# mux4_rr_arbiter

Figure 1. Wiring by layer (mux4_rr_arbiter).
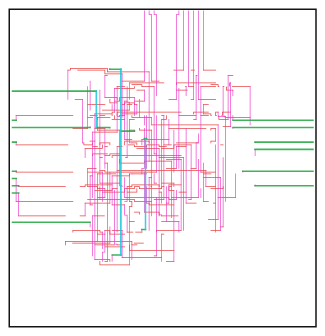

<file path="config.mk">
export PLATFORM = sky130hd
export DESIGN_NAME = mux4_rr_arbiter
export DESIGN_NICKNAME = d
export VERILOG_FILES = /design/src/rtl/mux4_arb_pkg.sv /design/src/rtl/rr_pick4.sv /design/src/rtl/mux4_rr_arbiter.sv
export SDC_FILE = /design/constraint.sdc
export NUM_CORES = 1
export LEC_CHECK = 0
export ABC_CLOCK_PERIOD_IN_PS = 2700
export CORE_AREA = 10 10 47 49
export CTS_BUF_LIST = sky130_fd_sc_hd__clkbuf_8
export DETAILED_ROUTE_END_ITERATION = 8
export DIE_AREA = 0 0 57 59
export PLACE_DENSITY = 0.81
export SLEW_MARGIN = 20
export SYNTH_ARGS = -nofsm -noshare
export SYNTH_HDL_FRONTEND = slang
export SYNTH_SLANG_ARGS = --single-unit
</file>
<file path="constraint.sdc">
create_clock -name clk -period 2.7 [get_ports clk]
set_input_delay 0.54 -clock clk [delete_from_list [all_inputs] [get_ports clk]]
set_output_delay 0.54 -clock clk [all_outputs]
set_load 0.05 [all_outputs]
</file>
<file path="src/rtl/mux4_arb_pkg.sv">
// Shared types and helpers for the 4-way round-robin arbiter.
// Optional grant counters are enabled with MUX4_ARB_GNT_CNT_EN.
package mux4_arb_pkg;

  typedef enum logic {
    EMPTY = 1'b0,
    FULL  = 1'b1
  } state_e;

  localparam int NREQ = 4;
  localparam int IDXW = 2;

  // Mod-4 increment; the 2-bit add wraps 3 -> 0 naturally.
  function automatic logic [IDXW-1:0] nxt_idx(input logic [IDXW-1:0] idx);
    return idx + 2'd1;
  endfunction

endpackage

</file>
<file path="src/rtl/rr_pick4.sv">
// Combinational round-robin pick: first set req bit searching ptr, ptr+1, ptr+2, ptr+3.
module rr_pick4
  import mux4_arb_pkg::*;
(
  input  logic [NREQ-1:0] req,
  input  logic [IDXW-1:0] ptr,
  output logic            any,
  output logic [IDXW-1:0] win,
  output logic [NREQ-1:0] onehot
);

  logic [IDXW-1:0] idx;

  always_comb begin
    any    = 1'b0;
    win    = '0;
    onehot = '0;
    idx    = '0;
    // Scan from farthest to nearest so the closest candidate to ptr is assigned last.
    for (int k = NREQ - 1; k >= 0; k--) begin
      idx = ptr + IDXW'(k);
      if (req[idx]) begin
        any = 1'b1;
        win = idx;
      end
    end
    if (any) onehot[win] = 1'b1;
  end

endmodule

</file>
<file path="src/rtl/mux4_rr_arbiter.sv">
// Round-robin arbiter driving a registered 4:1 selector onto a valid/ready output.
// Per-requester grant counters (gnt_cnt) exist only when MUX4_ARB_GNT_CNT_EN is defined.
module mux4_rr_arbiter
  import mux4_arb_pkg::*;
#(
  parameter int DW = 2,
  parameter int CW = 16
) (
  input  logic            clk,
  input  logic            rstn,
  input  logic [NREQ-1:0] req,
  input  logic [DW-1:0]   p0,
  input  logic [DW-1:0]   p1,
  input  logic [DW-1:0]   p2,
  input  logic [DW-1:0]   p3,
  output logic [NREQ-1:0] gnt,
  output logic [IDXW-1:0] sel,
  output logic [DW-1:0]   sout,
  output logic            out_valid,
  input  logic            out_ready
`ifdef MUX4_ARB_GNT_CNT_EN
  ,
  output logic [NREQ*CW-1:0] gnt_cnt
`endif
);

  // Handshake: a beat leaves when out_valid && out_ready; a requester's beat is
  // taken in the cycle its gnt bit is high, which happens only when the output
  // register is empty or being drained in that same cycle.

  state_e          state_q, state_d;
  logic [IDXW-1:0] sel_q, sel_d;
  logic [DW-1:0]   sout_q, sout_d;
  logic [IDXW-1:0] ptr_q, ptr_d;

  logic            any;
  logic [IDXW-1:0] win;
  logic [NREQ-1:0] onehot;
  logic            load;
  logic [DW-1:0]   win_data;

  rr_pick4 u_pick (
    .req    (req),
    .ptr    (ptr_q),
    .any    (any),
    .win    (win),
    .onehot (onehot)
  );

  // rstn gates load so no grant is ever issued during a reset cycle.
  assign load = rstn && any && ((state_q == EMPTY) || out_ready);

  always_comb begin
    case (win)
      2'd0:    win_data = p0;
      2'd1:    win_data = p1;
      2'd2:    win_data = p2;
      default: win_data = p3;
    endcase
  end

  always_comb begin
    state_d = state_q;
    sel_d   = sel_q;
    sout_d  = sout_q;
    ptr_d   = ptr_q;
    gnt     = '0;
    if (load) begin
      gnt     = onehot;
      state_d = FULL;
      sel_d   = win;
      sout_d  = win_data;
      ptr_d   = nxt_idx(win);
    end else if ((state_q == FULL) && out_ready) begin
      state_d = EMPTY;
    end
  end

  always_ff @(posedge clk) begin
    if (!rstn) begin
      state_q <= EMPTY;
      sel_q   <= '0;
      sout_q  <= '0;
      ptr_q   <= '0;
    end else begin
      state_q <= state_d;
      sel_q   <= sel_d;
      sout_q  <= sout_d;
      ptr_q   <= ptr_d;
    end
  end

  assign sel       = sel_q;
  assign sout      = sout_q;
  assign out_valid = (state_q == FULL);

`ifdef MUX4_ARB_GNT_CNT_EN
  logic [CW-1:0] cnt_q [NREQ];
  logic [CW-1:0] cnt_d [NREQ];

  always_comb begin
    for (int i = 0; i < NREQ; i++) begin
      cnt_d[i] = cnt_q[i];
      if (gnt[i]) cnt_d[i] = cnt_q[i] + CW'(1);
    end
  end

  always_ff @(posedge clk) begin
    for (int i = 0; i < NREQ; i++) begin
      if (!rstn) cnt_q[i] <= '0;
      else       cnt_q[i] <= cnt_d[i];
    end
  end

  for (genvar g = 0; g < NREQ; g++) begin : g_cnt
    assign gnt_cnt[CW*g +: CW] = cnt_q[g];
  end
`endif

endmodule
</file>
# counter_sequencer

<file path="config.mk">
export PLATFORM = sky130hd
export DESIGN_NAME = counter_sequencer
export DESIGN_NICKNAME = d
export VERILOG_FILES = /design/src/rtl/counter_sequencer.sv
export SDC_FILE = /design/constraint.sdc
export NUM_CORES = 1
export LEC_CHECK = 0
export CORE_MARGIN = 3
export CORE_UTILIZATION = 25
export DETAILED_ROUTE_END_ITERATION = 7
export SLEW_MARGIN = 20
export SYNTH_ARGS = -nofsm -noshare
export SYNTH_HDL_FRONTEND = slang
export SYNTH_SLANG_ARGS = --single-unit
</file>
<file path="constraint.sdc">
create_clock -name clk -period 2.4 [get_ports clk]
set_clock_uncertainty 0.1 [all_clocks]
set_input_delay 0.72 -clock clk [delete_from_list [all_inputs] [get_ports clk]]
set_output_delay 0.72 -clock clk [all_outputs]
set_load 0.02 [all_outputs]
</file>
<file path="src/rtl/counter_sequencer.sv">
// Command-driven up/down/bounce counter with a programmable prescaler,
// limit and auto-reload, controlled over a valid/ready command port.
module counter_sequencer #(
    parameter int WIDTH = 4,
    parameter int DIV_W = 8
) (
    input  logic             clk,
    input  logic             clear,
    input  logic             cmd_valid,
    output logic             cmd_ready,
    input  logic [1:0]       cmd_op,
    input  logic [WIDTH-1:0] cmd_data,
    input  logic [1:0]       cfg_mode,
    input  logic [WIDTH-1:0] cfg_limit,
    input  logic [DIV_W-1:0] cfg_div,
    input  logic             cfg_reload,
    output logic [WIDTH-1:0] count,
    output logic             dir,
    output logic             tc,
    output logic             busy,
    output logic             done,
    output logic [1:0]       state
);

    typedef enum logic [1:0] {
        IDLE  = 2'b00,
        RUN   = 2'b01,
        PAUSE = 2'b10,
        DONE  = 2'b11
    } state_t;

    localparam logic [1:0] OP_START = 2'b00;
    localparam logic [1:0] OP_STOP  = 2'b01;
    localparam logic [1:0] OP_PAUSE = 2'b10;
    localparam logic [1:0] OP_LOAD  = 2'b11;

    localparam logic [1:0] MODE_DOWN   = 2'b01;
    localparam logic [1:0] MODE_BOUNCE = 2'b10;

    state_t           st_q, st_d;
    logic [WIDTH-1:0] cnt_q, cnt_d;
    logic             dir_q, dir_d;
    logic             tc_q, tc_d;
    logic [DIV_W-1:0] div_q, div_d;
    logic [1:0]       sh_mode_q, sh_mode_d;
    logic [WIDTH-1:0] sh_lim_q, sh_lim_d;
    logic [DIV_W-1:0] sh_div_q, sh_div_d;
    logic             sh_rl_q, sh_rl_d;

    logic acc, step, is_down, is_bounce, at_top, at_zero;

    assign cmd_ready = ~clear;
    assign acc       = cmd_valid & cmd_ready;
    assign step      = (st_q == RUN) && (div_q == sh_div_q);
    assign is_down   = (sh_mode_q == MODE_DOWN);
    assign is_bounce = (sh_mode_q == MODE_BOUNCE);
    assign at_top    = (cnt_q >= sh_lim_q);
    assign at_zero   = (cnt_q == '0);

    always_ff @(posedge clk) begin
        if (clear) begin
            st_q      <= IDLE;
            cnt_q     <= '0;
            dir_q     <= 1'b0;
            tc_q      <= 1'b0;
            div_q     <= '0;
            sh_mode_q <= '0;
            sh_lim_q  <= '0;
            sh_div_q  <= '0;
            sh_rl_q   <= 1'b0;
        end else begin
            st_q      <= st_d;
            cnt_q     <= cnt_d;
            dir_q     <= dir_d;
            tc_q      <= tc_d;
            div_q     <= div_d;
            sh_mode_q <= sh_mode_d;
            sh_lim_q  <= sh_lim_d;
            sh_div_q  <= sh_div_d;
            sh_rl_q   <= sh_rl_d;
        end
    end

    always_comb begin
        st_d      = st_q;
        cnt_d     = cnt_q;
        dir_d     = dir_q;
        tc_d      = 1'b0;
        div_d     = div_q;
        sh_mode_d = sh_mode_q;
        sh_lim_d  = sh_lim_q;
        sh_div_d  = sh_div_q;
        sh_rl_d   = sh_rl_q;

        if (st_q == RUN)
            div_d = step ? '0 : div_q + 1'b1;

        // A step is only applied when no command is accepted that cycle
        if (step && !acc) begin
            if (sh_lim_q == '0) begin
                tc_d  = 1'b1;
                cnt_d = '0;
                if (!sh_rl_q) st_d = DONE;
            end else begin
                unique case (1'b1)
                    is_down: begin
                        if (!at_zero) cnt_d = cnt_q - 1'b1;
                        else begin
                            tc_d = 1'b1;
                            if (sh_rl_q) cnt_d = sh_lim_q;
                            else         st_d  = DONE;
                        end
                    end
                    is_bounce && !dir_q: begin
                        if (!at_top) cnt_d = cnt_q + 1'b1;
                        else begin
                            dir_d = 1'b1;
                            cnt_d = sh_lim_q - 1'b1;
                        end
                    end
                    is_bounce && dir_q: begin
                        if (!at_zero) cnt_d = cnt_q - 1'b1;
                        else begin
                            tc_d = 1'b1;
                            if (sh_rl_q) begin
                                dir_d = 1'b0;
                                cnt_d = WIDTH'(1);
                            end else st_d = DONE;
                        end
                    end
                    default: begin
                        if (!at_top) cnt_d = cnt_q + 1'b1;
                        else begin
                            tc_d = 1'b1;
                            if (sh_rl_q) cnt_d = '0;
                            else         st_d  = DONE;
                        end
                    end
                endcase
            end
        end

        if (acc) begin
            unique case (cmd_op)
                OP_START: begin
                    sh_mode_d = cfg_mode;
                    sh_lim_d  = cfg_limit;
                    sh_div_d  = cfg_div;
                    sh_rl_d   = cfg_reload;
                    div_d     = '0;
                    st_d      = RUN;
                    if (cfg_mode == MODE_DOWN) begin
                        cnt_d = cfg_limit;
                        dir_d = 1'b1;
                    end else begin
                        cnt_d = '0;
                        dir_d = 1'b0;
                    end
                end
                OP_STOP: st_d = IDLE;
                OP_PAUSE: begin
                    if (st_q == RUN)        st_d = PAUSE;
                    else if (st_q == PAUSE) st_d = RUN;
                end
                OP_LOAD: begin
                    if (st_q == IDLE || st_q == PAUSE)
                        cnt_d = (cmd_data > sh_lim_q) ? sh_lim_q : cmd_data;
                end
                default: ;
            endcase
        end
    end

    assign count = cnt_q;
    assign dir   = dir_q;
    assign tc    = tc_q;
    assign state = st_q;
    assign busy  = (st_q == RUN) || (st_q == PAUSE);
    assign done  = (st_q == DONE);

endmodule
</file>
Figure 2. Cells coloured by class (mux4_rr_arbiter).
Fill, decap, tap and diode cells in grey.
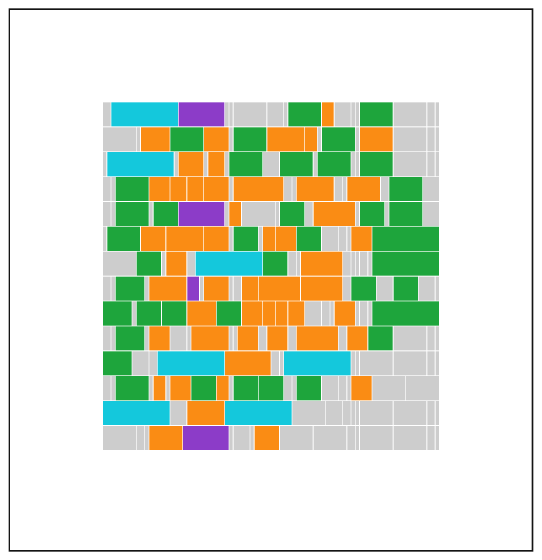
purple -> clock drivers and dummy loads  # cells 4, share of their area 4.8%
orange -> remaining logic cells  # cells 50, share of their area 41%
green -> remaining buffers and delay cells  # cells 39, share of their area 39%
cyan -> registers  # cells 7, share of their area 15%

About Figure 1:
magenta -> M2  # wire length 909 um
cyan -> M4  # wire length 58.5 um
green -> M3  # wire length 135 um
red -> M1  # wire length 614 um
WL/cell: 14.8 um
drt total wl: 1720 um
gr usage total: 9.97%
Vias: 611

==> flow_summary.json, mux4_rr_arbiter <==
{
  "status": "finished, final reports clean",
  "io_pins": 24,
  "finalPower_mw": 0.483,
  "irDropWorstVdd_uv": 384,
  "powerDensity_nw_per_um2": 499,
  "r2r_end": "sout[0]",
  "synthToLayoutAreaGrowth_pct": 81.9,
  "num-fill-cells": 126,
  "post-route-drc-count": 0,
  "post-dp-hpwl_um": 1320,
  "cts_resized": 7,
  "critPathRequiredTime_ns": 2.16,
  "initCoreUtil_pct": 37.9,
  "critPathMaxStageDelay_ns": 0.41,
  "ys_cells": 59,
  "cts_buffer_depth": 2,
  "mux_share_pct": 6.12,
  "cp-startpoint": "req[2]",
  "fin_crit_ns": 2.62,
  "antenna_found_initial": 0
}
mux4_rr_arbiter: how the worst max path moves through the flow:
stage                        end  slack, ns  depth (start not counted)
after floorplan           gnt[0]       0.43                          5
after CTS                 gnt[0]       0.08                          7
after global routing      gnt[1]      0.003                          7
after global placement    gnt[2]      -0.08                          7
after detailed placement  gnt[0]      -0.16                          7
final                     gnt[0]       0.08                          7
mux4_rr_arbiter: per-layer routing:
metal	share of wire, %	global-route usage [%]	vias up
met3	7.8	4.08	7
met1	36	8.74	278
met4	3.4	7.05	0
li1	-	-	306
met5	0	0	-
met2	53	18.1	20
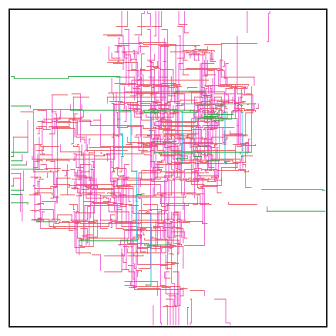
Figure 3: counter_sequencer, wiring by layer.
red -> M1  # wire length 2790 um
magenta -> M2  # wire length 3190 um
cyan -> M4  # wire length 176 um
green -> M3  # wire length 332 um

==> flow_summary.json, counter_sequencer <==
{
  "endpoint": "count[0]",
  "finalPower_mw": 1.41,
  "max_clock_freq_ghz": 0.420,
  "p_leak_nw": 1.27,
  "initCoreUtil_pct": 26.1,
  "powerSeq_mw": 0.544,
  "hold_viol": 0,
  "hold_start": "sh_div_q[1]",
  "power-top-group": "registers",
  "status": "finished, final reports clean",
  "antenna_found_initial": 0,
  "r2r_end": "count[1]",
  "finalMaxSlewViolations": 0,
  "ys_warn_count": 0,
  "synth.top_cell.area_share_pct": 26.9,
  "edf_count": 0,
  "path_clk_slew_ns": 0.07,
  "r2r-start": "count[1]",
  "rr_worst_depth": 8,
  "vias": 2358,
  "yosysChipArea_um2": 2310,
  "numCtsBuffers": 5,
  "fin_setup_tns_ns": 0,
  "syn_area_um2": 2310,
  "flop-count": 31
}
[counter_sequencer: routing by layer]
metal  global-route usage [%]  wire length (um)  part of all wire (%)
met4                     6.26               176                   2.7
met3                     2.66               331                   5.1
met1                     16.7              2790                    43
met5                        0                 0                     0
met2                     22.4              3190                    49
[counter_sequencer: sequential cells by signal, indices dropped and copies added, names as in the netlist]
signal	cells
sh_lim_q	4
tc	1
div_q	8
state	2
sh_div_q	8
sh_rl_q	1
dir	1
sh_mode_q	2
count	4

# button_conditioner

Figure 4. Wiring by layer (button_conditioner).
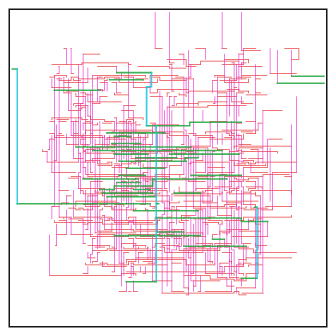

File: src/rtl/button_conditioner.sv
// Raw push-button conditioner: synchroniser, debounce FSM, press/release pulses.
// Optional auto-repeat on held press is compiled in with `define BTN_AUTOREPEAT_EN.
module button_conditioner #(
    parameter int DEBOUNCE_CYCLES = 250000,
    parameter int ACTIVE_LOW      = 1,
    parameter int REPEAT_DELAY    = 25000000,
    parameter int REPEAT_PERIOD   = 5000000
) (
    input  logic clk,
    input  logic reset,
    input  logic btn_raw,
    output logic btn_level,
    output logic press_pulse,
    output logic release_pulse,
    output logic busy
);

    function automatic int max3(input int a, input int b, input int c);
        int m;
        m = a;
        if (b > m) m = b;
        if (c > m) m = c;
        return m;
    endfunction

    localparam int CNT_MAX = max3(DEBOUNCE_CYCLES, REPEAT_DELAY, REPEAT_PERIOD);
    localparam int CW      = $clog2(CNT_MAX + 1);

    localparam logic [CW-1:0] DB_LAST  = CW'(DEBOUNCE_CYCLES - 1);
    localparam logic [CW-1:0] CNT_ONE  = CW'(1);
    localparam logic [CW-1:0] CNT_ZERO = '0;
    localparam logic          INVERT   = (ACTIVE_LOW != 0);

    typedef enum logic [1:0] {
        RELEASED,
        PRESS_WAIT,
        PRESSED,
        RELEASE_WAIT
    } state_t;

    logic          pressed_n;
    logic          sync1_q;
    logic          sync2_q;
    state_t        state_q;
    state_t        state_d;
    logic [CW-1:0] cnt_q;
    logic [CW-1:0] cnt_d;
    logic          press_q;
    logic          press_d;
    logic          release_q;
    logic          release_d;

`ifdef BTN_AUTOREPEAT_EN
    localparam logic [CW-1:0] RD_LAST = CW'(REPEAT_DELAY - 1);
    localparam logic [CW-1:0] RP_LAST = CW'(REPEAT_PERIOD - 1);

    logic arm_q;
    logic arm_d;
    logic first_q;
    logic first_d;
`endif

    assign pressed_n = btn_raw ^ INVERT;

    // Two-flop synchroniser on the normalised (1 = pressed) level
    always_ff @(posedge clk) begin
        if (reset) begin
            sync1_q <= 1'b0;
            sync2_q <= 1'b0;
        end else begin
            sync1_q <= pressed_n;
            sync2_q <= sync1_q;
        end
    end

    // State, shared debounce/repeat counter and registered pulses
    always_ff @(posedge clk) begin
        if (reset) begin
            state_q   <= RELEASED;
            cnt_q     <= CNT_ZERO;
            press_q   <= 1'b0;
            release_q <= 1'b0;
`ifdef BTN_AUTOREPEAT_EN
            arm_q     <= 1'b0;
            first_q   <= 1'b1;
`endif
        end else begin
            state_q   <= state_d;
            cnt_q     <= cnt_d;
            press_q   <= press_d;
            release_q <= release_d;
`ifdef BTN_AUTOREPEAT_EN
            arm_q     <= arm_d;
            first_q   <= first_d;
`endif
        end
    end

    // Next-state: debounce timing, plus repeat timing while held
    always_comb begin
        state_d   = state_q;
        cnt_d     = cnt_q;
        press_d   = 1'b0;
        release_d = 1'b0;
`ifdef BTN_AUTOREPEAT_EN
        arm_d     = arm_q;
        first_d   = first_q;
`endif
        unique case (state_q)
            RELEASED: begin
                if (sync2_q) begin
                    state_d = PRESS_WAIT;
                    cnt_d   = CNT_ONE;
                end
            end
            PRESS_WAIT: begin
                if (!sync2_q) begin
                    state_d = RELEASED;
                    cnt_d   = CNT_ZERO;
                end else if (cnt_q == DB_LAST) begin
                    state_d = PRESSED;
                    cnt_d   = CNT_ZERO;
                    press_d = 1'b1;
`ifdef BTN_AUTOREPEAT_EN
                    arm_d   = 1'b1;
                    first_d = 1'b1;
`endif
                end else begin
                    cnt_d = cnt_q + CNT_ONE;
                end
            end
            PRESSED: begin
                if (!sync2_q) begin
                    state_d = RELEASE_WAIT;
                    cnt_d   = CNT_ONE;
`ifdef BTN_AUTOREPEAT_EN
                    arm_d   = 1'b0;
                    first_d = 1'b1;
`endif
                end
`ifdef BTN_AUTOREPEAT_EN
                else if (arm_q) begin
                    if (cnt_q == (first_q ? RD_LAST : RP_LAST)) begin
                        cnt_d   = CNT_ZERO;
                        press_d = 1'b1;
                        first_d = 1'b0;
                    end else begin
                        cnt_d = cnt_q + CNT_ONE;
                    end
                end
`endif
            end
            RELEASE_WAIT: begin
                if (sync2_q) begin
                    state_d = PRESSED;
                    cnt_d   = CNT_ZERO;
                end else if (cnt_q == DB_LAST) begin
                    state_d   = RELEASED;
                    cnt_d     = CNT_ZERO;
                    release_d = 1'b1;
                end else begin
                    cnt_d = cnt_q + CNT_ONE;
                end
            end
            default: begin
                state_d = RELEASED;
                cnt_d   = CNT_ZERO;
            end
        endcase
    end

    // Outputs decoded from the stable/timing state
    always_comb begin
        btn_level = (state_q == PRESSED) || (state_q == RELEASE_WAIT);
        busy      = (state_q == PRESS_WAIT) || (state_q == RELEASE_WAIT);
    end

    assign press_pulse   = press_q;
    assign release_pulse = release_q;

endmodule
File: config.mk
export PLATFORM = sky130hd
export DESIGN_NAME = button_conditioner
export DESIGN_NICKNAME = d
export VERILOG_FILES = /design/src/rtl/button_conditioner.sv
export SDC_FILE = /design/constraint.sdc
export NUM_CORES = 1
export LEC_CHECK = 0
export CAP_MARGIN = 20
export CORE_MARGIN = 5
export CORE_UTILIZATION = 63
export CTS_CLUSTER_DIAMETER = 100
export DETAILED_ROUTE_END_ITERATION = 12
export HOLD_SLACK_MARGIN = 0.02
export PLACE_DENSITY = 0.83
export SYNTH_ARGS = -nofsm -noshare
export SYNTH_HDL_FRONTEND = slang
export SYNTH_SLANG_ARGS = --single-unit
export TNS_END_PERCENT = 100
File: constraint.sdc
create_clock -name clk -period 2.95 [get_ports clk]
set_input_delay 0.59 -clock clk [delete_from_list [all_inputs] [get_ports clk]]
set_output_delay 0.59 -clock clk [all_outputs]
set_load 0.1 [all_outputs]
# mac_result_collector

### src/rtl/mma_pkg.sv
// Shared sizing and FSM encoding for the 2x2 matrix result collector.
package mma_pkg;

  localparam int unsigned DATA_W    = 16;
  localparam int unsigned N_RESULTS = 4;

  typedef enum logic {
    COLLECT = 1'b0,
    DRAIN   = 1'b1
  } state_e;

endpackage

### src/rtl/mma_result_buf.sv
// Result storage: one synchronous write port, one combinational read port, no reset.
module mma_result_buf #(
  parameter int unsigned DATA_W    = mma_pkg::DATA_W,
  parameter int unsigned N_RESULTS = mma_pkg::N_RESULTS,
  parameter int unsigned PTR_W     = (N_RESULTS > 1) ? $clog2(N_RESULTS) : 1
) (
  input  logic              clk,
  input  logic              we_i,
  input  logic [PTR_W-1:0]  waddr_i,
  input  logic [DATA_W-1:0] wdata_i,
  input  logic [PTR_W-1:0]  raddr_i,
  output logic [DATA_W-1:0] rdata_o
);

  logic [DATA_W-1:0] mem_q [N_RESULTS];

  always_ff @(posedge clk) begin
    if (we_i) begin
      mem_q[waddr_i] <= wdata_i;
    end
  end

  assign rdata_o = mem_q[raddr_i];

endmodule

### src/rtl/mac_result_collector.sv
// Collects N_RESULTS MAC results per matrix, then drains them row-major over a valid/ready port.
module mac_result_collector #(
  parameter int unsigned DATA_W    = mma_pkg::DATA_W,
  parameter int unsigned N_RESULTS = mma_pkg::N_RESULTS
) (
  input  logic              clk,
  input  logic              reset,
  input  logic              enable,
  input  logic              clear,
  input  logic [DATA_W-1:0] mac_output,
  input  logic              mac_valid,
  output logic [DATA_W-1:0] out_data,
  output logic              out_valid,
  input  logic              out_ready,
  output logic [1:0]        out_index,
  output logic              out_last,
  output logic              matrix_done,
  output logic              overflow
);
  import mma_pkg::*;

  localparam int unsigned PTR_W = (N_RESULTS > 1) ? $clog2(N_RESULTS) : 1;
  localparam logic [PTR_W-1:0] LAST_PTR = PTR_W'(N_RESULTS - 1);

  state_e            state_q, state_d;
  logic [PTR_W-1:0]  wr_cnt_q, wr_cnt_d;
  logic [PTR_W-1:0]  rd_ptr_q, rd_ptr_d;
  logic              overflow_q, overflow_d;
  logic              matrix_done_q, matrix_done_d;
  logic              out_valid_q, out_valid_d;
  logic              out_last_q, out_last_d;
  logic [1:0]        out_index_q, out_index_d;
  logic [DATA_W-1:0] out_data_q, out_data_d;
  logic              buf_we;
  logic [DATA_W-1:0] buf_rdata;

  mma_result_buf #(
    .DATA_W    (DATA_W),
    .N_RESULTS (N_RESULTS),
    .PTR_W     (PTR_W)
  ) u_buf (
    .clk     (clk),
    .we_i    (buf_we),
    .waddr_i (wr_cnt_q),
    .wdata_i (mac_output),
    .raddr_i (rd_ptr_d),
    .rdata_o (buf_rdata)
  );

  // State register and registered output port.
  always_ff @(posedge clk or negedge reset) begin
    if (!reset) begin
      state_q       <= COLLECT;
      wr_cnt_q      <= '0;
      rd_ptr_q      <= '0;
      overflow_q    <= 1'b0;
      matrix_done_q <= 1'b0;
      out_valid_q   <= 1'b0;
      out_last_q    <= 1'b0;
      out_index_q   <= '0;
      out_data_q    <= '0;
    end else begin
      state_q       <= state_d;
      wr_cnt_q      <= wr_cnt_d;
      rd_ptr_q      <= rd_ptr_d;
      overflow_q    <= overflow_d;
      matrix_done_q <= matrix_done_d;
      out_valid_q   <= out_valid_d;
      out_last_q    <= out_last_d;
      out_index_q   <= out_index_d;
      out_data_q    <= out_data_d;
    end
  end

  // Next-state logic; clear overrides everything, including buffer writes.
  always_comb begin
    state_d       = state_q;
    wr_cnt_d      = wr_cnt_q;
    rd_ptr_d      = rd_ptr_q;
    overflow_d    = overflow_q;
    matrix_done_d = 1'b0;
    buf_we        = 1'b0;

    if (clear) begin
      state_d    = COLLECT;
      wr_cnt_d   = '0;
      rd_ptr_d   = '0;
      overflow_d = 1'b0;
    end else begin
      case (state_q)
        COLLECT: begin
          if (mac_valid && enable) begin
            buf_we = 1'b1;
            if (wr_cnt_q == LAST_PTR) begin
              state_d       = DRAIN;
              wr_cnt_d      = '0;
              rd_ptr_d      = '0;
              matrix_done_d = 1'b1;
            end else begin
              wr_cnt_d = wr_cnt_q + PTR_W'(1);
            end
          end
        end
        DRAIN: begin
          if (mac_valid) begin
            overflow_d = 1'b1;
          end
          if (out_ready) begin
            if (rd_ptr_q == LAST_PTR) begin
              state_d  = COLLECT;
              rd_ptr_d = '0;
            end else begin
              rd_ptr_d = rd_ptr_q + PTR_W'(1);
            end
          end
        end
        default: state_d = COLLECT;
      endcase
    end
  end

  // Output port is precomputed from the next state; a same-cycle write to the read slot is forwarded.
  always_comb begin
    out_valid_d = (state_d == DRAIN);
    out_index_d = 2'(rd_ptr_d);
    out_last_d  = out_valid_d && (rd_ptr_d == LAST_PTR);
    out_data_d  = '0;
    if (out_valid_d) begin
      out_data_d = (buf_we && (wr_cnt_q == rd_ptr_d)) ? mac_output : buf_rdata;
    end
  end

  assign out_valid   = out_valid_q;
  assign out_data    = out_data_q;
  assign out_index   = out_index_q;
  assign out_last    = out_last_q;
  assign matrix_done = matrix_done_q;
  assign overflow    = overflow_q;

endmodule

### config.mk
export PLATFORM = sky130hd
export DESIGN_NAME = mac_result_collector
export DESIGN_NICKNAME = d
export VERILOG_FILES = /design/src/rtl/mma_pkg.sv /design/src/rtl/mma_result_buf.sv /design/src/rtl/mac_result_collector.sv
export SDC_FILE = /design/constraint.sdc
export NUM_CORES = 1
export LEC_CHECK = 0
export ABC_CLOCK_PERIOD_IN_PS = 2650
export CORE_MARGIN = 10
export CORE_UTILIZATION = 45
export CTS_CLUSTER_SIZE = 16
export DETAILED_ROUTE_END_ITERATION = 12
export PLACE_DENSITY = 0.77
export SKIP_CTS_REPAIR_TIMING = 1
export SLEW_MARGIN = 30
export SYNTH_ARGS = -nofsm -noshare
export SYNTH_HDL_FRONTEND = slang
export SYNTH_SLANG_ARGS = --single-unit
### constraint.sdc
create_clock -name clk -period 2.65 [get_ports clk]
set_clock_uncertainty 0.2 [all_clocks]
set_input_delay 0.53 -clock clk [delete_from_list [all_inputs] [get_ports clk]]
set_output_delay 0.53 -clock clk [all_outputs]
set_load 0.005 [all_outputs]
# audio_adc_rx

--- config.mk ---
export PLATFORM = sky130hd
export DESIGN_NAME = audio_adc_rx
export DESIGN_NICKNAME = d
export VERILOG_FILES = /design/src/rtl/audio_adc_rx.sv
export SDC_FILE = /design/constraint.sdc
export NUM_CORES = 1
export LEC_CHECK = 0
export ABC_AREA = 1
export CAP_MARGIN = 20
export CORE_MARGIN = 4
export CORE_UTILIZATION = 50
export DETAILED_ROUTE_END_ITERATION = 8
export PLACE_DENSITY_LB_ADDON = 0.08
export SYNTH_ARGS = -nofsm -noshare
export SYNTH_HDL_FRONTEND = slang
export SYNTH_SLANG_ARGS = --single-unit
--- constraint.sdc ---
create_clock -name clk12 -period 7.1 [get_ports clk12]
set_input_delay 1.42 -clock clk12 [delete_from_list [all_inputs] [get_ports clk12]]
set_output_delay 1.42 -clock clk12 [all_outputs]
set_load 0.01 [all_outputs]
--- src/rtl/audio_adc_rx.sv ---
// I2S ADC capture: deserializes stereo sample pairs on the bit-clock rising edge
// and buffers them in a small FIFO drained through a valid/ready handshake.
module audio_adc_rx #(
   parameter int unsigned SAMPLE_BITS = 16,
   parameter int unsigned FIFO_DEPTH  = 4
) (
   input  logic                   clk12,
   input  logic                   reset12,
   input  logic                   enable,
   input  logic                   adc_bclk,
   input  logic                   adc_lrc,
   input  logic                   adc_dat,
   output logic                   out_valid,
   input  logic                   out_ready,
   output logic [SAMPLE_BITS-1:0] out_left,
   output logic [SAMPLE_BITS-1:0] out_right,
   output logic                   overrun,
   output logic                   frame_err,
   input  logic                   err_clr
);

   localparam int unsigned AW = (FIFO_DEPTH > 1) ? $clog2(FIFO_DEPTH) : 1;
   localparam int unsigned PW = AW + 1;
   localparam int unsigned CW = 6;

   typedef enum logic [1:0] {IDLE, SYNC, LEFT, RIGHT} state_t;

   state_t                 state;
   logic                   bclk_q;
   logic                   lrc_prev;
   logic                   bad;
   logic [CW-1:0]          bit_cnt;
   logic [SAMPLE_BITS-1:0] sr_left;
   logic [SAMPLE_BITS-1:0] sr_right;
   logic [SAMPLE_BITS-1:0] mem_left  [FIFO_DEPTH];
   logic [SAMPLE_BITS-1:0] mem_right [FIFO_DEPTH];
   logic [PW-1:0]          wr_ptr;
   logic [PW-1:0]          rd_ptr;

   logic          rise;
   logic [CW-1:0] bit_idx;
   logic          in_sample;
   logic          short_slot;
   logic          exit_left;
   logic          exit_right;
   logic          push;
   logic          pop;
   logic          full;
   logic          empty;
   logic          wr_en;
   logic          drop;
   logic          frame_set;

   assign rise       = adc_bclk & ~bclk_q;
   // Index of the bit sampled on this rise, saturating with the counter.
   assign bit_idx    = (bit_cnt == CW'(63)) ? CW'(63) : bit_cnt + CW'(1);
   assign in_sample  = (bit_idx <= CW'(SAMPLE_BITS));
   assign short_slot = (bit_cnt < CW'(SAMPLE_BITS));

   assign exit_left  = enable & rise & (state == LEFT)  &  adc_lrc;
   assign exit_right = enable & rise & (state == RIGHT) & ~adc_lrc;
   assign push       = exit_right & ~bad & ~short_slot;
   assign frame_set  = (exit_left | exit_right) & short_slot;

   assign empty     = (wr_ptr == rd_ptr);
   assign full      = (wr_ptr[AW] != rd_ptr[AW]) && (wr_ptr[AW-1:0] == rd_ptr[AW-1:0]);
   assign out_valid = ~empty;
   assign pop       = out_valid & out_ready;
   assign wr_en     = push & (~full | pop);
   assign drop      = push & full & ~pop;

   assign out_left  = mem_left[rd_ptr[AW-1:0]];
   assign out_right = mem_right[rd_ptr[AW-1:0]];

   // Frame tracking and deserialization; enable low forces IDLE on any cycle.
   always_ff @(posedge clk12 or posedge reset12) begin
      if (reset12) begin
         state    <= IDLE;
         bclk_q   <= 1'b0;
         lrc_prev <= 1'b0;
         bad      <= 1'b0;
         bit_cnt  <= '0;
         sr_left  <= '0;
         sr_right <= '0;
      end else begin
         bclk_q <= adc_bclk;
         if (rise) lrc_prev <= adc_lrc;
         if (!enable) begin
            state <= IDLE;
         end else if (rise) begin
            case (state)
               IDLE: state <= SYNC;
               SYNC: begin
                  if (!adc_lrc && lrc_prev) begin
                     state   <= LEFT;
                     bit_cnt <= '0;
                     bad     <= 1'b0;
                  end
               end
               LEFT: begin
                  if (adc_lrc) begin
                     state   <= RIGHT;
                     bit_cnt <= '0;
                     if (short_slot) bad <= 1'b1;
                  end else begin
                     bit_cnt <= bit_idx;
                     if (in_sample) sr_left <= {sr_left[SAMPLE_BITS-2:0], adc_dat};
                  end
               end
               RIGHT: begin
                  if (!adc_lrc) begin
                     state   <= LEFT;
                     bit_cnt <= '0;
                     bad     <= 1'b0;
                  end else begin
                     bit_cnt <= bit_idx;
                     if (in_sample) sr_right <= {sr_right[SAMPLE_BITS-2:0], adc_dat};
                  end
               end
               default: state <= IDLE;
            endcase
         end
      end
   end

   // Pair FIFO and sticky error flags; a set outranks a simultaneous clear.
   always_ff @(posedge clk12 or posedge reset12) begin
      if (reset12) begin
         wr_ptr    <= '0;
         rd_ptr    <= '0;
         overrun   <= 1'b0;
         frame_err <= 1'b0;
         for (int unsigned i = 0; i < FIFO_DEPTH; i++) begin
            mem_left[i]  <= '0;
            mem_right[i] <= '0;
         end
      end else begin
         if (wr_en) begin
            mem_left[wr_ptr[AW-1:0]]  <= sr_left;
            mem_right[wr_ptr[AW-1:0]] <= sr_right;
            wr_ptr <= wr_ptr + PW'(1);
         end
         if (pop) rd_ptr <= rd_ptr + PW'(1);
         if (drop)         overrun <= 1'b1;
         else if (err_clr) overrun <= 1'b0;
         if (frame_set)    frame_err <= 1'b1;
         else if (err_clr) frame_err <= 1'b0;
      end
   end

endmodule

Figure 5. Cells by drive strength (button_conditioner).
Scale bar: 20 um.
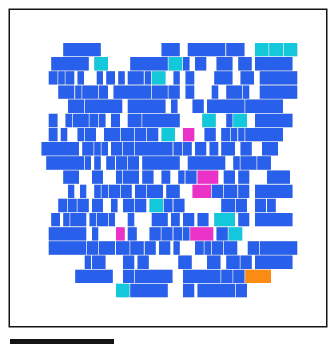
cyan -> x3 and x4  # cells 13
magenta -> x2  # cells 5
orange -> x6 and larger  # cells 1
blue -> x1 and smaller  # cells 183

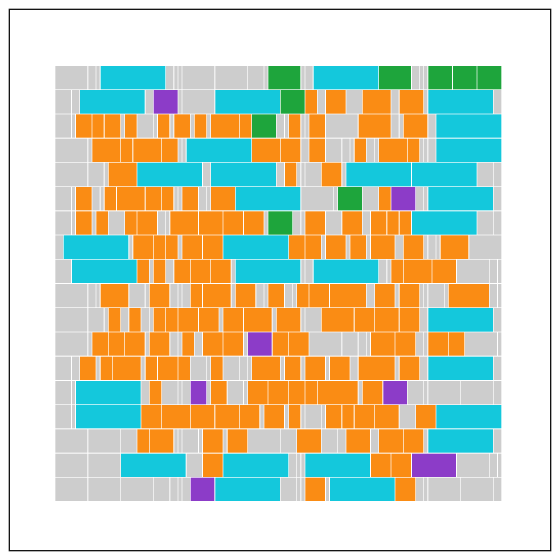
Figure 6: button_conditioner, cells coloured by class.
Fill, decap, tap and diode cells in grey.
green -> remaining buffers and delay cells  # cells 9, share of their area 4.3%
cyan -> registers  # cells 31, share of their area 37%
purple -> clock drivers and dummy loads  # cells 7, share of their area 3.3%
orange -> remaining logic cells  # cells 155, share of their area 55%
Final Cell Area: 1720 um2
FP Rows: 18
Finished Core Util: 70.1%

Notes on Figure 4 above:
green -> M3  # wire length 363 um
magenta -> M2  # wire length 1610 um
cyan -> M4  # wire length 80.5 um
red -> M1  # wire length 1560 um

==> flow_summary.json, button_conditioner <==
{
  "mux_share_pct": 0.620,
  "core_region_area_um2": 2450,
  "final_layout_size_suffix_gt1_share_pct": 9.41,
  "syn_area_um2": 1620,
  "rr_worst_depth": 5,
  "async_flop_share_pct": 0,
  "fin_crit_ns": 2.08,
  "ys_cells": 199,
  "internal_power_mw": 0.540,
  "vias": 1500,
  "status": "finished, final reports clean",
  "stage_log_warnings": 26,
  "rsz0062_at_grt": "no",
  "most_common_cell": "dfxtp_1",
  "aoi_share_pct": 15.5,
  "start_kind": "register"
}
[button_conditioner: worst reg2reg max path, cell delays in order, from the launching register on]
cell      delay (ns)
dfxtp_1         0.42
xor2_1          0.49
a21boi_2        0.51
buf_4           0.31
nand3b_1        0.11
a31oi_1         0.18
[button_conditioner: final cells by class]
cell class	instances	area [um2]
Fill cell	211	734
Clock inverter	1	5.00
Inverter	2	7.51
Clock buffer	6	51.3
Sequential cell	31	621
Tap cell	30	37.5
Timing Repair Buffer	9	72.6
Multi-Input combinational cell	153	926
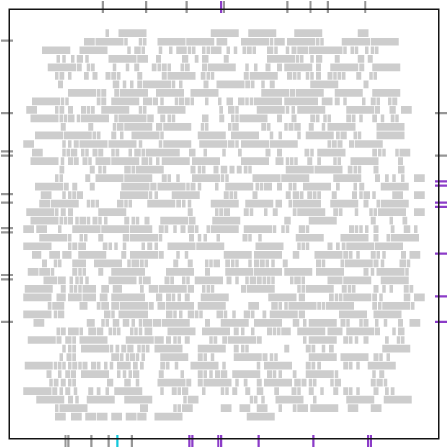
Figure 7: audio_adc_rx, pin map.
Pins as bars across the die edge, other pins in grey.
cyan -> frame_err  # pins 1, direction output, edge bottom
purple -> out_left  # pins 16, direction output, edge 8 bottom, 7 right, 1 top
all pins by edge = 14 bottom, 11 left, 9 right, 9 top

==> flow_summary.json, audio_adc_rx <==
{
  "synth_top_cell_by_area": "dfrtp_1",
  "final-clk-cell-share_pct": 7.11,
  "cp-startpoint": "adc_bclk",
  "fp_nets": 1029,
  "grt-ovfl-total": 0,
  "portBuffers": 42,
  "critPathMaxStageDelay_ns": 0.88,
  "hold_path.class": "reg -> reg",
  "final_common_cell": "nand2_1",
  "internal_power_mw": 2.09,
  "power_switching_mw": 0.964,
  "status": "finished, final reports clean",
  "post-dp-hpwl_um": 11000,
  "stage_log_warnings": 29,
  "grt_usage_pct": 23.7,
  "rsz0062_at_grt": "no",
  "drt-total-wl_um": 20900,
  "core_region_area_um2": 16100,
  "slew_headroom_pct": 32.4,
  "simple_gate_area_share_pct": 31.3,
  "fin_util_pct": 58.6,
  "critPathRequiredTime_ns": 7.46,
  "dpl.cell_count": 1217,
  "combPwrFrac_pct": 30.9,
  "wl_met2_um": 9990
}
## audio_adc_rx: sequential cells by signal, indices dropped and copies added, names as in the netlist
register	count
rd_ptr	3
bit_cnt	6
wr_ptr	3
bclk_q	1
sr_right	16
overrun	1
mem_right	64
frame_err	1
lrc_prev	1
bad	1
state	2
sr_left	16
mem_left	64
## audio_adc_rx: worst min-delay path: cells and delay by family, from the launching register on
family,cells,cell delay [ns]
flip-flops,1,0.34
AND/OR/NAND/NOR,2,0.09
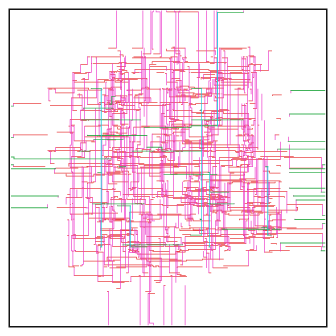
Figure 8: mac_result_collector, wiring by layer.
red -> M1  # wire length 3250 um
cyan -> M4  # wire length 209 um
green -> M3  # wire length 496 um
magenta -> M2  # wire length 4110 um
gr usage total: 14.0%
WL/cell: 18.7 um

==> flow_summary.json, mac_result_collector <==
{
  "fin_area_um2": 4610,
  "final_common_cell": "nand2_1",
  "most_common_cell": "nand2_1",
  "regToRegSetupSlack_ns": 0.20,
  "inv_count": 3,
  "vias": 2309,
  "die_w_um": 110,
  "hold_path.class": "reg -> reg",
  "drtAntennaViolNets": 0,
  "top_cells_by_area": "edfxtp_1, dfrtp_1, mux2i_1",
  "ys_seq_share_pct": 69.3,
  "p_sw_share_pct": 21.3,
  "fp_nets": 287,
  "synth-adder-area-share_pct": 1.72,
  "ys_sh_xor_pct": 0.481,
  "top_layer": "met4",
  "top_usage_layer": "met2",
  "fin_util_pct": 59.0,
  "comb_share_pct": 22.6,
  "dominant_cells": "registers",
  "grtUsageMet3_pct": 2.87,
  "comb_cells": 153,
  "final_layout_size_suffix_gt1_share_pct": 13.9,
  "dp_slack_ns": -0.0858,
  "synthCells": 260,
  "status": "finished, final reports clean",
  "hold_viol": 0,
  "post-dp-hpwl_um": 5350,
  "drt-total-wl_um": 8070,
  "chipHeight_um": 110
}
mac_result_collector: critical path: cells and delay by family, from the launching register on:
| kind | cells | cell delay (ns) |
|---|---|---|
| compound gates | 1 | 0.20 |
| fa+ha+maj | 1 | 0.30 |
| buf+inv | 2 | 0.37 |
| flops | 1 | 0.48 |
| mux | 1 | 0.15 |
| simple gates | 3 | 0.67 |
mac_result_collector: power groups by stage:
stage,clock network [mW],registers (mW),logic [mW]
CTS,0.932,1.50,0.120
finish,0.911,1.50,0.118
global route,0.997,1.50,0.131
global placement,0,1.53,0.115
detailed placement,0,1.53,0.120
floorplan,0,1.53,0.0398

==> screenshots <==
Clock network drawn from the DEF.
panel A
Scale bar: 20 um.
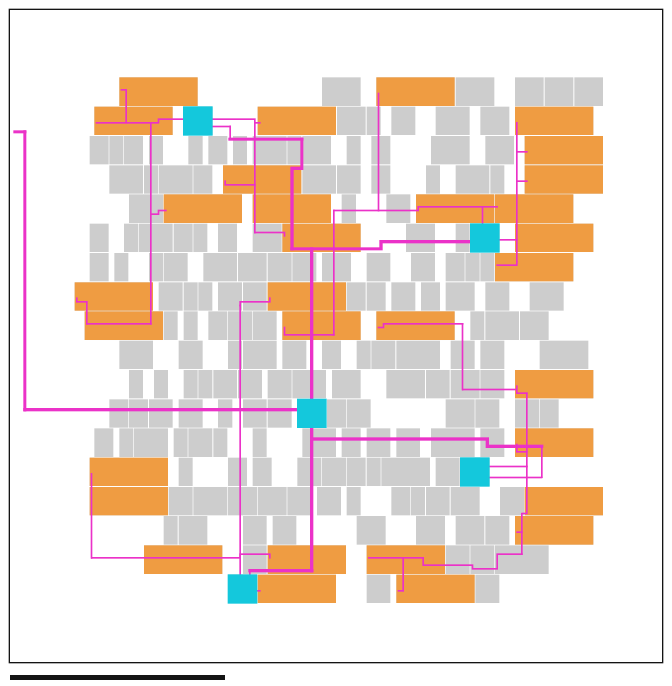
panel B
Scale bar: 50 um.
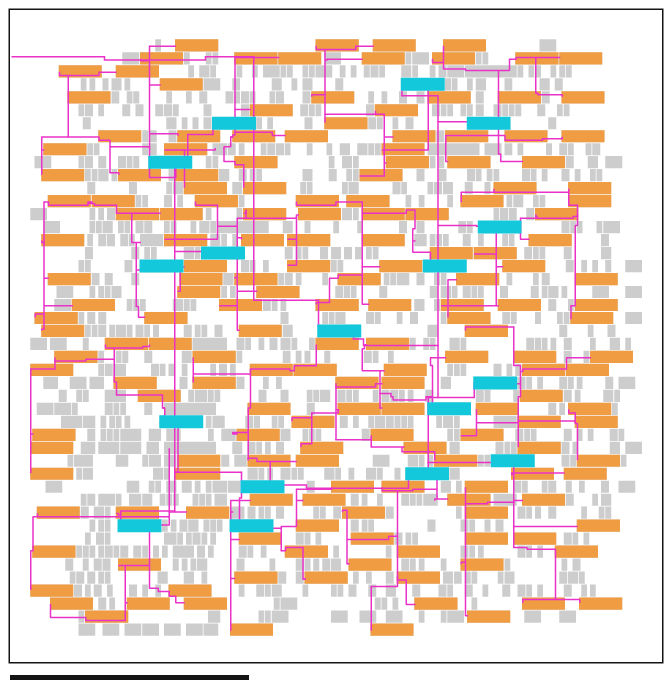
panel C
Scale bar: 20 um.
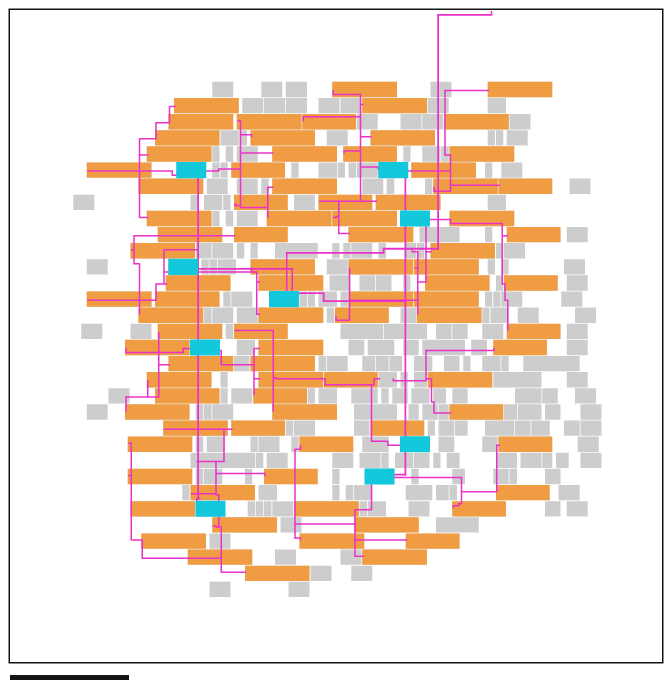
panel C: mac_result_collector
panel A: button_conditioner
panel B: audio_adc_rx
Of these, largest die: panel B
Of these, fewest sequential cells: panel A


# acmv_stim_drv

Figure 9. Clock network drawn from the DEF (acmv_stim_drv).
Scale bar: 20 um.
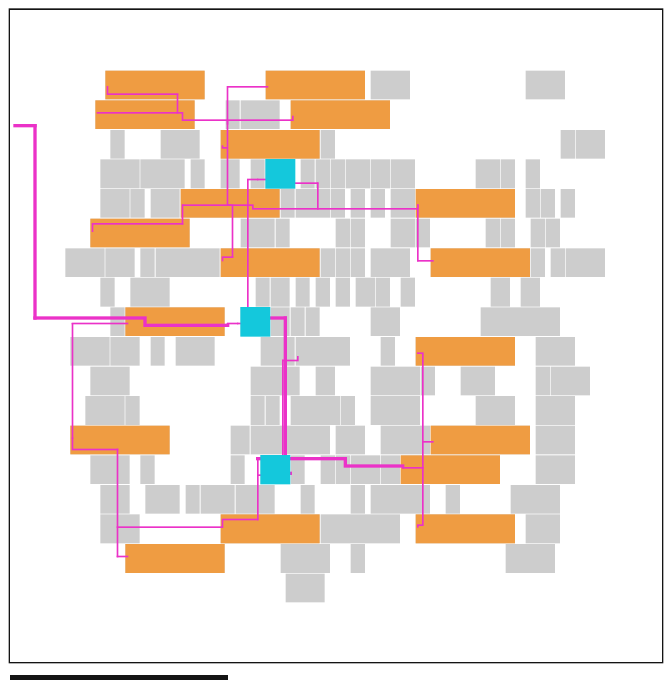

$ cat src/rtl/acmv_stim_drv.sv
// acmv_stim_drv: generates a/b/opt for the acmv counter sample so its r3
// counter walks the shortest way to a commanded target. It also keeps a shadow
// copy (mirror) of r3 that can be compared against acmv's x output.
//
//  state  | meaning
//  -------+------------------------------------------------------------
//  S_IDLE | dither mirror around its value, accept a command
//  S_SEEK | step toward target along the shortest path
//  S_DONE | target reached; done pulses this cycle, then back to idle
module acmv_stim_drv #(
  parameter int W = 4
) (
  input  logic         clk,
  input  logic         rst,
  input  logic         cmd_valid,
  output logic         cmd_ready,
  input  logic [W-1:0] cmd_tgt,
  input  logic [1:0]   cmd_sel,
  output logic         a,
  output logic         b,
  output logic [3:0]   opt,
  output logic [W-1:0] mirror,
  output logic         busy,
  output logic         done
);

  typedef enum logic [1:0] {
    S_IDLE = 2'd0,
    S_SEEK = 2'd1,
    S_DONE = 2'd2
  } state_e;

  localparam logic [W-1:0] ONE  = {{(W-1){1'b0}}, 1'b1};
  localparam logic [W-1:0] HALF = {1'b1, {(W-1){1'b0}}};

  state_e         r_state;
  logic           r_started;
  logic           r_a;
  logic           r_b;        // direction register: 0 = up, 1 = down (b == ~dir)
  logic [3:0]     r_opt;
  logic [W-1:0]   r_mirror;
  logic [W-1:0]   r_target;
  logic           r_busy;
  logic           r_done;

  logic [W-1:0]   w_mirror_n;
  logic [W-1:0]   w_diff_cmd;
  logic [W-1:0]   w_diff_tgt;
  logic           w_cmd_down;
  logic           w_tgt_down;
  logic           w_accept;
  logic [3:0]     w_opt_code;

  // r3 steps every cycle, so the mirror does too; direction comes from r_b.
  assign w_mirror_n = r_b ? (r_mirror - ONE) : (r_mirror + ONE);

  // Shortest-path decision against the post-edge mirror; a tie at half range goes up.
  assign w_diff_cmd = cmd_tgt  - w_mirror_n;
  assign w_diff_tgt = r_target - w_mirror_n;
  assign w_cmd_down = (w_diff_cmd > HALF);
  assign w_tgt_down = (w_diff_tgt > HALF);

  // Hold off acceptance until the first edge after reset so cmd_ready reads 0 in reset.
  assign cmd_ready  = (r_state == S_IDLE) && r_started;
  assign w_accept   = cmd_valid && cmd_ready;
  assign w_opt_code = 4'b1000 >> cmd_sel;

  // Sequencer FSM with all outputs registered.
  always_ff @(posedge clk or negedge rst) begin
    if (!rst) begin
      r_state   <= S_IDLE;
      r_started <= 1'b0;
      r_a       <= 1'b0;
      r_b       <= 1'b0;
      r_opt     <= 4'b0000;
      r_mirror  <= '0;
      r_target  <= '0;
      r_busy    <= 1'b0;
      r_done    <= 1'b0;
    end else begin
      r_started <= 1'b1;
      r_a       <= 1'b0;
      r_mirror  <= w_mirror_n;
      case (r_state)
        S_IDLE: begin
          r_done <= 1'b0;
          if (w_accept) begin
            r_state  <= S_SEEK;
            r_target <= cmd_tgt;
            r_opt    <= w_opt_code;
            r_b      <= w_cmd_down;
            r_busy   <= 1'b1;
          end else begin
            r_b <= ~r_b;
          end
        end
        S_SEEK: begin
          if (w_diff_tgt == '0) begin
            r_state <= S_DONE;
            r_done  <= 1'b1;
            r_b     <= 1'b0;
          end else begin
            r_b <= w_tgt_down;
          end
        end
        S_DONE: begin
          // First idle cycle steps down, giving the tgt+1, tgt dither.
          r_state <= S_IDLE;
          r_done  <= 1'b0;
          r_busy  <= 1'b0;
          r_b     <= 1'b1;
        end
        default: begin
          r_state <= S_IDLE;
          r_done  <= 1'b0;
          r_busy  <= 1'b0;
          r_b     <= 1'b0;
        end
      endcase
    end
  end

  assign a      = r_a;
  assign b      = r_b;
  assign opt    = r_opt;
  assign mirror = r_mirror;
  assign busy   = r_busy;
  assign done   = r_done;

endmodule

$ cat config.mk
export PLATFORM = sky130hd
export DESIGN_NAME = acmv_stim_drv
export DESIGN_NICKNAME = d
export VERILOG_FILES = /design/src/rtl/acmv_stim_drv.sv
export SDC_FILE = /design/constraint.sdc
export NUM_CORES = 1
export LEC_CHECK = 0
export ABC_AREA = 1
export CAP_MARGIN = 20
export CORE_MARGIN = 5
export CORE_UTILIZATION = 45
export CTS_CLUSTER_SIZE = 14
export DETAILED_ROUTE_END_ITERATION = 6
export GPL_TIMING_DRIVEN = 0
export PLACE_DENSITY = 0.78
export SETUP_SLACK_MARGIN = 0.3
export SYNTH_ARGS = -nofsm -noshare
export SYNTH_HDL_FRONTEND = slang
export SYNTH_SLANG_ARGS = --single-unit
$ cat constraint.sdc
create_clock -name clk -period 6.8 [get_ports clk]
set_clock_uncertainty 0.2 [all_clocks]
set_input_delay 1.02 -clock clk [delete_from_list [all_inputs] [get_ports clk]]
set_output_delay 1.02 -clock clk [all_outputs]
set_load 0.01 [all_outputs]
# tt_sweep_ctrl

## config.mk

```make
export PLATFORM = sky130hd
export DESIGN_NAME = tt_sweep_ctrl
export DESIGN_NICKNAME = d
export VERILOG_FILES = /design/src/rtl/tt_sweep_pkg.sv /design/src/rtl/tt_sync2.sv /design/src/rtl/tt_sweep_ctrl.sv
export SDC_FILE = /design/constraint.sdc
export NUM_CORES = 1
export LEC_CHECK = 0
export CELL_PAD_IN_SITES_DETAIL_PLACEMENT = 1
export CELL_PAD_IN_SITES_GLOBAL_PLACEMENT = 2
export CORE_UTILIZATION = 32
export CTS_CLUSTER_DIAMETER = 30
export DETAILED_ROUTE_END_ITERATION = 7
export HOLD_SLACK_MARGIN = 0.02
export PLACE_DENSITY = 0.81
export SLEW_MARGIN = 20
export SYNTH_ARGS = -nofsm -noshare
export SYNTH_HDL_FRONTEND = slang
export SYNTH_SLANG_ARGS = --single-unit
```

## constraint.sdc

```tcl
create_clock -name clk -period 2.1 [get_ports clk]
set_input_delay 0.42 -clock clk [delete_from_list [all_inputs] [get_ports clk]]
set_output_delay 0.42 -clock clk [all_outputs]
set_load 0.1 [all_outputs]
```

## src/rtl/tt_sweep_pkg.sv

```systemverilog
// Shared types and sizes for the truth-table sweep controller.
package tt_sweep_pkg;

    localparam int unsigned TT_ROWS  = 8;
    localparam int unsigned TT_WIDTH = 8;
    localparam int unsigned ROW_W    = 3;
    localparam int unsigned CNT_W    = 9;

    typedef enum logic [1:0] {
        IDLE   = 2'd0,
        SETTLE = 2'd1,
        SAMPLE = 2'd2,
        DONE   = 2'd3
    } state_t;

    // Counter reload so that SETTLE lasts exactly `eff` cycles (counts eff-1 down to 0).
    function automatic logic [CNT_W-1:0] settle_reload(input int unsigned eff);
        return CNT_W'(eff - 1);
    endfunction

endpackage

```

## src/rtl/tt_sync2.sv

```systemverilog
// Two-flop synchronizer for the asynchronous gate output; both flops reset to 0.
module tt_sync2 (
    input  logic clk,
    input  logic rst_n,
    input  logic d,
    output logic q
);

    logic r_meta;
    logic r_q;

    always_ff @(posedge clk or negedge rst_n) begin
        if (!rst_n) begin
            r_meta <= 1'b0;
            r_q    <= 1'b0;
        end else begin
            r_meta <= d;
            r_q    <= r_meta;
        end
    end

    assign q = r_q;

endmodule

```

## src/rtl/tt_sweep_ctrl.sv

```systemverilog
// Walks a 3-input gate through all 8 input rows and records its truth table.
// Define TT_SWEEP_SYNC_EN to synchronize gate_out (adds 2 settle cycles per row).
module tt_sweep_ctrl
    import tt_sweep_pkg::*;
#(
    parameter int unsigned SETTLE_CYCLES = 4
) (
    input  logic                clk,
    input  logic                rst_n,
    input  logic                start,
    input  logic                abort,
    input  logic [TT_WIDTH-1:0] expected,
    output logic                in1,
    output logic                in2,
    output logic                in3,
    input  logic                gate_out,
    output logic                busy,
    output logic                done,
    output logic [TT_WIDTH-1:0] table_out,
    output logic                match
);

    logic w_gate;

`ifdef TT_SWEEP_SYNC_EN
    localparam int unsigned SETTLE_EFF = SETTLE_CYCLES + 2;

    tt_sync2 u_sync (
        .clk   (clk),
        .rst_n (rst_n),
        .d     (gate_out),
        .q     (w_gate)
    );
`else
    localparam int unsigned SETTLE_EFF = SETTLE_CYCLES;

    assign w_gate = gate_out;
`endif

    localparam logic [CNT_W-1:0] RELOAD   = settle_reload(SETTLE_EFF);
    localparam logic [ROW_W-1:0] LAST_ROW = ROW_W'(TT_ROWS - 1);

    state_t                r_state, w_state;
    logic [ROW_W-1:0]      r_row,   w_row;
    logic [CNT_W-1:0]      r_cnt,   w_cnt;
    logic [TT_WIDTH-1:0]   r_exp,   w_exp;
    logic [TT_WIDTH-1:0]   r_table, w_table;
    logic                  r_match, w_match;
    logic                  r_busy,  w_busy;
    logic                  r_done,  w_done;
    logic [ROW_W-1:0]      r_ins,   w_ins;

    always_ff @(posedge clk or negedge rst_n) begin
        if (!rst_n) begin
            r_state <= IDLE;
            r_row   <= '0;
            r_cnt   <= '0;
            r_exp   <= '0;
            r_table <= '0;
            r_match <= 1'b0;
            r_busy  <= 1'b0;
            r_done  <= 1'b0;
            r_ins   <= '0;
        end else begin
            r_state <= w_state;
            r_row   <= w_row;
            r_cnt   <= w_cnt;
            r_exp   <= w_exp;
            r_table <= w_table;
            r_match <= w_match;
            r_busy  <= w_busy;
            r_done  <= w_done;
            r_ins   <= w_ins;
        end
    end

    // Next state and next values of every registered output; abort outranks start.
    always_comb begin
        w_state = r_state;
        w_row   = r_row;
        w_cnt   = r_cnt;
        w_exp   = r_exp;
        w_table = r_table;
        w_match = r_match;

        case (r_state)
            IDLE: begin
                if (start) begin
                    w_state = SETTLE;
                    w_row   = '0;
                    w_cnt   = RELOAD;
                    w_exp   = expected;
                    w_table = '0;
                    w_match = 1'b0;
                end
            end
            SETTLE: begin
                if (abort) begin
                    w_state = IDLE;
                    w_match = 1'b0;
                end else if (r_cnt == '0) begin
                    w_state = SAMPLE;
                end else begin
                    w_cnt = r_cnt - CNT_W'(1);
                end
            end
            SAMPLE: begin
                if (abort) begin
                    w_state = IDLE;
                    w_match = 1'b0;
                end else begin
                    w_table[LAST_ROW - r_row] = w_gate;
                    if (r_row == LAST_ROW) begin
                        w_state = DONE;
                        w_match = (w_table == r_exp);
                    end else begin
                        w_state = SETTLE;
                        w_row   = r_row + ROW_W'(1);
                        w_cnt   = RELOAD;
                    end
                end
            end
            DONE: begin
                w_state = IDLE;
            end
            default: begin
                w_state = IDLE;
            end
        endcase

        w_busy = (w_state == SETTLE) || (w_state == SAMPLE);
        w_done = (w_state == DONE);
        w_ins  = w_busy ? w_row : '0;
    end

    assign {in1, in2, in3} = r_ins;
    assign busy            = r_busy;
    assign done            = r_done;
    assign table_out       = r_table;
    assign match           = r_match;

endmodule

```

Figure 10. Pin map (tt_sweep_ctrl).
Pins as bars across the die edge, other pins in grey.
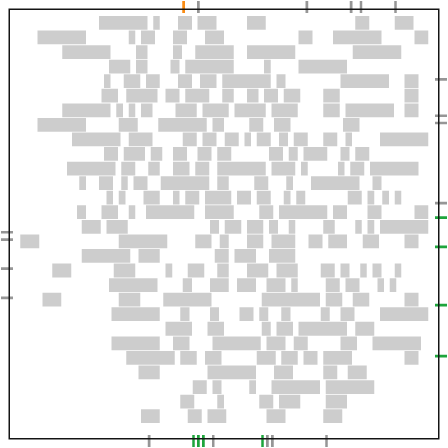
orange -> abort  # pins 1, direction input, edge top
green -> table_out  # pins 8, direction output, edge 4 right, 4 bottom
all pins by edge = 9 bottom, 8 right, 6 top, 4 left

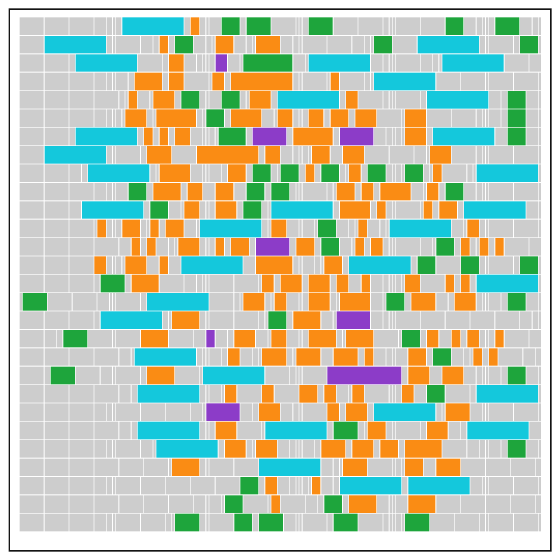
Figure 11: tt_sweep_ctrl, cells coloured by class.
Fill, decap, tap and diode cells in grey.
orange -> remaining logic cells  # cells 139, share of their area 42%
cyan -> registers  # cells 36, share of their area 36%
purple -> clock drivers and dummy loads  # cells 8, share of their area 4.3%
green -> remaining buffers and delay cells  # cells 54, share of their area 18%
FP Rows: 28
Seq area share: 34.5%
Core ar.: 5890 um2

==> flow_summary.json, tt_sweep_ctrl <==
{
  "cts_tree": "done",
  "grt_max_degree": 37,
  "logic_area_um2": 1040,
  "initCoreUtil_pct": 33.0,
  "fp_nets": 198,
  "lay_top_cells": "buf_4, dfrtp_1, nand2_1",
  "status": "finished, final reports clean",
  "finalClockPeriodUsage_pct": 98.4,
  "worstHoldEndpoint": "match",
  "wl_met3_um": 188,
  "final-clk-cell-share_pct": 4.12,
  "met2_usage_pct": 25.3,
  "grt-ovfl-total": 0,
  "cp-startpoint": "r_cnt[1]",
  "worstHoldPathCells": 2,
  "final_common_cell": "buf_4",
  "final_cells": 312,
  "avgRoutedWirePerCell_um": 15.9,
  "post-route-drc-count": 0,
  "yosysChipArea_um2": 1940,
  "ys.flop_type": "dfrtp_1",
  "aoi_share_pct": 16.4,
  "gp_congestion": 0.729
}
[tt_sweep_ctrl: power by group]
part	internal (mW)	switching (mW)	total (mW)
Combinational	0.368	0.371	0.739
Clock	0.353	0.259	0.612
Sequential	0.805	0.110	0.914
Total	1.53	0.740	2.27
[tt_sweep_ctrl: worst min-delay path: cells and delay by family, from the launching register on]
kind | cells | cell delay [ns]
compound gates | 1 | 0.05
flops | 1 | 0.35
simple gates | 1 | 0.06
[tt_sweep_ctrl: flip-flops by register name, summed over array words and instances (netlist names)]
name and count:
r_state 2, r_row 3, table_out 8, match 1
r_ins 3, r_exp 8, r_cnt 9, busy 1
done 1
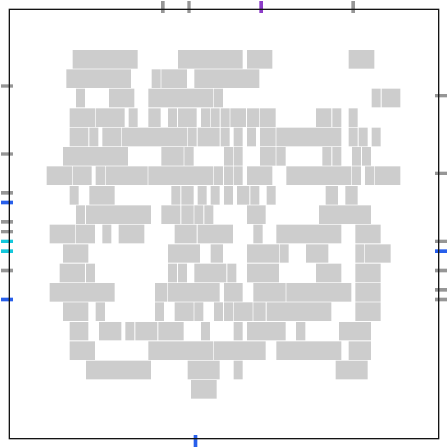
Figure 12: acmv_stim_drv, pin map.
Pins as bars across the die edge, other pins in grey.
cyan -> cmd_sel  # pins 2, direction input, edge left
blue -> cmd_tgt  # pins 4, direction input, edge 2 left, 1 bottom, 1 right
purple -> done  # pins 1, direction output, edge top
all pins by edge = 10 left, 7 right, 4 top, 1 bottom
die height: 59.9 um
IO buf count: 20
Die Span X: 59.9 um

Notes on Figure 9 above:
magenta -> clock wires  # length 269 um
orange -> flip-flops  # count 18
cyan -> clock-net drivers  # count 3
routed clock nets = 4
clk latency of the worst-skew pair: 0.30 ns
Clk network pwr share: 8.3%
clock-net power: 0.0690 mW

==> flow_summary.json, acmv_stim_drv <==
{
  "top_usage_layer": "met2",
  "cp-startpoint": "r_state[1]",
  "start_kind": "register",
  "hold_start": "opt[1]",
  "r2r_end": "b",
  "ys_warn_count": 0,
  "grtUsageMet3_pct": 3.46,
  "gp_congestion": 0.802,
  "fin_crit_ns": 2.80,
  "core_region_area_um2": 2430,
  "rsz0062_at_grt": "no",
  "clkSinkCount": 18,
  "crit_family": "buffers and inverters",
  "regToRegSetupSlack_ns": 4.05,
  "setup_viol": 0,
  "status": "finished, final reports clean",
  "worst-path-buf-inv": 1,
  "met2_usage_pct": 28.1,
  "aoi_share_pct": 10.1
}
==> acmv_stim_drv: per-stage QoR <==
step                instance area (um2)  setup slack (ns)  hold slack, ns  std cells
floorplan                          1120              4.32           0.255        127
finish                             1400              4.00           0.307        181
CTS                                1400              3.98           0.308        181
global route                       1400              3.88           0.334        181
global placement                   1360              3.81           0.264        177
detailed placement                 1360              3.77           0.279        177
==> acmv_stim_drv: layer usage <==
layer  wire (um)  vias up
met1         973      445
li1            -      451
met2        1240       26
met5           0        -
met4          53        0
met3         154        6

# uart_host_seq

Figure 13. Pin map (uart_host_seq).
Pins as bars across the die edge, other pins in grey.
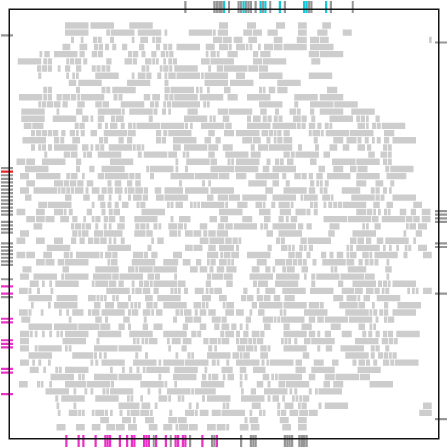

File: src/rtl/uart_host_seq.sv
// uart_host_seq: host-side UART loader command sequencer (tx frames, rx reply collection)
module uart_host_seq #(
  parameter int XLEN    = 32,
  parameter int TIMEOUT = 100000
) (
  input  logic            clk_i,
  input  logic            rst_n_i,
  input  logic            req_vld_i,
  output logic            req_rdy_o,
  input  logic [2:0]      req_op_i,
  input  logic [XLEN-1:0] req_addr_i,
  input  logic [XLEN-1:0] req_len_i,
  input  logic [7:0]      wr_data_i,
  input  logic            wr_data_vld_i,
  output logic            wr_data_rdy_o,
  output logic [7:0]      rd_data_o,
  output logic            rd_data_vld_o,
  output logic [7:0]      uart_tx_data_o,
  output logic            uart_tx_data_vld_o,
  input  logic            uart_tx_data_rdy_i,
  input  logic [7:0]      uart_rx_data_i,
  input  logic            uart_rx_data_vld_i,
  output logic            uart_rx_data_rdy_o,
  output logic            busy_o,
  output logic            done_o,
  output logic            err_o
);
  typedef enum logic [2:0] {S_IDLE, S_CMD, S_CFG, S_WDATA, S_RDATA, S_DONE} state_e;
  state_e          state_q;
  logic [2:0]      op_q;
  logic [XLEN-1:0] addr_q, len_q, cfg_len_q, cnt_q, tmo_q;
  logic [3:0]      idx_q;
  logic [7:0]      tx_data_q, rd_data_q;
  logic            tx_vld_q, rd_vld_q, req_rdy_q, busy_q, done_q, err_q;
  logic            accept, bad_req, tx_xfer, wr_take, fin_ok, fin_err;
  logic [63:0]     cfg_frame;
  assign req_rdy_o          = req_rdy_q;
  assign wr_data_rdy_o      = wr_take;
  assign rd_data_o          = rd_data_q;
  assign rd_data_vld_o      = rd_vld_q;
  assign uart_tx_data_o     = tx_data_q;
  assign uart_tx_data_vld_o = tx_vld_q;
  assign uart_rx_data_rdy_o = 1'b1;
  assign busy_o             = busy_q;
  assign done_o             = done_q;
  assign err_o              = err_q;
  // handshake decodes and end-of-transaction detection (a late rx byte beats the timeout)
  always_comb begin
    accept    = state_q == S_IDLE && req_vld_i && req_rdy_q;
    bad_req   = req_op_i > 3'd5 || (req_op_i == 3'd2 && req_len_i == '0);
    tx_xfer   = tx_vld_q && uart_tx_data_rdy_i;
    wr_take   = state_q == S_WDATA && !tx_vld_q && uart_tx_data_rdy_i && cnt_q != '0;
    cfg_frame = {32'(len_q - 1'b1), 32'(addr_q)};
    fin_ok    = (state_q == S_CMD && tx_xfer && op_q < 3'd2) ||
                (state_q == S_CFG && tx_xfer && idx_q == 4'd8) ||
                (state_q == S_WDATA && tx_xfer && cnt_q == '0) ||
                (state_q == S_RDATA && uart_rx_data_vld_i && cnt_q == XLEN'(1));
    fin_err   = (accept && bad_req) ||
                (state_q == S_RDATA && !uart_rx_data_vld_i && tmo_q == XLEN'(TIMEOUT - 1));
  end
  // sequencer FSM with registered handshake and status outputs
  always_ff @(posedge clk_i or negedge rst_n_i) begin
    if (!rst_n_i) begin
      state_q   <= S_IDLE;
      op_q      <= '0;
      addr_q    <= '0;
      len_q     <= '0;
      cfg_len_q <= XLEN'(1);
      cnt_q     <= '0;
      tmo_q     <= '0;
      idx_q     <= '0;
      tx_data_q <= '0;
      tx_vld_q  <= 1'b0;
      rd_data_q <= '0;
      rd_vld_q  <= 1'b0;
      req_rdy_q <= 1'b1;
      busy_q    <= 1'b0;
      done_q    <= 1'b0;
      err_q     <= 1'b0;
    end else begin
      rd_vld_q <= 1'b0;
      done_q   <= fin_ok || fin_err;
      err_q    <= fin_err;
      if (tx_xfer) tx_vld_q <= 1'b0;
      case (state_q)
        S_IDLE: if (accept) begin
          op_q      <= req_op_i;
          addr_q    <= req_addr_i;
          len_q     <= req_len_i;
          req_rdy_q <= 1'b0;
          idx_q     <= '0;
          tmo_q     <= '0;
          if (!bad_req) begin
            busy_q    <= 1'b1;
            tx_vld_q  <= 1'b1;
            tx_data_q <= 8'h2a + 8'(req_op_i);
            state_q   <= S_CMD;
          end
        end
        S_CMD: if (tx_xfer) begin
          cnt_q <= op_q == 3'd3 ? XLEN'(8) : cfg_len_q;
          if (op_q == 3'd2) state_q <= S_CFG;
          else if (op_q == 3'd4) state_q <= S_WDATA;
          else if (op_q == 3'd3 || op_q == 3'd5) state_q <= S_RDATA;
        end
        S_CFG: begin
          if (!tx_vld_q && uart_tx_data_rdy_i && idx_q != 4'd8) begin
            tx_vld_q  <= 1'b1;
            tx_data_q <= cfg_frame[{idx_q[2:0], 3'b000} +: 8];
            idx_q     <= idx_q + 4'd1;
          end
          if (fin_ok) cfg_len_q <= len_q;
        end
        S_WDATA: if (wr_take && wr_data_vld_i) begin
          tx_vld_q  <= 1'b1;
          tx_data_q <= wr_data_i;
          cnt_q     <= cnt_q - 1'b1;
        end
        S_RDATA: if (uart_rx_data_vld_i) begin
          rd_data_q <= uart_rx_data_i;
          rd_vld_q  <= 1'b1;
          cnt_q     <= cnt_q - 1'b1;
          tmo_q     <= '0;
        end else tmo_q <= tmo_q + 1'b1;
        S_DONE: begin
          req_rdy_q <= 1'b1;
          state_q   <= S_IDLE;
        end
        default: state_q <= S_IDLE;
      endcase
      if (fin_ok || fin_err) begin
        busy_q  <= 1'b0;
        state_q <= S_DONE;
      end
    end
  end
endmodule

File: config.mk
export PLATFORM = sky130hd
export DESIGN_NAME = uart_host_seq
export DESIGN_NICKNAME = d
export VERILOG_FILES = /design/src/rtl/uart_host_seq.sv
export SDC_FILE = /design/constraint.sdc
export NUM_CORES = 1
export LEC_CHECK = 0
export ABC_AREA = 0
export CAP_MARGIN = 20
export CORE_MARGIN = 2
export CORE_UTILIZATION = 40
export CTS_CLUSTER_SIZE = 20
export DETAILED_ROUTE_END_ITERATION = 8
export PLACE_DENSITY_LB_ADDON = 0.12
export SLEW_MARGIN = 20
export SYNTH_ARGS = -nofsm -noshare
export SYNTH_HDL_FRONTEND = slang
export SYNTH_SLANG_ARGS = --single-unit
export TNS_END_PERCENT = 10
File: constraint.sdc
create_clock -name clk_i -period 2.7 [get_ports clk_i]
set_clock_uncertainty 0.05 [all_clocks]
set_input_delay 0.27 -clock clk_i [delete_from_list [all_inputs] [get_ports clk_i]]
set_output_delay 0.27 -clock clk_i [all_outputs]
set_load 0.05 [all_outputs]
# split_mag

==> src/rtl/fp_conv_pkg.sv <==
// Shared widths and limits for the two's-complement-to-float converter.
// Used by the magnitude splitter and the stages around it.
package fp_conv_pkg;

    localparam int MAG_W = 13;
    localparam int E_W   = 3;
    localparam int F_W   = 5;
    localparam int P_W   = 4;

    localparam logic [E_W-1:0] E_MAX = 3'd7;
    localparam logic [F_W-1:0] F_MAX = 5'b11111;

    // Leading-one positions the splitter can report.
    localparam logic [P_W-1:0] P_MIN = P_W'(F_W - 1);
    localparam logic [P_W-1:0] P_TOP = P_W'(MAG_W - 1);

endpackage

==> src/rtl/split_mag_lead1.sv <==
// Leading-one priority encoder for the magnitude splitter.
// Below bit 4 nothing is searched; p then defaults to 4.
module split_mag_lead1
    import fp_conv_pkg::*;
(
    input  logic [MAG_W-1:0] mag,
    output logic [P_W-1:0]   p,
    output logic             sat
);

    always_comb begin
        p   = P_MIN;
        sat = mag[MAG_W-1];
        // Ascending scan: the highest set bit wins.
        for (int i = int'(P_MIN); i < MAG_W; i++) begin
            if (mag[i]) begin
                p = P_W'(i);
            end
        end
    end

endmodule

==> src/rtl/split_mag.sv <==
// Registered splitter: magnitude -> exponent, 5-bit significand and
// round bit, one cycle of latency, synchronous active-low clear.
module split_mag
    import fp_conv_pkg::*;
(
    input  logic             clk,
    input  logic             rst_n,
    input  logic [MAG_W-1:0] Magnitude,
    output logic [E_W-1:0]   E,
    output logic [F_W-1:0]   F,
    output logic             SixthBit
);

    logic [P_W-1:0]   p;
    logic             sat;
    logic [P_W-1:0]   shamt;
    logic [MAG_W-1:0] norm;
    logic [E_W-1:0]   e_d;
    logic [F_W-1:0]   f_d;
    logic             six_d;

    split_mag_lead1 u_lead1 (
        .mag (Magnitude),
        .p   (p),
        .sat (sat)
    );

    // Left-justify the leading one; bits shifted in from below are zero,
    // which yields the p=4 round bit of 0 for free.
    assign shamt = P_TOP - p;
    assign norm  = Magnitude << shamt;

    always_comb begin
        e_d   = E_W'(p - P_MIN);
        f_d   = norm[MAG_W-1 -: F_W];
        six_d = norm[MAG_W-1-F_W];
        if (sat) begin
            e_d   = E_MAX;
            f_d   = F_MAX;
            six_d = 1'b0;
        end
    end

    always_ff @(posedge clk) begin
        if (!rst_n) begin
            E        <= '0;
            F        <= '0;
            SixthBit <= 1'b0;
        end else begin
            E        <= e_d;
            F        <= f_d;
            SixthBit <= six_d;
        end
    end

endmodule

==> config.mk <==
export PLATFORM = sky130hd
export DESIGN_NAME = split_mag
export DESIGN_NICKNAME = d
export VERILOG_FILES = /design/src/rtl/fp_conv_pkg.sv /design/src/rtl/split_mag_lead1.sv /design/src/rtl/split_mag.sv
export SDC_FILE = /design/constraint.sdc
export NUM_CORES = 1
export LEC_CHECK = 0
export CAP_MARGIN = 20
export CORE_ASPECT_RATIO = 0.9
export CORE_MARGIN = 2
export CORE_UTILIZATION = 35
export DETAILED_ROUTE_END_ITERATION = 10
export GPL_TIMING_DRIVEN = 1
export PLACE_DENSITY = 0.65
export SYNTH_ARGS = -nofsm -noshare
export SYNTH_HDL_FRONTEND = slang
export SYNTH_SLANG_ARGS = --single-unit
==> constraint.sdc <==
create_clock -name clk -period 3.83 [get_ports clk]
set_input_delay 0.766 -clock clk [delete_from_list [all_inputs] [get_ports clk]]
set_output_delay 0.766 -clock clk [all_outputs]
set_load 0.005 [all_outputs]
# distribute_4_flat

==> config.mk <==
export PLATFORM = sky130hd
export DESIGN_NAME = distribute_4_flat
export DESIGN_NICKNAME = d
export VERILOG_FILES = /design/src/rtl/distribute_pkg.sv /design/src/rtl/distribute_4_if.sv /design/src/rtl/distribute_4_slot.sv /design/src/rtl/distribute_4.sv /design/src/flat_wrapper.sv
export SDC_FILE = /design/constraint.sdc
export NUM_CORES = 1
export LEC_CHECK = 0
export CAP_MARGIN = 10
export CELL_PAD_IN_SITES_DETAIL_PLACEMENT = 1
export CELL_PAD_IN_SITES_GLOBAL_PLACEMENT = 1
export CORE_MARGIN = 2
export CORE_UTILIZATION = 43
export CTS_BUF_LIST = sky130_fd_sc_hd__clkbuf_4
export DETAILED_ROUTE_END_ITERATION = 12
export GPL_TIMING_DRIVEN = 0
export PLACE_DENSITY = 0.95
export SYNTH_ARGS = -nofsm -noshare
export SYNTH_HDL_FRONTEND = slang
export SYNTH_HIERARCHICAL = 1
export SYNTH_SLANG_ARGS = --single-unit
export TNS_END_PERCENT = 20
==> constraint.sdc <==
create_clock -name clk -period 4.3 [get_ports clk]
set_clock_uncertainty 0.2 [all_clocks]
set_input_delay 0.645 -clock clk [delete_from_list [all_inputs] [get_ports clk]]
set_output_delay 0.645 -clock clk [all_outputs]
set_load 0.02 [all_outputs]
==> src/rtl/distribute_pkg.sv <==
// Shared constants, slot state type and helpers for the 1-to-4 distributor.
package distribute_pkg;

    localparam int DEFAULT_WIDTH = 32;
    localparam int NUM_SLOTS     = 4;

    localparam logic [1:0] SLOT_1 = 2'b00;
    localparam logic [1:0] SLOT_2 = 2'b01;
    localparam logic [1:0] SLOT_3 = 2'b10;
    localparam logic [1:0] SLOT_4 = 2'b11;

    typedef enum logic {
        SLOT_EMPTY = 1'b0,
        SLOT_FULL  = 1'b1
    } slot_state_e;

    function automatic logic [2:0] popcount4(input logic [NUM_SLOTS-1:0] v);
        popcount4 = {2'b00, v[0]} + {2'b00, v[1]} + {2'b00, v[2]} + {2'b00, v[3]};
    endfunction

endpackage

==> src/rtl/distribute_4_if.sv <==
// Producer/consumer bundle of the 1-to-4 distributor.
// The bcast signal exists only when DISTRIBUTE_BCAST_EN is defined.
interface distribute_4_if #(
    parameter int WIDTH = distribute_pkg::DEFAULT_WIDTH
) ();
    logic [WIDTH-1:0] data_r;
    logic [1:0]       selector;
    logic             in_valid;
    logic             in_ready;
`ifdef DISTRIBUTE_BCAST_EN
    logic             bcast;
`endif
    logic [WIDTH-1:0] data_1;
    logic [WIDTH-1:0] data_2;
    logic [WIDTH-1:0] data_3;
    logic [WIDTH-1:0] data_4;
    logic [3:0]       valid_w;
    logic [3:0]       ack_w;
    logic [2:0]       occupancy;

    modport master (
        output data_r, selector, in_valid, ack_w,
`ifdef DISTRIBUTE_BCAST_EN
        output bcast,
`endif
        input  in_ready, data_1, data_2, data_3, data_4, valid_w, occupancy
    );

    modport slave (
        input  data_r, selector, in_valid, ack_w,
`ifdef DISTRIBUTE_BCAST_EN
        input  bcast,
`endif
        output in_ready, data_1, data_2, data_3, data_4, valid_w, occupancy
    );
endinterface

==> src/rtl/distribute_4_slot.sv <==
// Single-entry holding slot: one data register plus an EMPTY/FULL flag.
//   state      | meaning
//   SLOT_EMPTY | no unconsumed word; ack is ignored
//   SLOT_FULL  | word held until acked; load with ack keeps it full
module distribute_slot
    import distribute_pkg::*;
#(
    parameter int WIDTH = DEFAULT_WIDTH
) (
    input  logic             clk,
    input  logic             rst,
    input  logic             load_i,
    input  logic             ack_i,
    input  logic [WIDTH-1:0] d_i,
    output logic [WIDTH-1:0] q_o,
    output logic             valid_o
);

    slot_state_e      state_q, state_d;
    logic [WIDTH-1:0] data_q, data_d;

    always_ff @(posedge clk or posedge rst) begin
        if (rst) begin
            state_q <= SLOT_EMPTY;
            data_q  <= '0;
        end else begin
            state_q <= state_d;
            data_q  <= data_d;
        end
    end

    // Load wins over ack so a slot can turn over one word per cycle.
    always_comb begin
        state_d = state_q;
        data_d  = data_q;
        if (load_i) begin
            state_d = SLOT_FULL;
            data_d  = d_i;
        end else if (ack_i && (state_q == SLOT_FULL)) begin
            state_d = SLOT_EMPTY;
        end
    end

    assign q_o     = data_q;
    assign valid_o = (state_q == SLOT_FULL);

endmodule

==> src/rtl/distribute_4.sv <==
// 1-to-4 registered distributor: selector decode, in_ready and occupancy.
// Optional broadcast write enabled by DISTRIBUTE_BCAST_EN.
module distribute_4
    import distribute_pkg::*;
#(
    parameter int WIDTH = DEFAULT_WIDTH
) (
    input  logic           clk,
    input  logic           rst,
    distribute_4_if.slave  bus
);

    logic [NUM_SLOTS-1:0] valid_w;
    logic [NUM_SLOTS-1:0] target;
    logic [NUM_SLOTS-1:0] load;
    logic [NUM_SLOTS-1:0] valid_nxt;
    logic                 in_ready;
    logic [2:0]           occupancy_q, occupancy_d;
    logic [WIDTH-1:0]     slot_q [NUM_SLOTS];

    always_comb begin
        target   = '0;
        in_ready = ~valid_w[bus.selector] | bus.ack_w[bus.selector];
        for (int k = 0; k < NUM_SLOTS; k++) begin
            target[k] = (bus.selector == 2'(k));
        end
`ifdef DISTRIBUTE_BCAST_EN
        if (bus.bcast) begin
            target   = '1;
            in_ready = &(~valid_w | bus.ack_w);
        end
`endif
    end

    assign load      = {NUM_SLOTS{bus.in_valid & in_ready}} & target;
    assign valid_nxt = load | (valid_w & ~bus.ack_w);

    // Counted from next-state flags so it changes on the same edge as valid_w.
    assign occupancy_d = popcount4(valid_nxt);

    always_ff @(posedge clk or posedge rst) begin
        if (rst) begin
            occupancy_q <= '0;
        end else begin
            occupancy_q <= occupancy_d;
        end
    end

    for (genvar k = 0; k < NUM_SLOTS; k++) begin : g_slot
        distribute_slot #(.WIDTH(WIDTH)) u_slot (
            .clk     (clk),
            .rst     (rst),
            .load_i  (load[k]),
            .ack_i   (bus.ack_w[k]),
            .d_i     (bus.data_r),
            .q_o     (slot_q[k]),
            .valid_o (valid_w[k])
        );
    end

    assign bus.in_ready  = in_ready;
    assign bus.valid_w   = valid_w;
    assign bus.occupancy = occupancy_q;
    assign bus.data_1    = slot_q[SLOT_1];
    assign bus.data_2    = slot_q[SLOT_2];
    assign bus.data_3    = slot_q[SLOT_3];
    assign bus.data_4    = slot_q[SLOT_4];

endmodule

==> src/flat_wrapper.sv <==
// flat-port wrapper written by rule: the top's interface ports become plain ports
module distribute_4_flat import distribute_pkg::*;
#(
    parameter int WIDTH = DEFAULT_WIDTH
)
  (clk, rst, bus_data_r, bus_selector, bus_in_valid, bus_ack_w, bus_in_ready, bus_data_1, bus_data_2, bus_data_3, bus_data_4, bus_valid_w, bus_occupancy);
  distribute_4_if #(.WIDTH(WIDTH)) bus_i ();
  input  logic clk;
  input  logic rst;
  input wire logic [$bits(bus_i.data_r)-1:0] bus_data_r;
  input wire logic [$bits(bus_i.selector)-1:0] bus_selector;
  input wire logic [$bits(bus_i.in_valid)-1:0] bus_in_valid;
  input wire logic [$bits(bus_i.ack_w)-1:0] bus_ack_w;
  output wire logic [$bits(bus_i.in_ready)-1:0] bus_in_ready;
  output wire logic [$bits(bus_i.data_1)-1:0] bus_data_1;
  output wire logic [$bits(bus_i.data_2)-1:0] bus_data_2;
  output wire logic [$bits(bus_i.data_3)-1:0] bus_data_3;
  output wire logic [$bits(bus_i.data_4)-1:0] bus_data_4;
  output wire logic [$bits(bus_i.valid_w)-1:0] bus_valid_w;
  output wire logic [$bits(bus_i.occupancy)-1:0] bus_occupancy;
  assign bus_i.data_r = bus_data_r;
  assign bus_i.selector = bus_selector;
  assign bus_i.in_valid = bus_in_valid;
  assign bus_i.ack_w = bus_ack_w;
  assign bus_in_ready = bus_i.in_ready;
  assign bus_data_1 = bus_i.data_1;
  assign bus_data_2 = bus_i.data_2;
  assign bus_data_3 = bus_i.data_3;
  assign bus_data_4 = bus_i.data_4;
  assign bus_valid_w = bus_i.valid_w;
  assign bus_occupancy = bus_i.occupancy;
  distribute_4 #(.WIDTH(WIDTH)) u_core (.clk(clk), .rst(rst), .bus(bus_i));
endmodule
Figure 14. Pin map (split_mag).
Pins as bars across the die edge, other pins in grey.
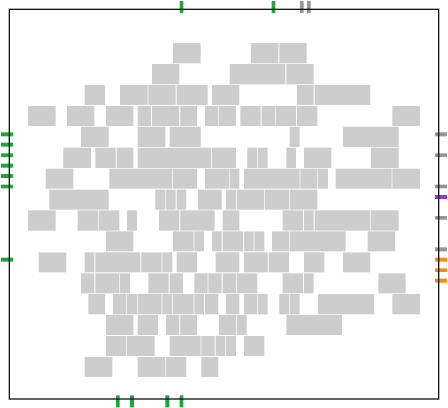
green -> Magnitude  # pins 13, direction input, edge 7 left, 4 bottom, 2 top
purple -> rst_n  # pins 1, direction input, edge right
orange -> E  # pins 3, direction output, edge right
IO buf count: 23
Die Span X: 55.7 um
die height: 50.5 um

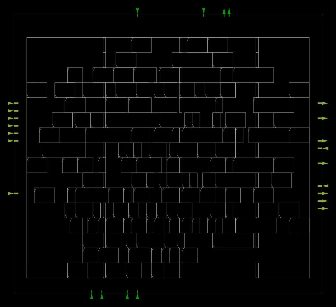
Figure 15: split_mag, cell outlines without signal wires.
final std cells w/o fill: 164
Fillers: 205
FP Rows: 16

==> flow_summary.json, split_mag <==
{
  "grtUsageMet3_pct": 3.09,
  "dpl.cell_count": 160,
  "finalClockPeriodUsage_pct": 83.6,
  "largest_register_ffs": 5,
  "post-route-drc-count": 0,
  "synthCells": 105,
  "hold_start": "rst_n",
  "clkSinkCount": 9,
  "cts_buffer_depth": 2,
  "yosysChipArea_um2": 841,
  "nNetsFinal": 154,
  "initCoreUtil_pct": 37.8,
  "ys_seq_share_pct": 21.4,
  "status": "finished, final reports clean",
  "drtAntennaViolNets": 0,
  "synth.top_cell.area_share_pct": 21.4,
  "worst-path-buf-inv": 3,
  "worstHoldEndpoint": "F[4]",
  "top_cells_by_area": "dfxtp_1, mux2i_1, nor2_1",
  "placed_area_um2": 1160,
  "end_kind": "register",
  "aoi_share_pct": 29.8,
  "core_region_area_um2": 2220,
  "endpoint": "F[2]",
  "power-top-group": "combinational logic"
}
==> split_mag: per-stage QoR <==
step / hold WS, ns / total power [mW] / setup WS, ns
final: 1.23 / 0.328 / 0.627
after CTS: 1.21 / 0.329 / 0.631
after floorplan: 0.892 / 0.190 / 0.851
after detailed placement: 1.46 / 0.258 / 0.351
after global routing: 1.25 / 0.348 / 0.459
after global placement: 1.47 / 0.257 / 0.403
==> split_mag: per-layer routing <==
layer	vias to the layer above	wire length [um]
li1	461	-
met4	0	0
met2	34	1000
met1	416	1040
met3	0	144
met5	-	0
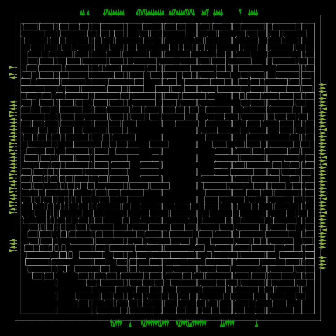
Figure 16: distribute_4_flat, cell outlines without signal wires.
FP Rows: 42
final std cells w/o fill: 700
Finished Core Util: 61.3%
Seq area share: 41.8%
registers: 135

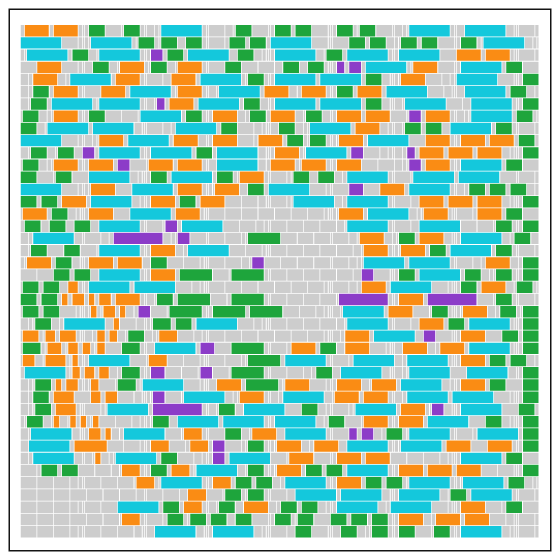
Figure 17: distribute_4_flat, cells coloured by class.
Fill, decap, tap and diode cells in grey.
cyan -> registers  # cells 135, share of their area 43%
orange -> remaining logic cells  # cells 167, share of their area 27%
green -> remaining buffers and delay cells  # cells 192, share of their area 26%
purple -> clock drivers and dummy loads  # cells 30, share of their area 3.9%
Final Cell Area: 8090 um2
Core ar.: 13200 um2

==> flow_summary.json, distribute_4_flat <==
{
  "hold_slack_ns": 0.253,
  "endpoint": "bus_in_ready",
  "grt_usage_pct": 22.3,
  "p_clk_mw": 0.913,
  "clkLatencyLatePin_ns": 0.54,
  "avgRoutedWirePerCell_um": 22.0,
  "wl_met3_um": 816,
  "cp_common_cell": "clkdlybuf4s50_1",
  "power-top-group": "registers",
  "comb_share_pct": 25.8,
  "critPathRequiredTime_ns": 3.45,
  "status": "finished, final reports clean",
  "synth_top_cell_by_area": "dfrtp_1",
  "nNetsFinal": 557,
  "setup_viol": 0,
  "synthToLayoutAreaGrowth_pct": 39.3,
  "cts_tree": "done",
  "cap_viol_max_count": 0,
  "slew_headroom_pct": 38.7,
  "via_per_inst": 4.91
}
distribute_4_flat: kinds of logic (layout without fill, tap and decap cells):
kind of cell	after synthesis	in the layout	share of synthesized area (%)
AND-OR/OR-AND	9	9	1.03
adder cells (fa/ha/maj)	3	3	0.776
buffers and inverters	29	234	5.88
flip-flops	135	135	58.2
multiplexers	128	128	32.3
AND/OR/NAND/NOR	15	15	1.81
distribute_4_flat: worst max-delay path, delay by kind of cell:
family                 cells  cell delay [ns]
buffers and inverters      2             1.27
AND/OR/NAND/NOR            2             0.51
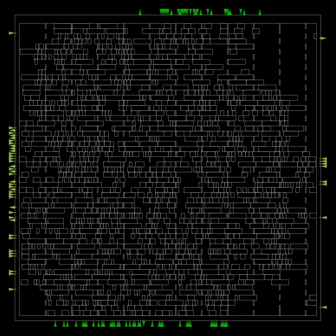
Figure 18: uart_host_seq, cell outlines without signal wires.
Fillers: 2296
Tap Cells: 324
final std cells w/o fill: 1637
Core ar.: 24500 um2
Finished Core Util: 52.9%

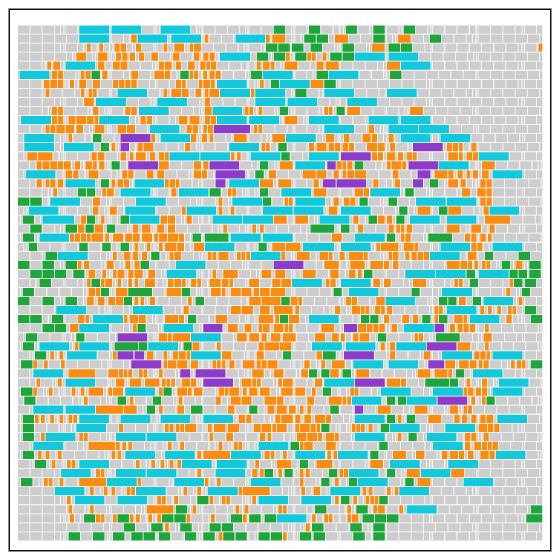
Figure 19: uart_host_seq, cells coloured by class.
Fill, decap, tap and diode cells in grey.
green -> remaining buffers and delay cells  # cells 224, share of their area 16%
orange -> remaining logic cells  # cells 865, share of their area 40%
cyan -> registers  # cells 192, share of their area 38%
purple -> clock drivers and dummy loads  # cells 32, share of their area 4.8%

Notes on Figure 13 above:
magenta -> req_addr_i  # pins 32, direction input, edge 22 bottom, 10 left
cyan -> uart_rx_data_i  # pins 8, direction input, edge top
red -> err_o  # pins 1, direction output, edge left
all pins by edge = 39 bottom, 38 left, 27 top, 9 right

==> flow_summary.json, uart_host_seq <==
{
  "failed_checks": "setup timing",
  "max_clock_freq_ghz": 0.361,
  "critPathMaxStageDelay_ns": 0.55,
  "grt_pass1_wl_um": 47800,
  "setup_viol": 3,
  "final_common_cell": "nand2_1",
  "powerDensity_nw_per_um2": 445,
  "cp-startpoint": "len_q[26]",
  "synthTopCellsByCount": "nand2_1, dfrtp_1, o21ai_0",
  "rsz0062_at_grt": "yes",
  "portBuffers": 111,
  "async_flop_share_pct": 100,
  "path_cells": "or4_4, or4_4, or4_4, xnor2_2, mux2i_1, o22ai_1, mux2_4",
  "status": "finished with violations",
  "p_sw_share_pct": 23.8,
  "clkLatencyLatePin_ns": 0.44,
  "worst_slack_ns": -0.0739,
  "placed_area_um2": 12200,
  "hold_viol": 0,
  "grtUsageMet3_pct": 4.26,
  "edf_count": 0,
  "ys_seq_share_pct": 48.0,
  "cap_viol_max_count": 0,
  "grt_pass1_vias": 8657,
  "grt-ovfl-total": 0,
  "synthToLayoutAreaGrowth_pct": 29.2
}
[uart_host_seq: cell type report]
| cell class | count | area, um2 |
|---|---|---|
| fillers | 2296 | 11500 |
| multi-input cells | 848 | 5010 |
| flip-flops and latches | 192 | 4810 |
| repair buffers | 224 | 2050 |
| clock buffers | 19 | 453 |
| well taps | 324 | 405 |
| clock inverters | 13 | 146 |
| inverters | 17 | 63.8 |
[uart_host_seq: timing repair]
action                                 CTS  global route
pin swaps                                2             3
endpoints found under the hold margin   75             0
hold buffers                             1             0
gates resized                           12            10
cloned                                   0             0
setup endpoints to repair                6            11

# riscv_dmem_pipe

Figure 20. Clock network drawn from the DEF (riscv_dmem_pipe).
Scale bar: 50 um.
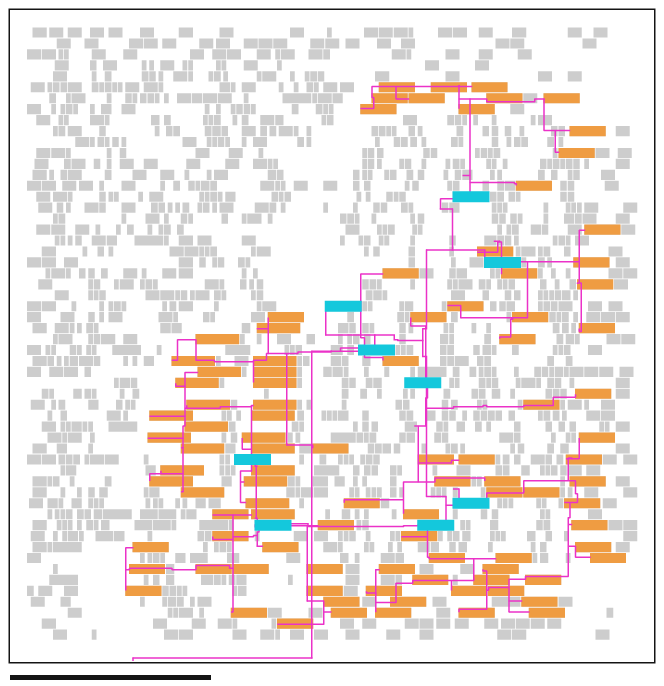

==> src/rtl/riscv_dmem_pipe.sv <==
// Data-memory request pipeline: ready/valid core bus to a pipelined memory port,
// up to DEPTH requests in flight, in-order responses with lane steering and alignment checks.
module riscv_dmem_pipe #(
  parameter int XLEN  = 64,
  parameter int PLEN  = 64,
  parameter int DEPTH = 4
) (
  input  logic              clk,
  input  logic              rst,
  input  logic              dmem_req,
  output logic              dmem_rdy,
  input  logic [XLEN-1:0]   dmem_adr,
  input  logic [XLEN-1:0]   dmem_d,
  input  logic              dmem_we,
  input  logic [2:0]        dmem_size,
  output logic              dmem_ack,
  output logic [XLEN-1:0]   dmem_q,
  output logic              dmem_err,
  output logic              dmem_misaligned,
  output logic              mem_req,
  input  logic              mem_ready,
  output logic [PLEN-1:0]   mem_adr,
  output logic              mem_we,
  output logic [XLEN/8-1:0] mem_be,
  output logic [XLEN-1:0]   mem_d,
  input  logic              mem_rvalid,
  input  logic [XLEN-1:0]   mem_rdata,
  input  logic              mem_rerr
);

  localparam int BEW   = XLEN / 8;
  localparam int LANEW = $clog2(BEW);
  localparam int PW    = $clog2(DEPTH);
  localparam int CW    = PW + 1;
  localparam int TW    = LANEW + 3;

  logic [PW-1:0]    wr_ptr_reg;
  logic [PW-1:0]    rd_ptr_reg;
  logic [CW-1:0]    count_reg;
  logic             ack_reg;
  logic [XLEN-1:0]  q_reg;
  logic             err_reg;
  logic             mis_reg;
  logic [TW-1:0]    tag_mem [DEPTH];

  logic [LANEW-1:0] lane;
  logic             misaligned;
  logic             not_full;
  logic             empty;
  logic             push;
  logic             pop;
  logic             mis_accept;
  logic [15:0]      be_wide;
  logic [PLEN-1:0]  adr_ext;

  assign lane = dmem_adr[LANEW-1:0];

  always_comb begin
    misaligned = 1'b0;
    case (dmem_size)
      3'd0:    misaligned = 1'b0;
      3'd1:    misaligned = dmem_adr[0];
      3'd2:    misaligned = |dmem_adr[1:0];
      3'd3:    misaligned = (|dmem_adr[2:0]) || (XLEN == 32);
      default: misaligned = 1'b1;
    endcase
  end

  assign not_full   = (count_reg != CW'(DEPTH));
  assign empty      = (count_reg == '0);
  assign mem_req    = dmem_req && !misaligned && not_full;
  assign push       = mem_req && mem_ready;
  // A misaligned request only completes once the pipe is drained, so its ack stays in order.
  assign mis_accept = dmem_req && misaligned && empty && !mis_reg;
  assign pop        = mem_rvalid && !empty;
  assign dmem_rdy   = misaligned ? (empty && !mis_reg) : (mem_ready && not_full);

  generate
    if (PLEN > XLEN) begin : g_adr_ext
      assign adr_ext = {{(PLEN-XLEN){1'b0}}, dmem_adr};
    end else begin : g_adr_trunc
      assign adr_ext = dmem_adr[PLEN-1:0];
    end
  endgenerate

  assign mem_adr = {adr_ext[PLEN-1:LANEW], {LANEW{1'b0}}};
  assign mem_we  = dmem_we;
  assign be_wide = (16'd1 << (5'd1 << dmem_size[1:0])) - 16'd1;
  assign mem_be  = be_wide[BEW-1:0] << lane;
  assign mem_d   = dmem_d << {lane, 3'b000};

  // Tag of each in-flight request: {lane, size, we}
  always_ff @(posedge clk) begin
    if (push) begin
      tag_mem[wr_ptr_reg] <= {lane, dmem_size[1:0], dmem_we};
    end
  end

  logic [TW-1:0]    head;
  logic [LANEW-1:0] head_lane;
  logic [1:0]       head_size;
  logic             head_we;
  logic [XLEN-1:0]  shifted;
  logic [XLEN-1:0]  size_mask;
  logic [XLEN-1:0]  load_q;

  assign head      = tag_mem[rd_ptr_reg];
  assign head_lane = head[TW-1:3];
  assign head_size = head[2:1];
  assign head_we   = head[0];
  assign shifted   = mem_rdata >> {head_lane, 3'b000};

  always_comb begin
    size_mask = '1;
    case (head_size)
      2'd0:    size_mask = XLEN'(8'hFF);
      2'd1:    size_mask = XLEN'(16'hFFFF);
      2'd2:    size_mask = XLEN'(32'hFFFF_FFFF);
      default: size_mask = '1;
    endcase
  end

  assign load_q = head_we ? '0 : (shifted & size_mask);

  always_ff @(posedge clk or posedge rst) begin
    if (rst) begin
      wr_ptr_reg <= '0;
      rd_ptr_reg <= '0;
      count_reg  <= '0;
      ack_reg    <= 1'b0;
      q_reg      <= '0;
      err_reg    <= 1'b0;
      mis_reg    <= 1'b0;
    end else begin
      if (push) begin
        wr_ptr_reg <= wr_ptr_reg + PW'(1);
      end
      if (pop) begin
        rd_ptr_reg <= rd_ptr_reg + PW'(1);
      end
      case ({push, pop})
        2'b10:   count_reg <= count_reg + CW'(1);
        2'b01:   count_reg <= count_reg - CW'(1);
        default: count_reg <= count_reg;
      endcase
      // pop and mis_accept are exclusive: a misaligned accept needs an empty pipe.
      ack_reg <= pop || mis_accept;
      err_reg <= pop && mem_rerr;
      mis_reg <= mis_accept;
      q_reg   <= pop ? load_q : '0;
    end
  end

  assign dmem_ack        = ack_reg;
  assign dmem_q          = q_reg;
  assign dmem_err        = err_reg;
  assign dmem_misaligned = mis_reg;

endmodule

==> config.mk <==
export PLATFORM = sky130hd
export DESIGN_NAME = riscv_dmem_pipe
export DESIGN_NICKNAME = d
export VERILOG_FILES = /design/src/rtl/riscv_dmem_pipe.sv
export SDC_FILE = /design/constraint.sdc
export NUM_CORES = 1
export LEC_CHECK = 0
export ABC_AREA = 1
export CORE_AREA = 4 4 156 158
export CTS_BUF_LIST = sky130_fd_sc_hd__clkbuf_16
export DETAILED_ROUTE_END_ITERATION = 8
export DIE_AREA = 0 0 160 162
export PLACE_DENSITY_LB_ADDON = 0.1
export SLEW_MARGIN = 20
export SYNTH_ARGS = -nofsm -noshare
export SYNTH_HDL_FRONTEND = slang
export SYNTH_SLANG_ARGS = --single-unit
==> constraint.sdc <==
create_clock -name clk -period 3.36 [get_ports clk]
set_clock_uncertainty 0.2 [all_clocks]
set_input_delay 0.672 -clock clk [delete_from_list [all_inputs] [get_ports clk]]
set_output_delay 0.672 -clock clk [all_outputs]
set_load 0.005 [all_outputs]
# ewb_multi

## src/rtl/ewb_multi.sv

```systemverilog
// Multi-entry eviction write buffer: queues dirty victim lines, merges repeats,
// serves miss lookups from buffered lines and drains to pmem in FIFO order.
module ewb_multi #(
  parameter int unsigned DEPTH    = 4,
  parameter int unsigned LINE_W   = 256,
  parameter int unsigned TAG_W    = 27,
  parameter int unsigned WAIT_CYC = 2
) (
  input  logic                       clk,
  input  logic                       rst,
  input  logic                       evict_valid,
  output logic                       evict_ready,
  input  logic [TAG_W-1:0]           evict_addr,
  input  logic [LINE_W-1:0]          evict_data,
  input  logic [TAG_W-1:0]           lkup_addr,
  output logic                       lkup_hit,
  output logic [LINE_W-1:0]          lkup_data,
  input  logic                       mem_busy,
  output logic                       pmem_write,
  output logic [31:0]                pmem_address,
  output logic [LINE_W-1:0]          pmem_wdata,
  input  logic                       pmem_resp,
  output logic [$clog2(DEPTH+1)-1:0] count,
  output logic                       empty
);
  localparam int unsigned PTR_W = $clog2(DEPTH);
  localparam int unsigned CNT_W = $clog2(DEPTH + 1);
  localparam int unsigned WC_W  = $clog2(WAIT_CYC + 1);
  localparam int unsigned OFF_W = 32 - TAG_W;

  typedef enum logic [1:0] {S_IDLE, S_WAIT, S_WRITE} state_t;

  state_t              state_q, state_d;
  logic [WC_W-1:0]     wait_q, wait_d;
  logic                pmem_write_q, pmem_write_d;
  logic [DEPTH-1:0]    valid_q;
  logic [TAG_W-1:0]    tag_q  [DEPTH];
  logic [LINE_W-1:0]   data_q [DEPTH];
  logic [PTR_W-1:0]    head_q, tail_q;
  logic [CNT_W-1:0]    count_q, count_d;

  logic                push, pop, append, idle_cyc;
  logic                merge_hit;
  logic [PTR_W-1:0]    merge_idx;
  logic [PTR_W-1:0]    lk_idx;

  assign idle_cyc = !evict_valid && !mem_busy;
  assign push     = evict_valid && evict_ready;
  assign pop      = (state_q == S_WRITE) && pmem_resp;
  assign append   = push && !merge_hit;
  assign count_d  = count_q + CNT_W'(append) - CNT_W'(pop);

  // Merge target: any valid copy except the head while it is on the bus.
  always_comb begin
    merge_hit = 1'b0;
    merge_idx = '0;
    for (int i = 0; i < DEPTH; i++) begin
      if (valid_q[i] && (tag_q[i] == evict_addr) &&
          !((state_q == S_WRITE) && (PTR_W'(i) == head_q))) begin
        merge_hit = 1'b1;
        merge_idx = PTR_W'(i);
      end
    end
  end

  // Walk oldest to youngest so the newest matching copy wins.
  always_comb begin
    lkup_hit  = 1'b0;
    lkup_data = '0;
    lk_idx    = '0;
    for (int k = 0; k < DEPTH; k++) begin
      lk_idx = head_q + PTR_W'(k);
      if (valid_q[lk_idx] && (tag_q[lk_idx] == lkup_addr)) begin
        lkup_hit  = 1'b1;
        lkup_data = data_q[lk_idx];
      end
    end
  end

  always_ff @(posedge clk) begin
    if (!rst) state_q <= S_IDLE;
    else      state_q <= state_d;
  end

  always_comb begin
    state_d = state_q;
    unique case (state_q)
      S_IDLE:  if (count_q != '0) state_d = S_WAIT;
      S_WAIT: begin
        if (count_q == '0)
          state_d = S_IDLE;
        else if (idle_cyc && (wait_q == WC_W'(WAIT_CYC - 1)))
          state_d = S_WRITE;
      end
      S_WRITE: if (pop) state_d = (count_d != '0) ? S_WAIT : S_IDLE;
      default: state_d = S_IDLE;
    endcase
  end

  // Wait counter restarts on any push or busy cycle; write drops with the response.
  always_comb begin
    wait_d       = '0;
    pmem_write_d = 1'b0;
    if ((state_q == S_WAIT) && idle_cyc && (wait_q != WC_W'(WAIT_CYC - 1)))
      wait_d = wait_q + WC_W'(1);
    if ((state_q == S_WRITE) && !pmem_resp)
      pmem_write_d = 1'b1;
  end

  always_ff @(posedge clk) begin
    if (!rst) begin
      wait_q       <= '0;
      pmem_write_q <= 1'b0;
      valid_q      <= '0;
      head_q       <= '0;
      tail_q       <= '0;
      count_q      <= '0;
    end else begin
      wait_q       <= wait_d;
      pmem_write_q <= pmem_write_d;
      count_q      <= count_d;
      if (pop) begin
        valid_q[head_q] <= 1'b0;
        head_q          <= head_q + PTR_W'(1);
      end
      if (append) begin
        valid_q[tail_q] <= 1'b1;
        tail_q          <= tail_q + PTR_W'(1);
      end
    end
  end

  // Line storage carries no reset; valid bits qualify every read.
  always_ff @(posedge clk) begin
    if (push) begin
      if (merge_hit) begin
        data_q[merge_idx] <= evict_data;
      end else begin
        tag_q[tail_q]  <= evict_addr;
        data_q[tail_q] <= evict_data;
      end
    end
  end

  assign evict_ready  = (count_q != CNT_W'(DEPTH));
  assign count        = count_q;
  assign empty        = (count_q == '0);
  assign pmem_write   = pmem_write_q;
  assign pmem_address = {tag_q[head_q], OFF_W'(0)};
  assign pmem_wdata   = data_q[head_q];

endmodule

```

## config.mk

```make
export PLATFORM = sky130hd
export DESIGN_NAME = ewb_multi
export DESIGN_NICKNAME = d
export VERILOG_FILES = /design/src/rtl/ewb_multi.sv
export SDC_FILE = /design/constraint.sdc
export NUM_CORES = 2
export LEC_CHECK = 0
export CORE_UTILIZATION = 28
export CTS_CLUSTER_SIZE = 12
export DETAILED_ROUTE_END_ITERATION = 8
export PLACE_DENSITY_LB_ADDON = 0.08
export SYNTH_ARGS = -nofsm -noshare
export SYNTH_HDL_FRONTEND = slang
export SYNTH_SLANG_ARGS = --single-unit
```

## constraint.sdc

```tcl
create_clock -name clk -period 14.45 [get_ports clk]
set_input_delay 2.1675 -clock clk [delete_from_list [all_inputs] [get_ports clk]]
set_output_delay 2.1675 -clock clk [all_outputs]
set_load 0.01 [all_outputs]
```

# ms_boot_seq

===== config.mk =====
export PLATFORM = sky130hd
export DESIGN_NAME = ms_boot_seq
export DESIGN_NICKNAME = d
export VERILOG_FILES = /design/src/rtl/ms_boot_seq.sv
export SDC_FILE = /design/constraint.sdc
export NUM_CORES = 1
export LEC_CHECK = 0
export CORE_UTILIZATION = 47
export DETAILED_ROUTE_END_ITERATION = 12
export PLACE_DENSITY = 0.95
export SYNTH_ARGS = -nofsm -noshare
export SYNTH_HDL_FRONTEND = slang
export SYNTH_SLANG_ARGS = --single-unit

===== constraint.sdc =====
create_clock -name AClkH -period 3.44 [get_ports AClkH]
set_input_delay 0.688 -clock AClkH [delete_from_list [all_inputs] [get_ports AClkH]]
set_output_delay 0.688 -clock AClkH [all_outputs]
set_load 0.02 [all_outputs]

===== src/rtl/ms_boot_seq.sv =====
// Table-driven start-up sequencer: walks a command table after reset and issues
// each entry as one DBIO transaction, waiting for ack / loader idle with timeout.
module ms_boot_seq #(
    parameter int CCmdCnt  = 8,
    parameter int CAddrLen = 12,
    parameter int CDataLen = 64,
    parameter int CTimeout = 255
) (
    input  logic                           AClkH,
    input  logic                           AResetH,
    input  logic                           AClkHEn,
    input  logic                           ALoadFW,
    input  logic                           ALdrActive,
    input  logic                           ARestart,
    output logic [3:0]                     ATblIdx,
    input  logic [CAddrLen+CDataLen+12:0]  ATblEntry,
    output logic [CAddrLen-1:0]            ADbioAddr,
    output logic [CDataLen-1:0]            ADbioMosi,
    output logic [3:0]                     ADbioMosiIdx,
    output logic [3:0]                     ADbioMisoIdx,
    output logic                           ADbioMosi1st,
    output logic                           ADbioMiso1st,
    input  logic                           ADbioAck,
    output logic                           AReady,
    output logic                           AError,
    output logic [3:0]                     AErrIdx,
    output logic [7:0]                     ATest
);

    localparam int CEntW = CAddrLen + CDataLen + 13;
    // CondFW is only needed while fetching, so the entry register drops it
    localparam int CRegW = CEntW - 1;
    localparam logic [3:0]  CLastIdx = 4'(CCmdCnt - 1);
    localparam logic [15:0] CTmoLast = 16'(CTimeout - 1);
    localparam bit          CTmoOn   = (CTimeout != 0);

    typedef enum logic [2:0] {
        S_IDLE     = 3'd0,
        S_FETCH    = 3'd1,
        S_ISSUE    = 3'd2,
        S_WAIT_ACK = 3'd3,
        S_WAIT_LDR = 3'd4,
        S_NEXT     = 3'd5,
        S_READY    = 3'd6,
        S_ERROR    = 3'd7
    } state_t;

    state_t             state_q, state_d;
    logic [3:0]         idx_q, idx_d;
    logic [15:0]        timer_q, timer_d;
    logic               fw_q, fw_d;
    logic [CRegW-1:0]   entry_q, entry_d;

    logic tbl_cond, tbl_last, ent_last, ent_wait_ldr, tmo_hit, issue;

    assign tbl_cond     = ATblEntry[2];
    assign tbl_last     = ATblEntry[0];
    assign ent_last     = entry_q[0];
    assign ent_wait_ldr = entry_q[1];
    assign tmo_hit      = CTmoOn && (timer_q == CTmoLast);

    always_ff @(posedge AClkH) begin
        if (AResetH) begin
            state_q <= S_IDLE;
            idx_q   <= '0;
            timer_q <= '0;
            fw_q    <= 1'b0;
            entry_q <= '0;
        end else if (AClkHEn) begin
            state_q <= state_d;
            idx_q   <= idx_d;
            timer_q <= timer_d;
            fw_q    <= fw_d;
            entry_q <= entry_d;
        end
    end

    always_comb begin
        state_d = state_q;
        idx_d   = idx_q;
        timer_d = timer_q;
        fw_d    = fw_q;
        entry_d = entry_q;
        case (state_q)
            S_IDLE: begin
                fw_d    = ALoadFW;
                idx_d   = '0;
                state_d = S_FETCH;
            end
            S_FETCH: begin
                entry_d = {ATblEntry[CEntW-1:3], ATblEntry[1:0]};
                if (tbl_cond && !fw_q) begin
                    if (tbl_last || idx_q == CLastIdx) state_d = S_READY;
                    else                               idx_d   = idx_q + 4'd1;
                end else begin
                    state_d = S_ISSUE;
                end
            end
            S_ISSUE: begin
                timer_d = '0;
                if (ADbioAck) state_d = ent_wait_ldr ? S_WAIT_LDR : S_NEXT;
                else          state_d = S_WAIT_ACK;
            end
            S_WAIT_ACK: begin
                if (ADbioAck) begin
                    timer_d = '0;
                    state_d = ent_wait_ldr ? S_WAIT_LDR : S_NEXT;
                end else if (tmo_hit) begin
                    state_d = S_ERROR;
                end else begin
                    timer_d = timer_q + 16'd1;
                end
            end
            S_WAIT_LDR: begin
                if (!ALdrActive)  state_d = S_NEXT;
                else if (tmo_hit) state_d = S_ERROR;
                else              timer_d = timer_q + 16'd1;
            end
            S_NEXT: begin
                if (ent_last || idx_q == CLastIdx) begin
                    state_d = S_READY;
                end else begin
                    idx_d   = idx_q + 4'd1;
                    state_d = S_FETCH;
                end
            end
            S_READY: if (ARestart) state_d = S_IDLE;
            S_ERROR: if (ARestart) state_d = S_IDLE;
            default: state_d = S_IDLE;
        endcase
    end

    assign issue        = (state_q == S_ISSUE);
    assign ADbioAddr    = issue ? entry_q[CRegW-1 -: CAddrLen] : '0;
    assign ADbioMosi    = issue ? entry_q[12 +: CDataLen] : '0;
    assign ADbioMosiIdx = issue ? entry_q[11:8] : '0;
    assign ADbioMisoIdx = issue ? entry_q[7:4] : '0;
    assign ADbioMosi1st = issue & entry_q[3];
    assign ADbioMiso1st = issue & entry_q[2];

    assign ATblIdx = idx_q;
    assign AReady  = (state_q == S_READY);
    assign AError  = (state_q == S_ERROR);
    assign AErrIdx = AError ? idx_q : '0;
    assign ATest   = {fw_q, state_q, idx_q};

endmodule

Figure 21. Pin map (ms_boot_seq).
Pins as bars across the die edge, other pins in grey.
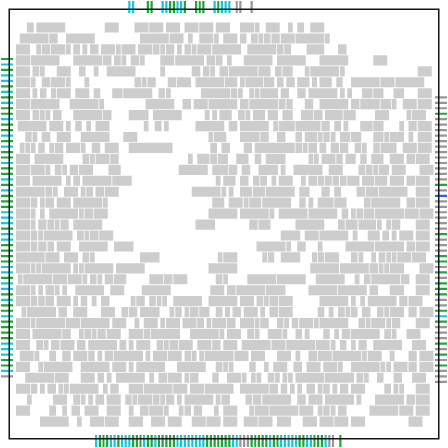
blue -> AError  # pins 1, direction output, edge right
cyan -> ADbioMosi  # pins 64, direction output, edge 27 bottom, 26 left, 10 top, 1 right
green -> ATblEntry  # pins 89, direction input, edge 34 bottom, 32 left, 14 right, 9 top
all pins by edge = 66 bottom, 59 left, 53 right, 22 top
die height: 106 um
IO buf count: 199
Die Span X: 106 um

==> flow_summary.json, ms_boot_seq <==
{
  "vias": 5258,
  "avgRoutedWirePerCell_um": 14.3,
  "worst-path-buf-inv": 2,
  "internal_power_mw": 1.90,
  "drtAntennaViolNets": 0,
  "ys_seq_elements": 112,
  "logic_area_um2": 2630,
  "post_cts_buffers": 0,
  "status": "finished, final reports clean",
  "nNetsFinal": 935,
  "placed_area_um2": 7190,
  "n_all_buffers": 210,
  "grt-ovfl-total": 0,
  "crit_cells": 4,
  "io_pins": 200,
  "grt_max_degree": 63,
  "core_region_area_um2": 10500,
  "chipArea_um2": 11300,
  "worstHoldPathCells": 2,
  "hold_buffers": 0,
  "endpoint": "ADbioMosi[45]",
  "wl_met3_um": 1090,
  "cp-startpoint": "state_q[2]",
  "gp_congestion": 0.948
}
## ms_boot_seq: registers in the layout, summed over array words and instances (netlist names)
register	cells
ATblIdx	4
entry_q	88
fw_q	1
state_q	3
timer_q	16
## ms_boot_seq: logic make-up (layout without fill, tap and decap cells)
group	Yosys count	in the layout	synth area share, %
AND/OR/NAND/NOR	360	360	34.9
XOR/XNOR	14	14	2.40
other	0	1	0
adder cells (fa/ha/maj)	3	3	0.733
buffers and inverters	64	232	5.11
flip-flops	112	112	43.8
AND-OR/OR-AND	119	119	12.9
multiplexers	1	1	0.196
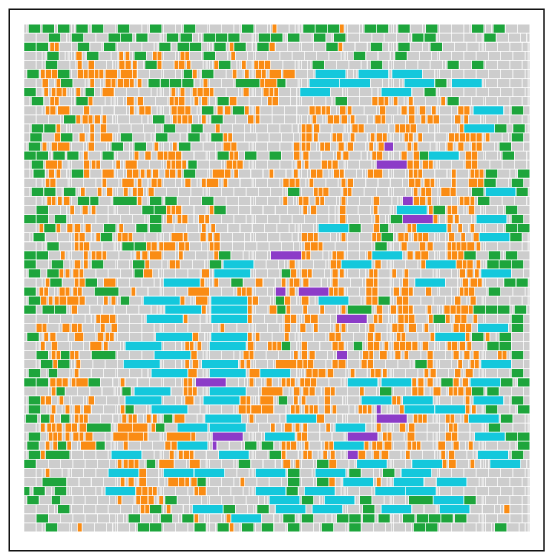
Figure 22: riscv_dmem_pipe, cells coloured by class.
Fill, decap, tap and diode cells in grey.
purple -> clock drivers and dummy loads  # cells 16, share of their area 2.7%
green -> remaining buffers and delay cells  # cells 320, share of their area 31%
orange -> remaining logic cells  # cells 915, share of their area 41%
cyan -> registers  # cells 98, share of their area 25%

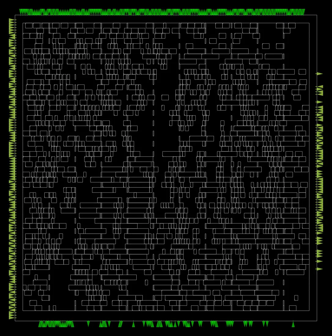
Figure 23: riscv_dmem_pipe, cell outlines without signal wires.
final std cells w/o fill: 1640
FP Rows: 56
Core ar.: 23100 um2

Notes on Figure 20 above:
magenta -> clock wires  # length 1390 um
orange -> flip-flops  # count 98
cyan -> clock-net drivers  # count 9
routed clock nets = 10

==> flow_summary.json, riscv_dmem_pipe <==
{
  "nNetsFinal": 1552,
  "netlist-cell-type-count": 38,
  "grt-ovfl-total": 0,
  "comb_cells": 811,
  "n_all_buffers": 320,
  "worst-path-buf-inv": 4,
  "power-top-group": "combinational logic",
  "power_frac_seq_pct": 22.5,
  "regToRegSetupSlack_ns": 0.74,
  "via_per_inst": 5.12,
  "cp_max_fo": 2,
  "hold_viol": 0,
  "final-clk-cell-share_pct": 2.57,
  "clkSinkCount": 98,
  "dr.pass1.iters": 7,
  "power_switching_mw": 3.31,
  "status": "finished, final reports clean",
  "worstHoldPathCells": 1,
  "post-dp-hpwl_um": 24200,
  "largest_register_ffs": 64,
  "grt_pass1_vias": 8492,
  "finalClockPeriodUsage_pct": 97.9,
  "final_layout_size_suffix_gt1_share_pct": 6.38,
  "r2r-start": "rd_ptr_reg[0]",
  "taps": 290,
  "fin_area_um2": 10700,
  "edf_count": 24
}
-- riscv_dmem_pipe: metrics by stage --
step                      TNS, ns  utilization, %
final                           0            46.3
after global routing      -0.0256            46.3
after CTS                       0            46.3
after detailed placement  -0.0309            45.1
after global placement    -0.0757            45.1
after floorplan                 0               -
-- riscv_dmem_pipe: layer usage --
layer  GRT usage [%]  routed length (um)  vias to the layer above  share of wire (%)
met2            41.3               15800                      385                 50
met1            28.2               12500                     3902                 39
met3            6.50                2390                       60                7.6
li1                -                   -                     4042                  -
met4            8.53                 940                        0                3.0
met5               0                   0                        -                  0
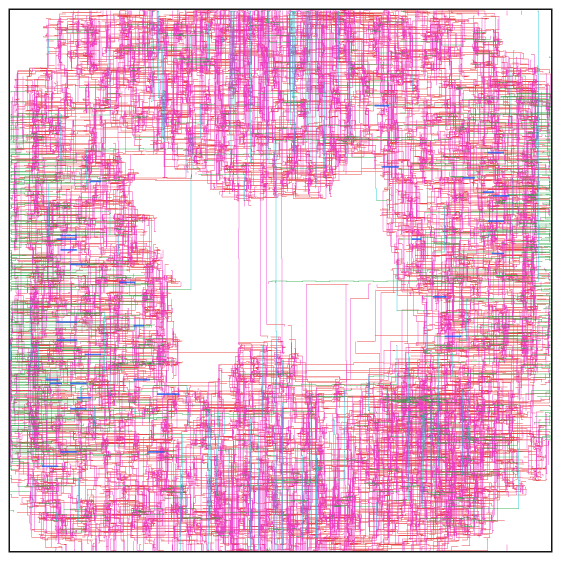
Figure 24: ewb_multi, wiring by layer.
green -> M3  # wire length 23.8 mm
blue -> M5  # wire length 402 um
red -> M1  # wire length 126 mm
magenta -> M2  # wire length 140 mm
cyan -> M4  # wire length 9210 um
drt total wl: 300000 um
WL/cell: 31.4 um
Vias: 55100
gr usage total: 22.2%

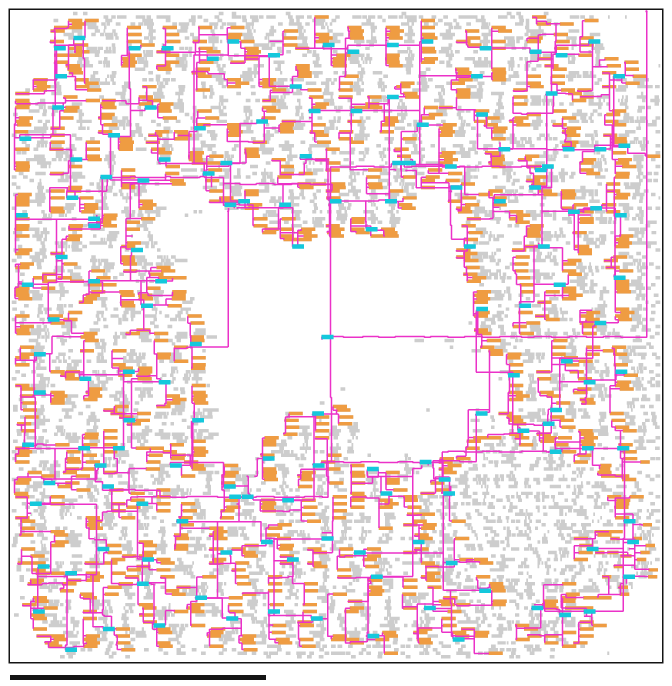
Figure 25: ewb_multi, clock network drawn from the DEF.
Scale bar: 200 um.
orange -> flip-flops  # count 1150
magenta -> clock wires  # length 18500 um
cyan -> clock-net drivers  # count 152
flops lie = all over the die
routed clock nets = 153

==> flow_summary.json, ewb_multi <==
{
  "finalClockPeriodUsage_pct": 73.8,
  "drtAntennaViolNets": 0,
  "logic_family": "multiplexers",
  "final_common_cell": "edfxtp_1",
  "cap_viol_max_count": 0,
  "crit_family": "buffers and inverters",
  "netlist-cell-type-count": 72,
  "synth-adder-area-share_pct": 0.218,
  "aoi_share_pct": 15.8,
  "largest_register_ffs": 1024,
  "cts_buffer_depth": 3,
  "simple_gate_area_share_pct": 4.00,
  "final_layout_size_suffix_gt1_share_pct": 18.9,
  "flop-count": 1150,
  "sh_seq_area_pct": 38.8,
  "status": "finished, final reports clean",
  "p_clk_mw": 3.65,
  "comb_cells": 3733,
  "critPathMaxStageDelay_ns": 0.86,
  "ys_sh_xor_pct": 2.29,
  "post_cts_buffers": 0,
  "htree_levels": 4,
  "regMostFlops": "data_q",
  "end_kind": "primary output"
}
==> ewb_multi: synth_stat cells (259+ instances only) <==
cell type / n
a2111oi_0: 262
o211ai_1: 260
a21boi_0: 259
nor2_1: 293
o21ai_0: 268
mux2i_1: 348
edfxtp_1: 1132
nand2_1: 301
a21oi_1: 274
mux4_2: 561
clkbuf_1: 409
a22oi_1: 268
mux2_2: 270
==> ewb_multi: layer usage <==
| layer | up-vias | routed length [um] |
|---|---|---|
| met4 | 62 | 9210 |
| met3 | 446 | 23800 |
| met2 | 2052 | 140000 |
| met5 | - | 402 |
| li1 | 23600 | - |
| met1 | 28900 | 126000 |


==> screenshots <==
Clock network drawn from the DEF.
picture 1
Scale bar: 50 um.
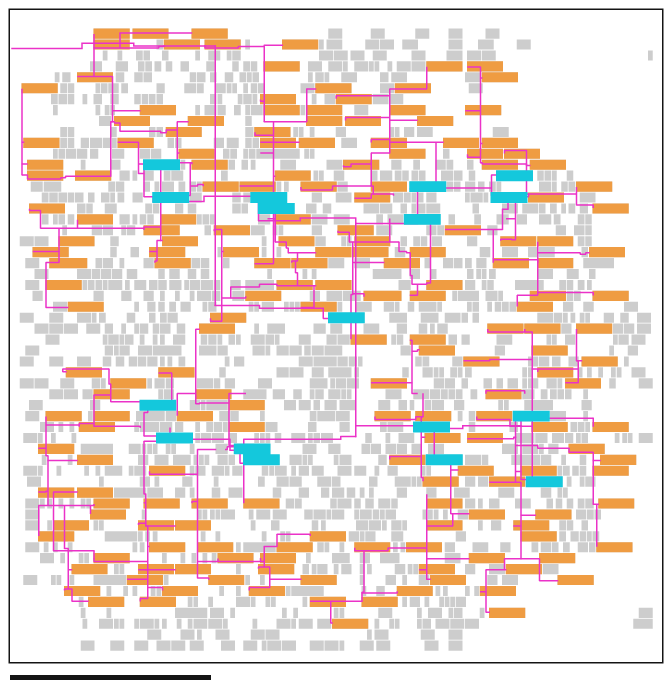
picture 2
Scale bar: 20 um.
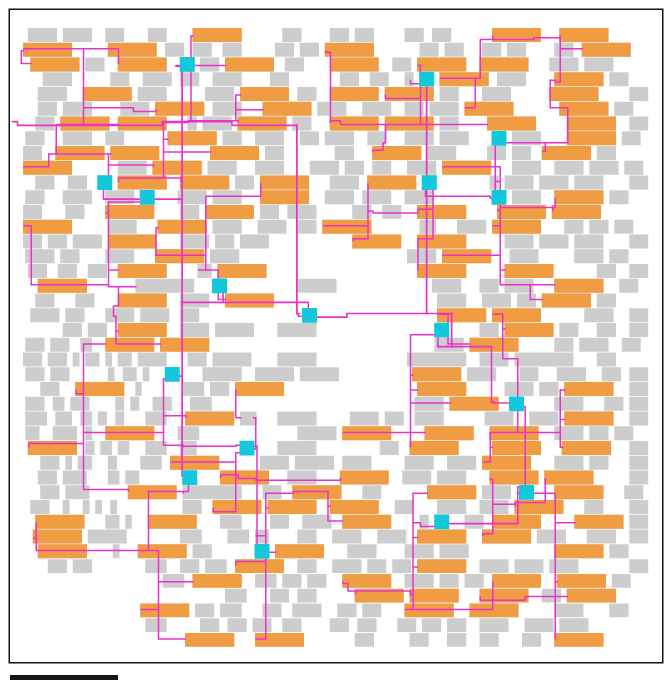
picture 3
Scale bar: 20 um.
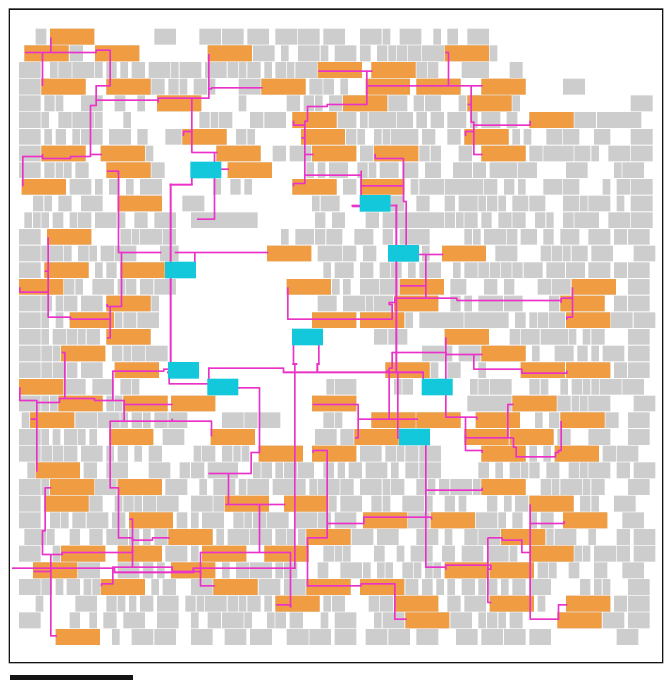
picture 4
Scale bar: 20 um.
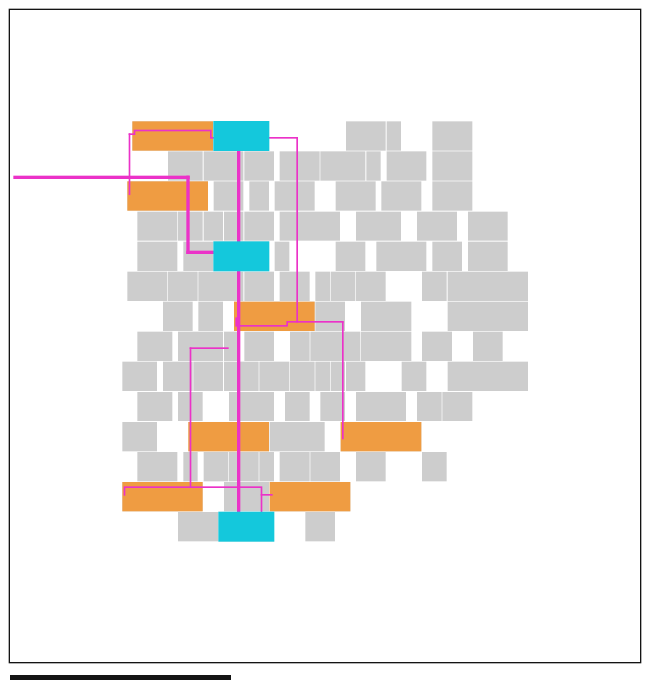
picture 5
Scale bar: 20 um.
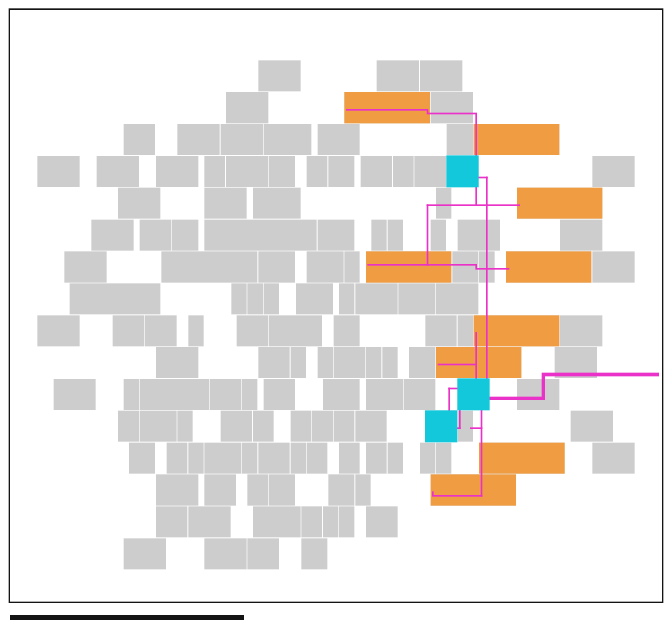
picture 6
Scale bar: 20 um.
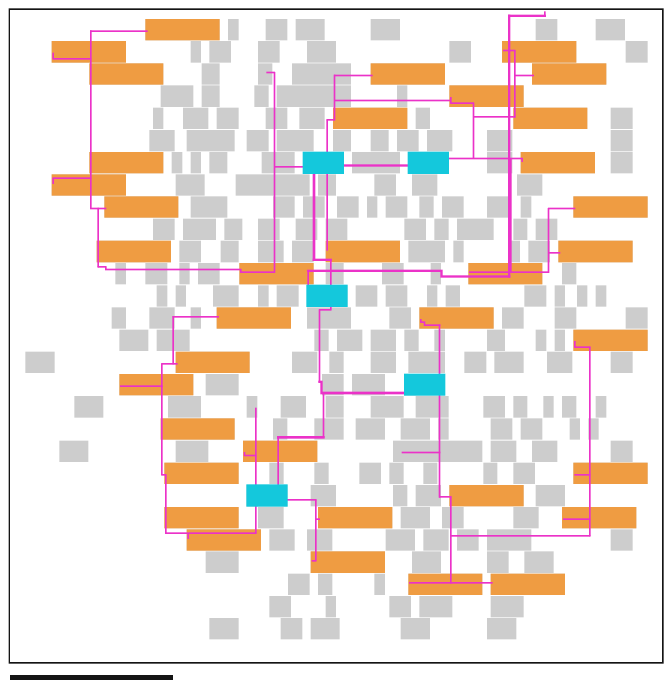
Of these, most sequential cells: picture 1
For ms_boot_seq, see picture 3.
For mux4_rr_arbiter, see picture 4.
For uart_host_seq, see picture 1.
For split_mag, see picture 5.
For distribute_4_flat, see picture 2.
For tt_sweep_ctrl, see picture 6.


==> layout pictures side by side <==
Pin map.
Pins as bars across the die edge, other pins in grey.
shot_01.png
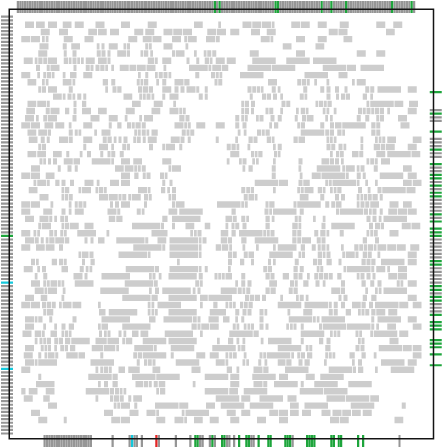
shot_02.png
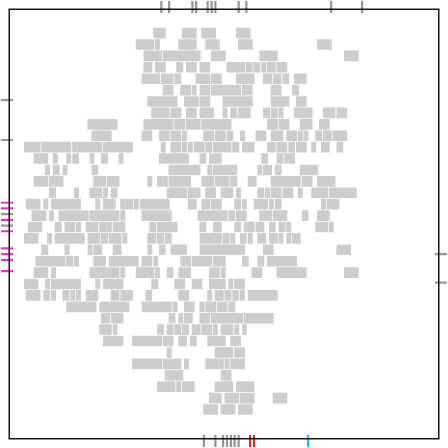
shot_03.png
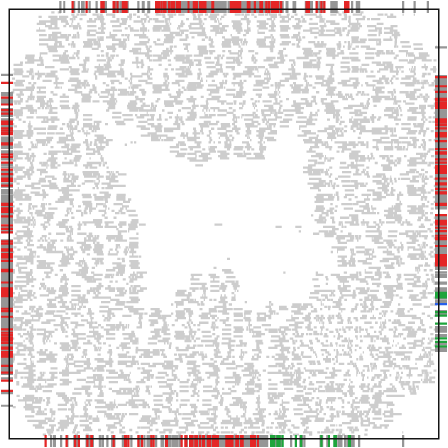
shot_04.png
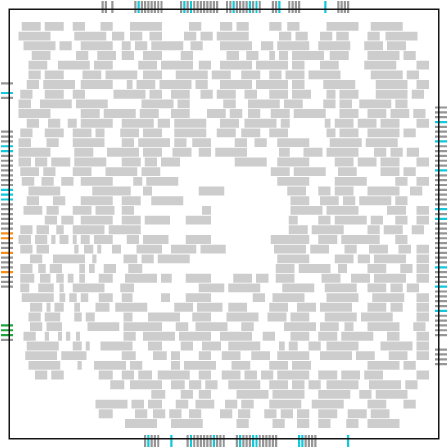
shot_05.png
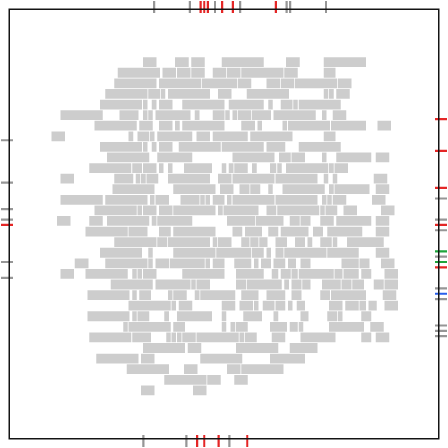
shot_06.png
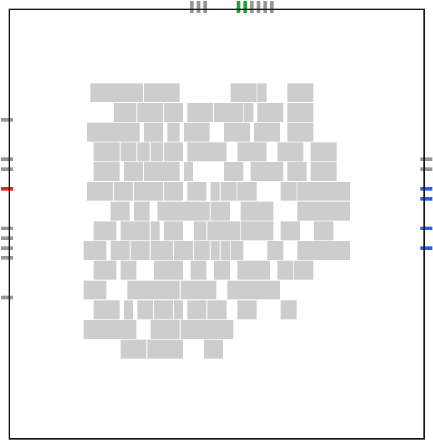
- ewb_multi = shot_03.png
- mac_result_collector = shot_05.png
- distribute_4_flat = shot_04.png
- riscv_dmem_pipe = shot_01.png
- mux4_rr_arbiter = shot_06.png
- counter_sequencer = shot_02.png

Key to shot_06.png:
blue -> gnt  # pins 4, direction output, edge right
green -> p3  # pins 2, direction input, edge top
red -> rstn  # pins 1, direction input, edge left
all pins by edge = 9 left, 9 top, 6 right

No activity file was given, so power comes from the tool's default toggle rates.
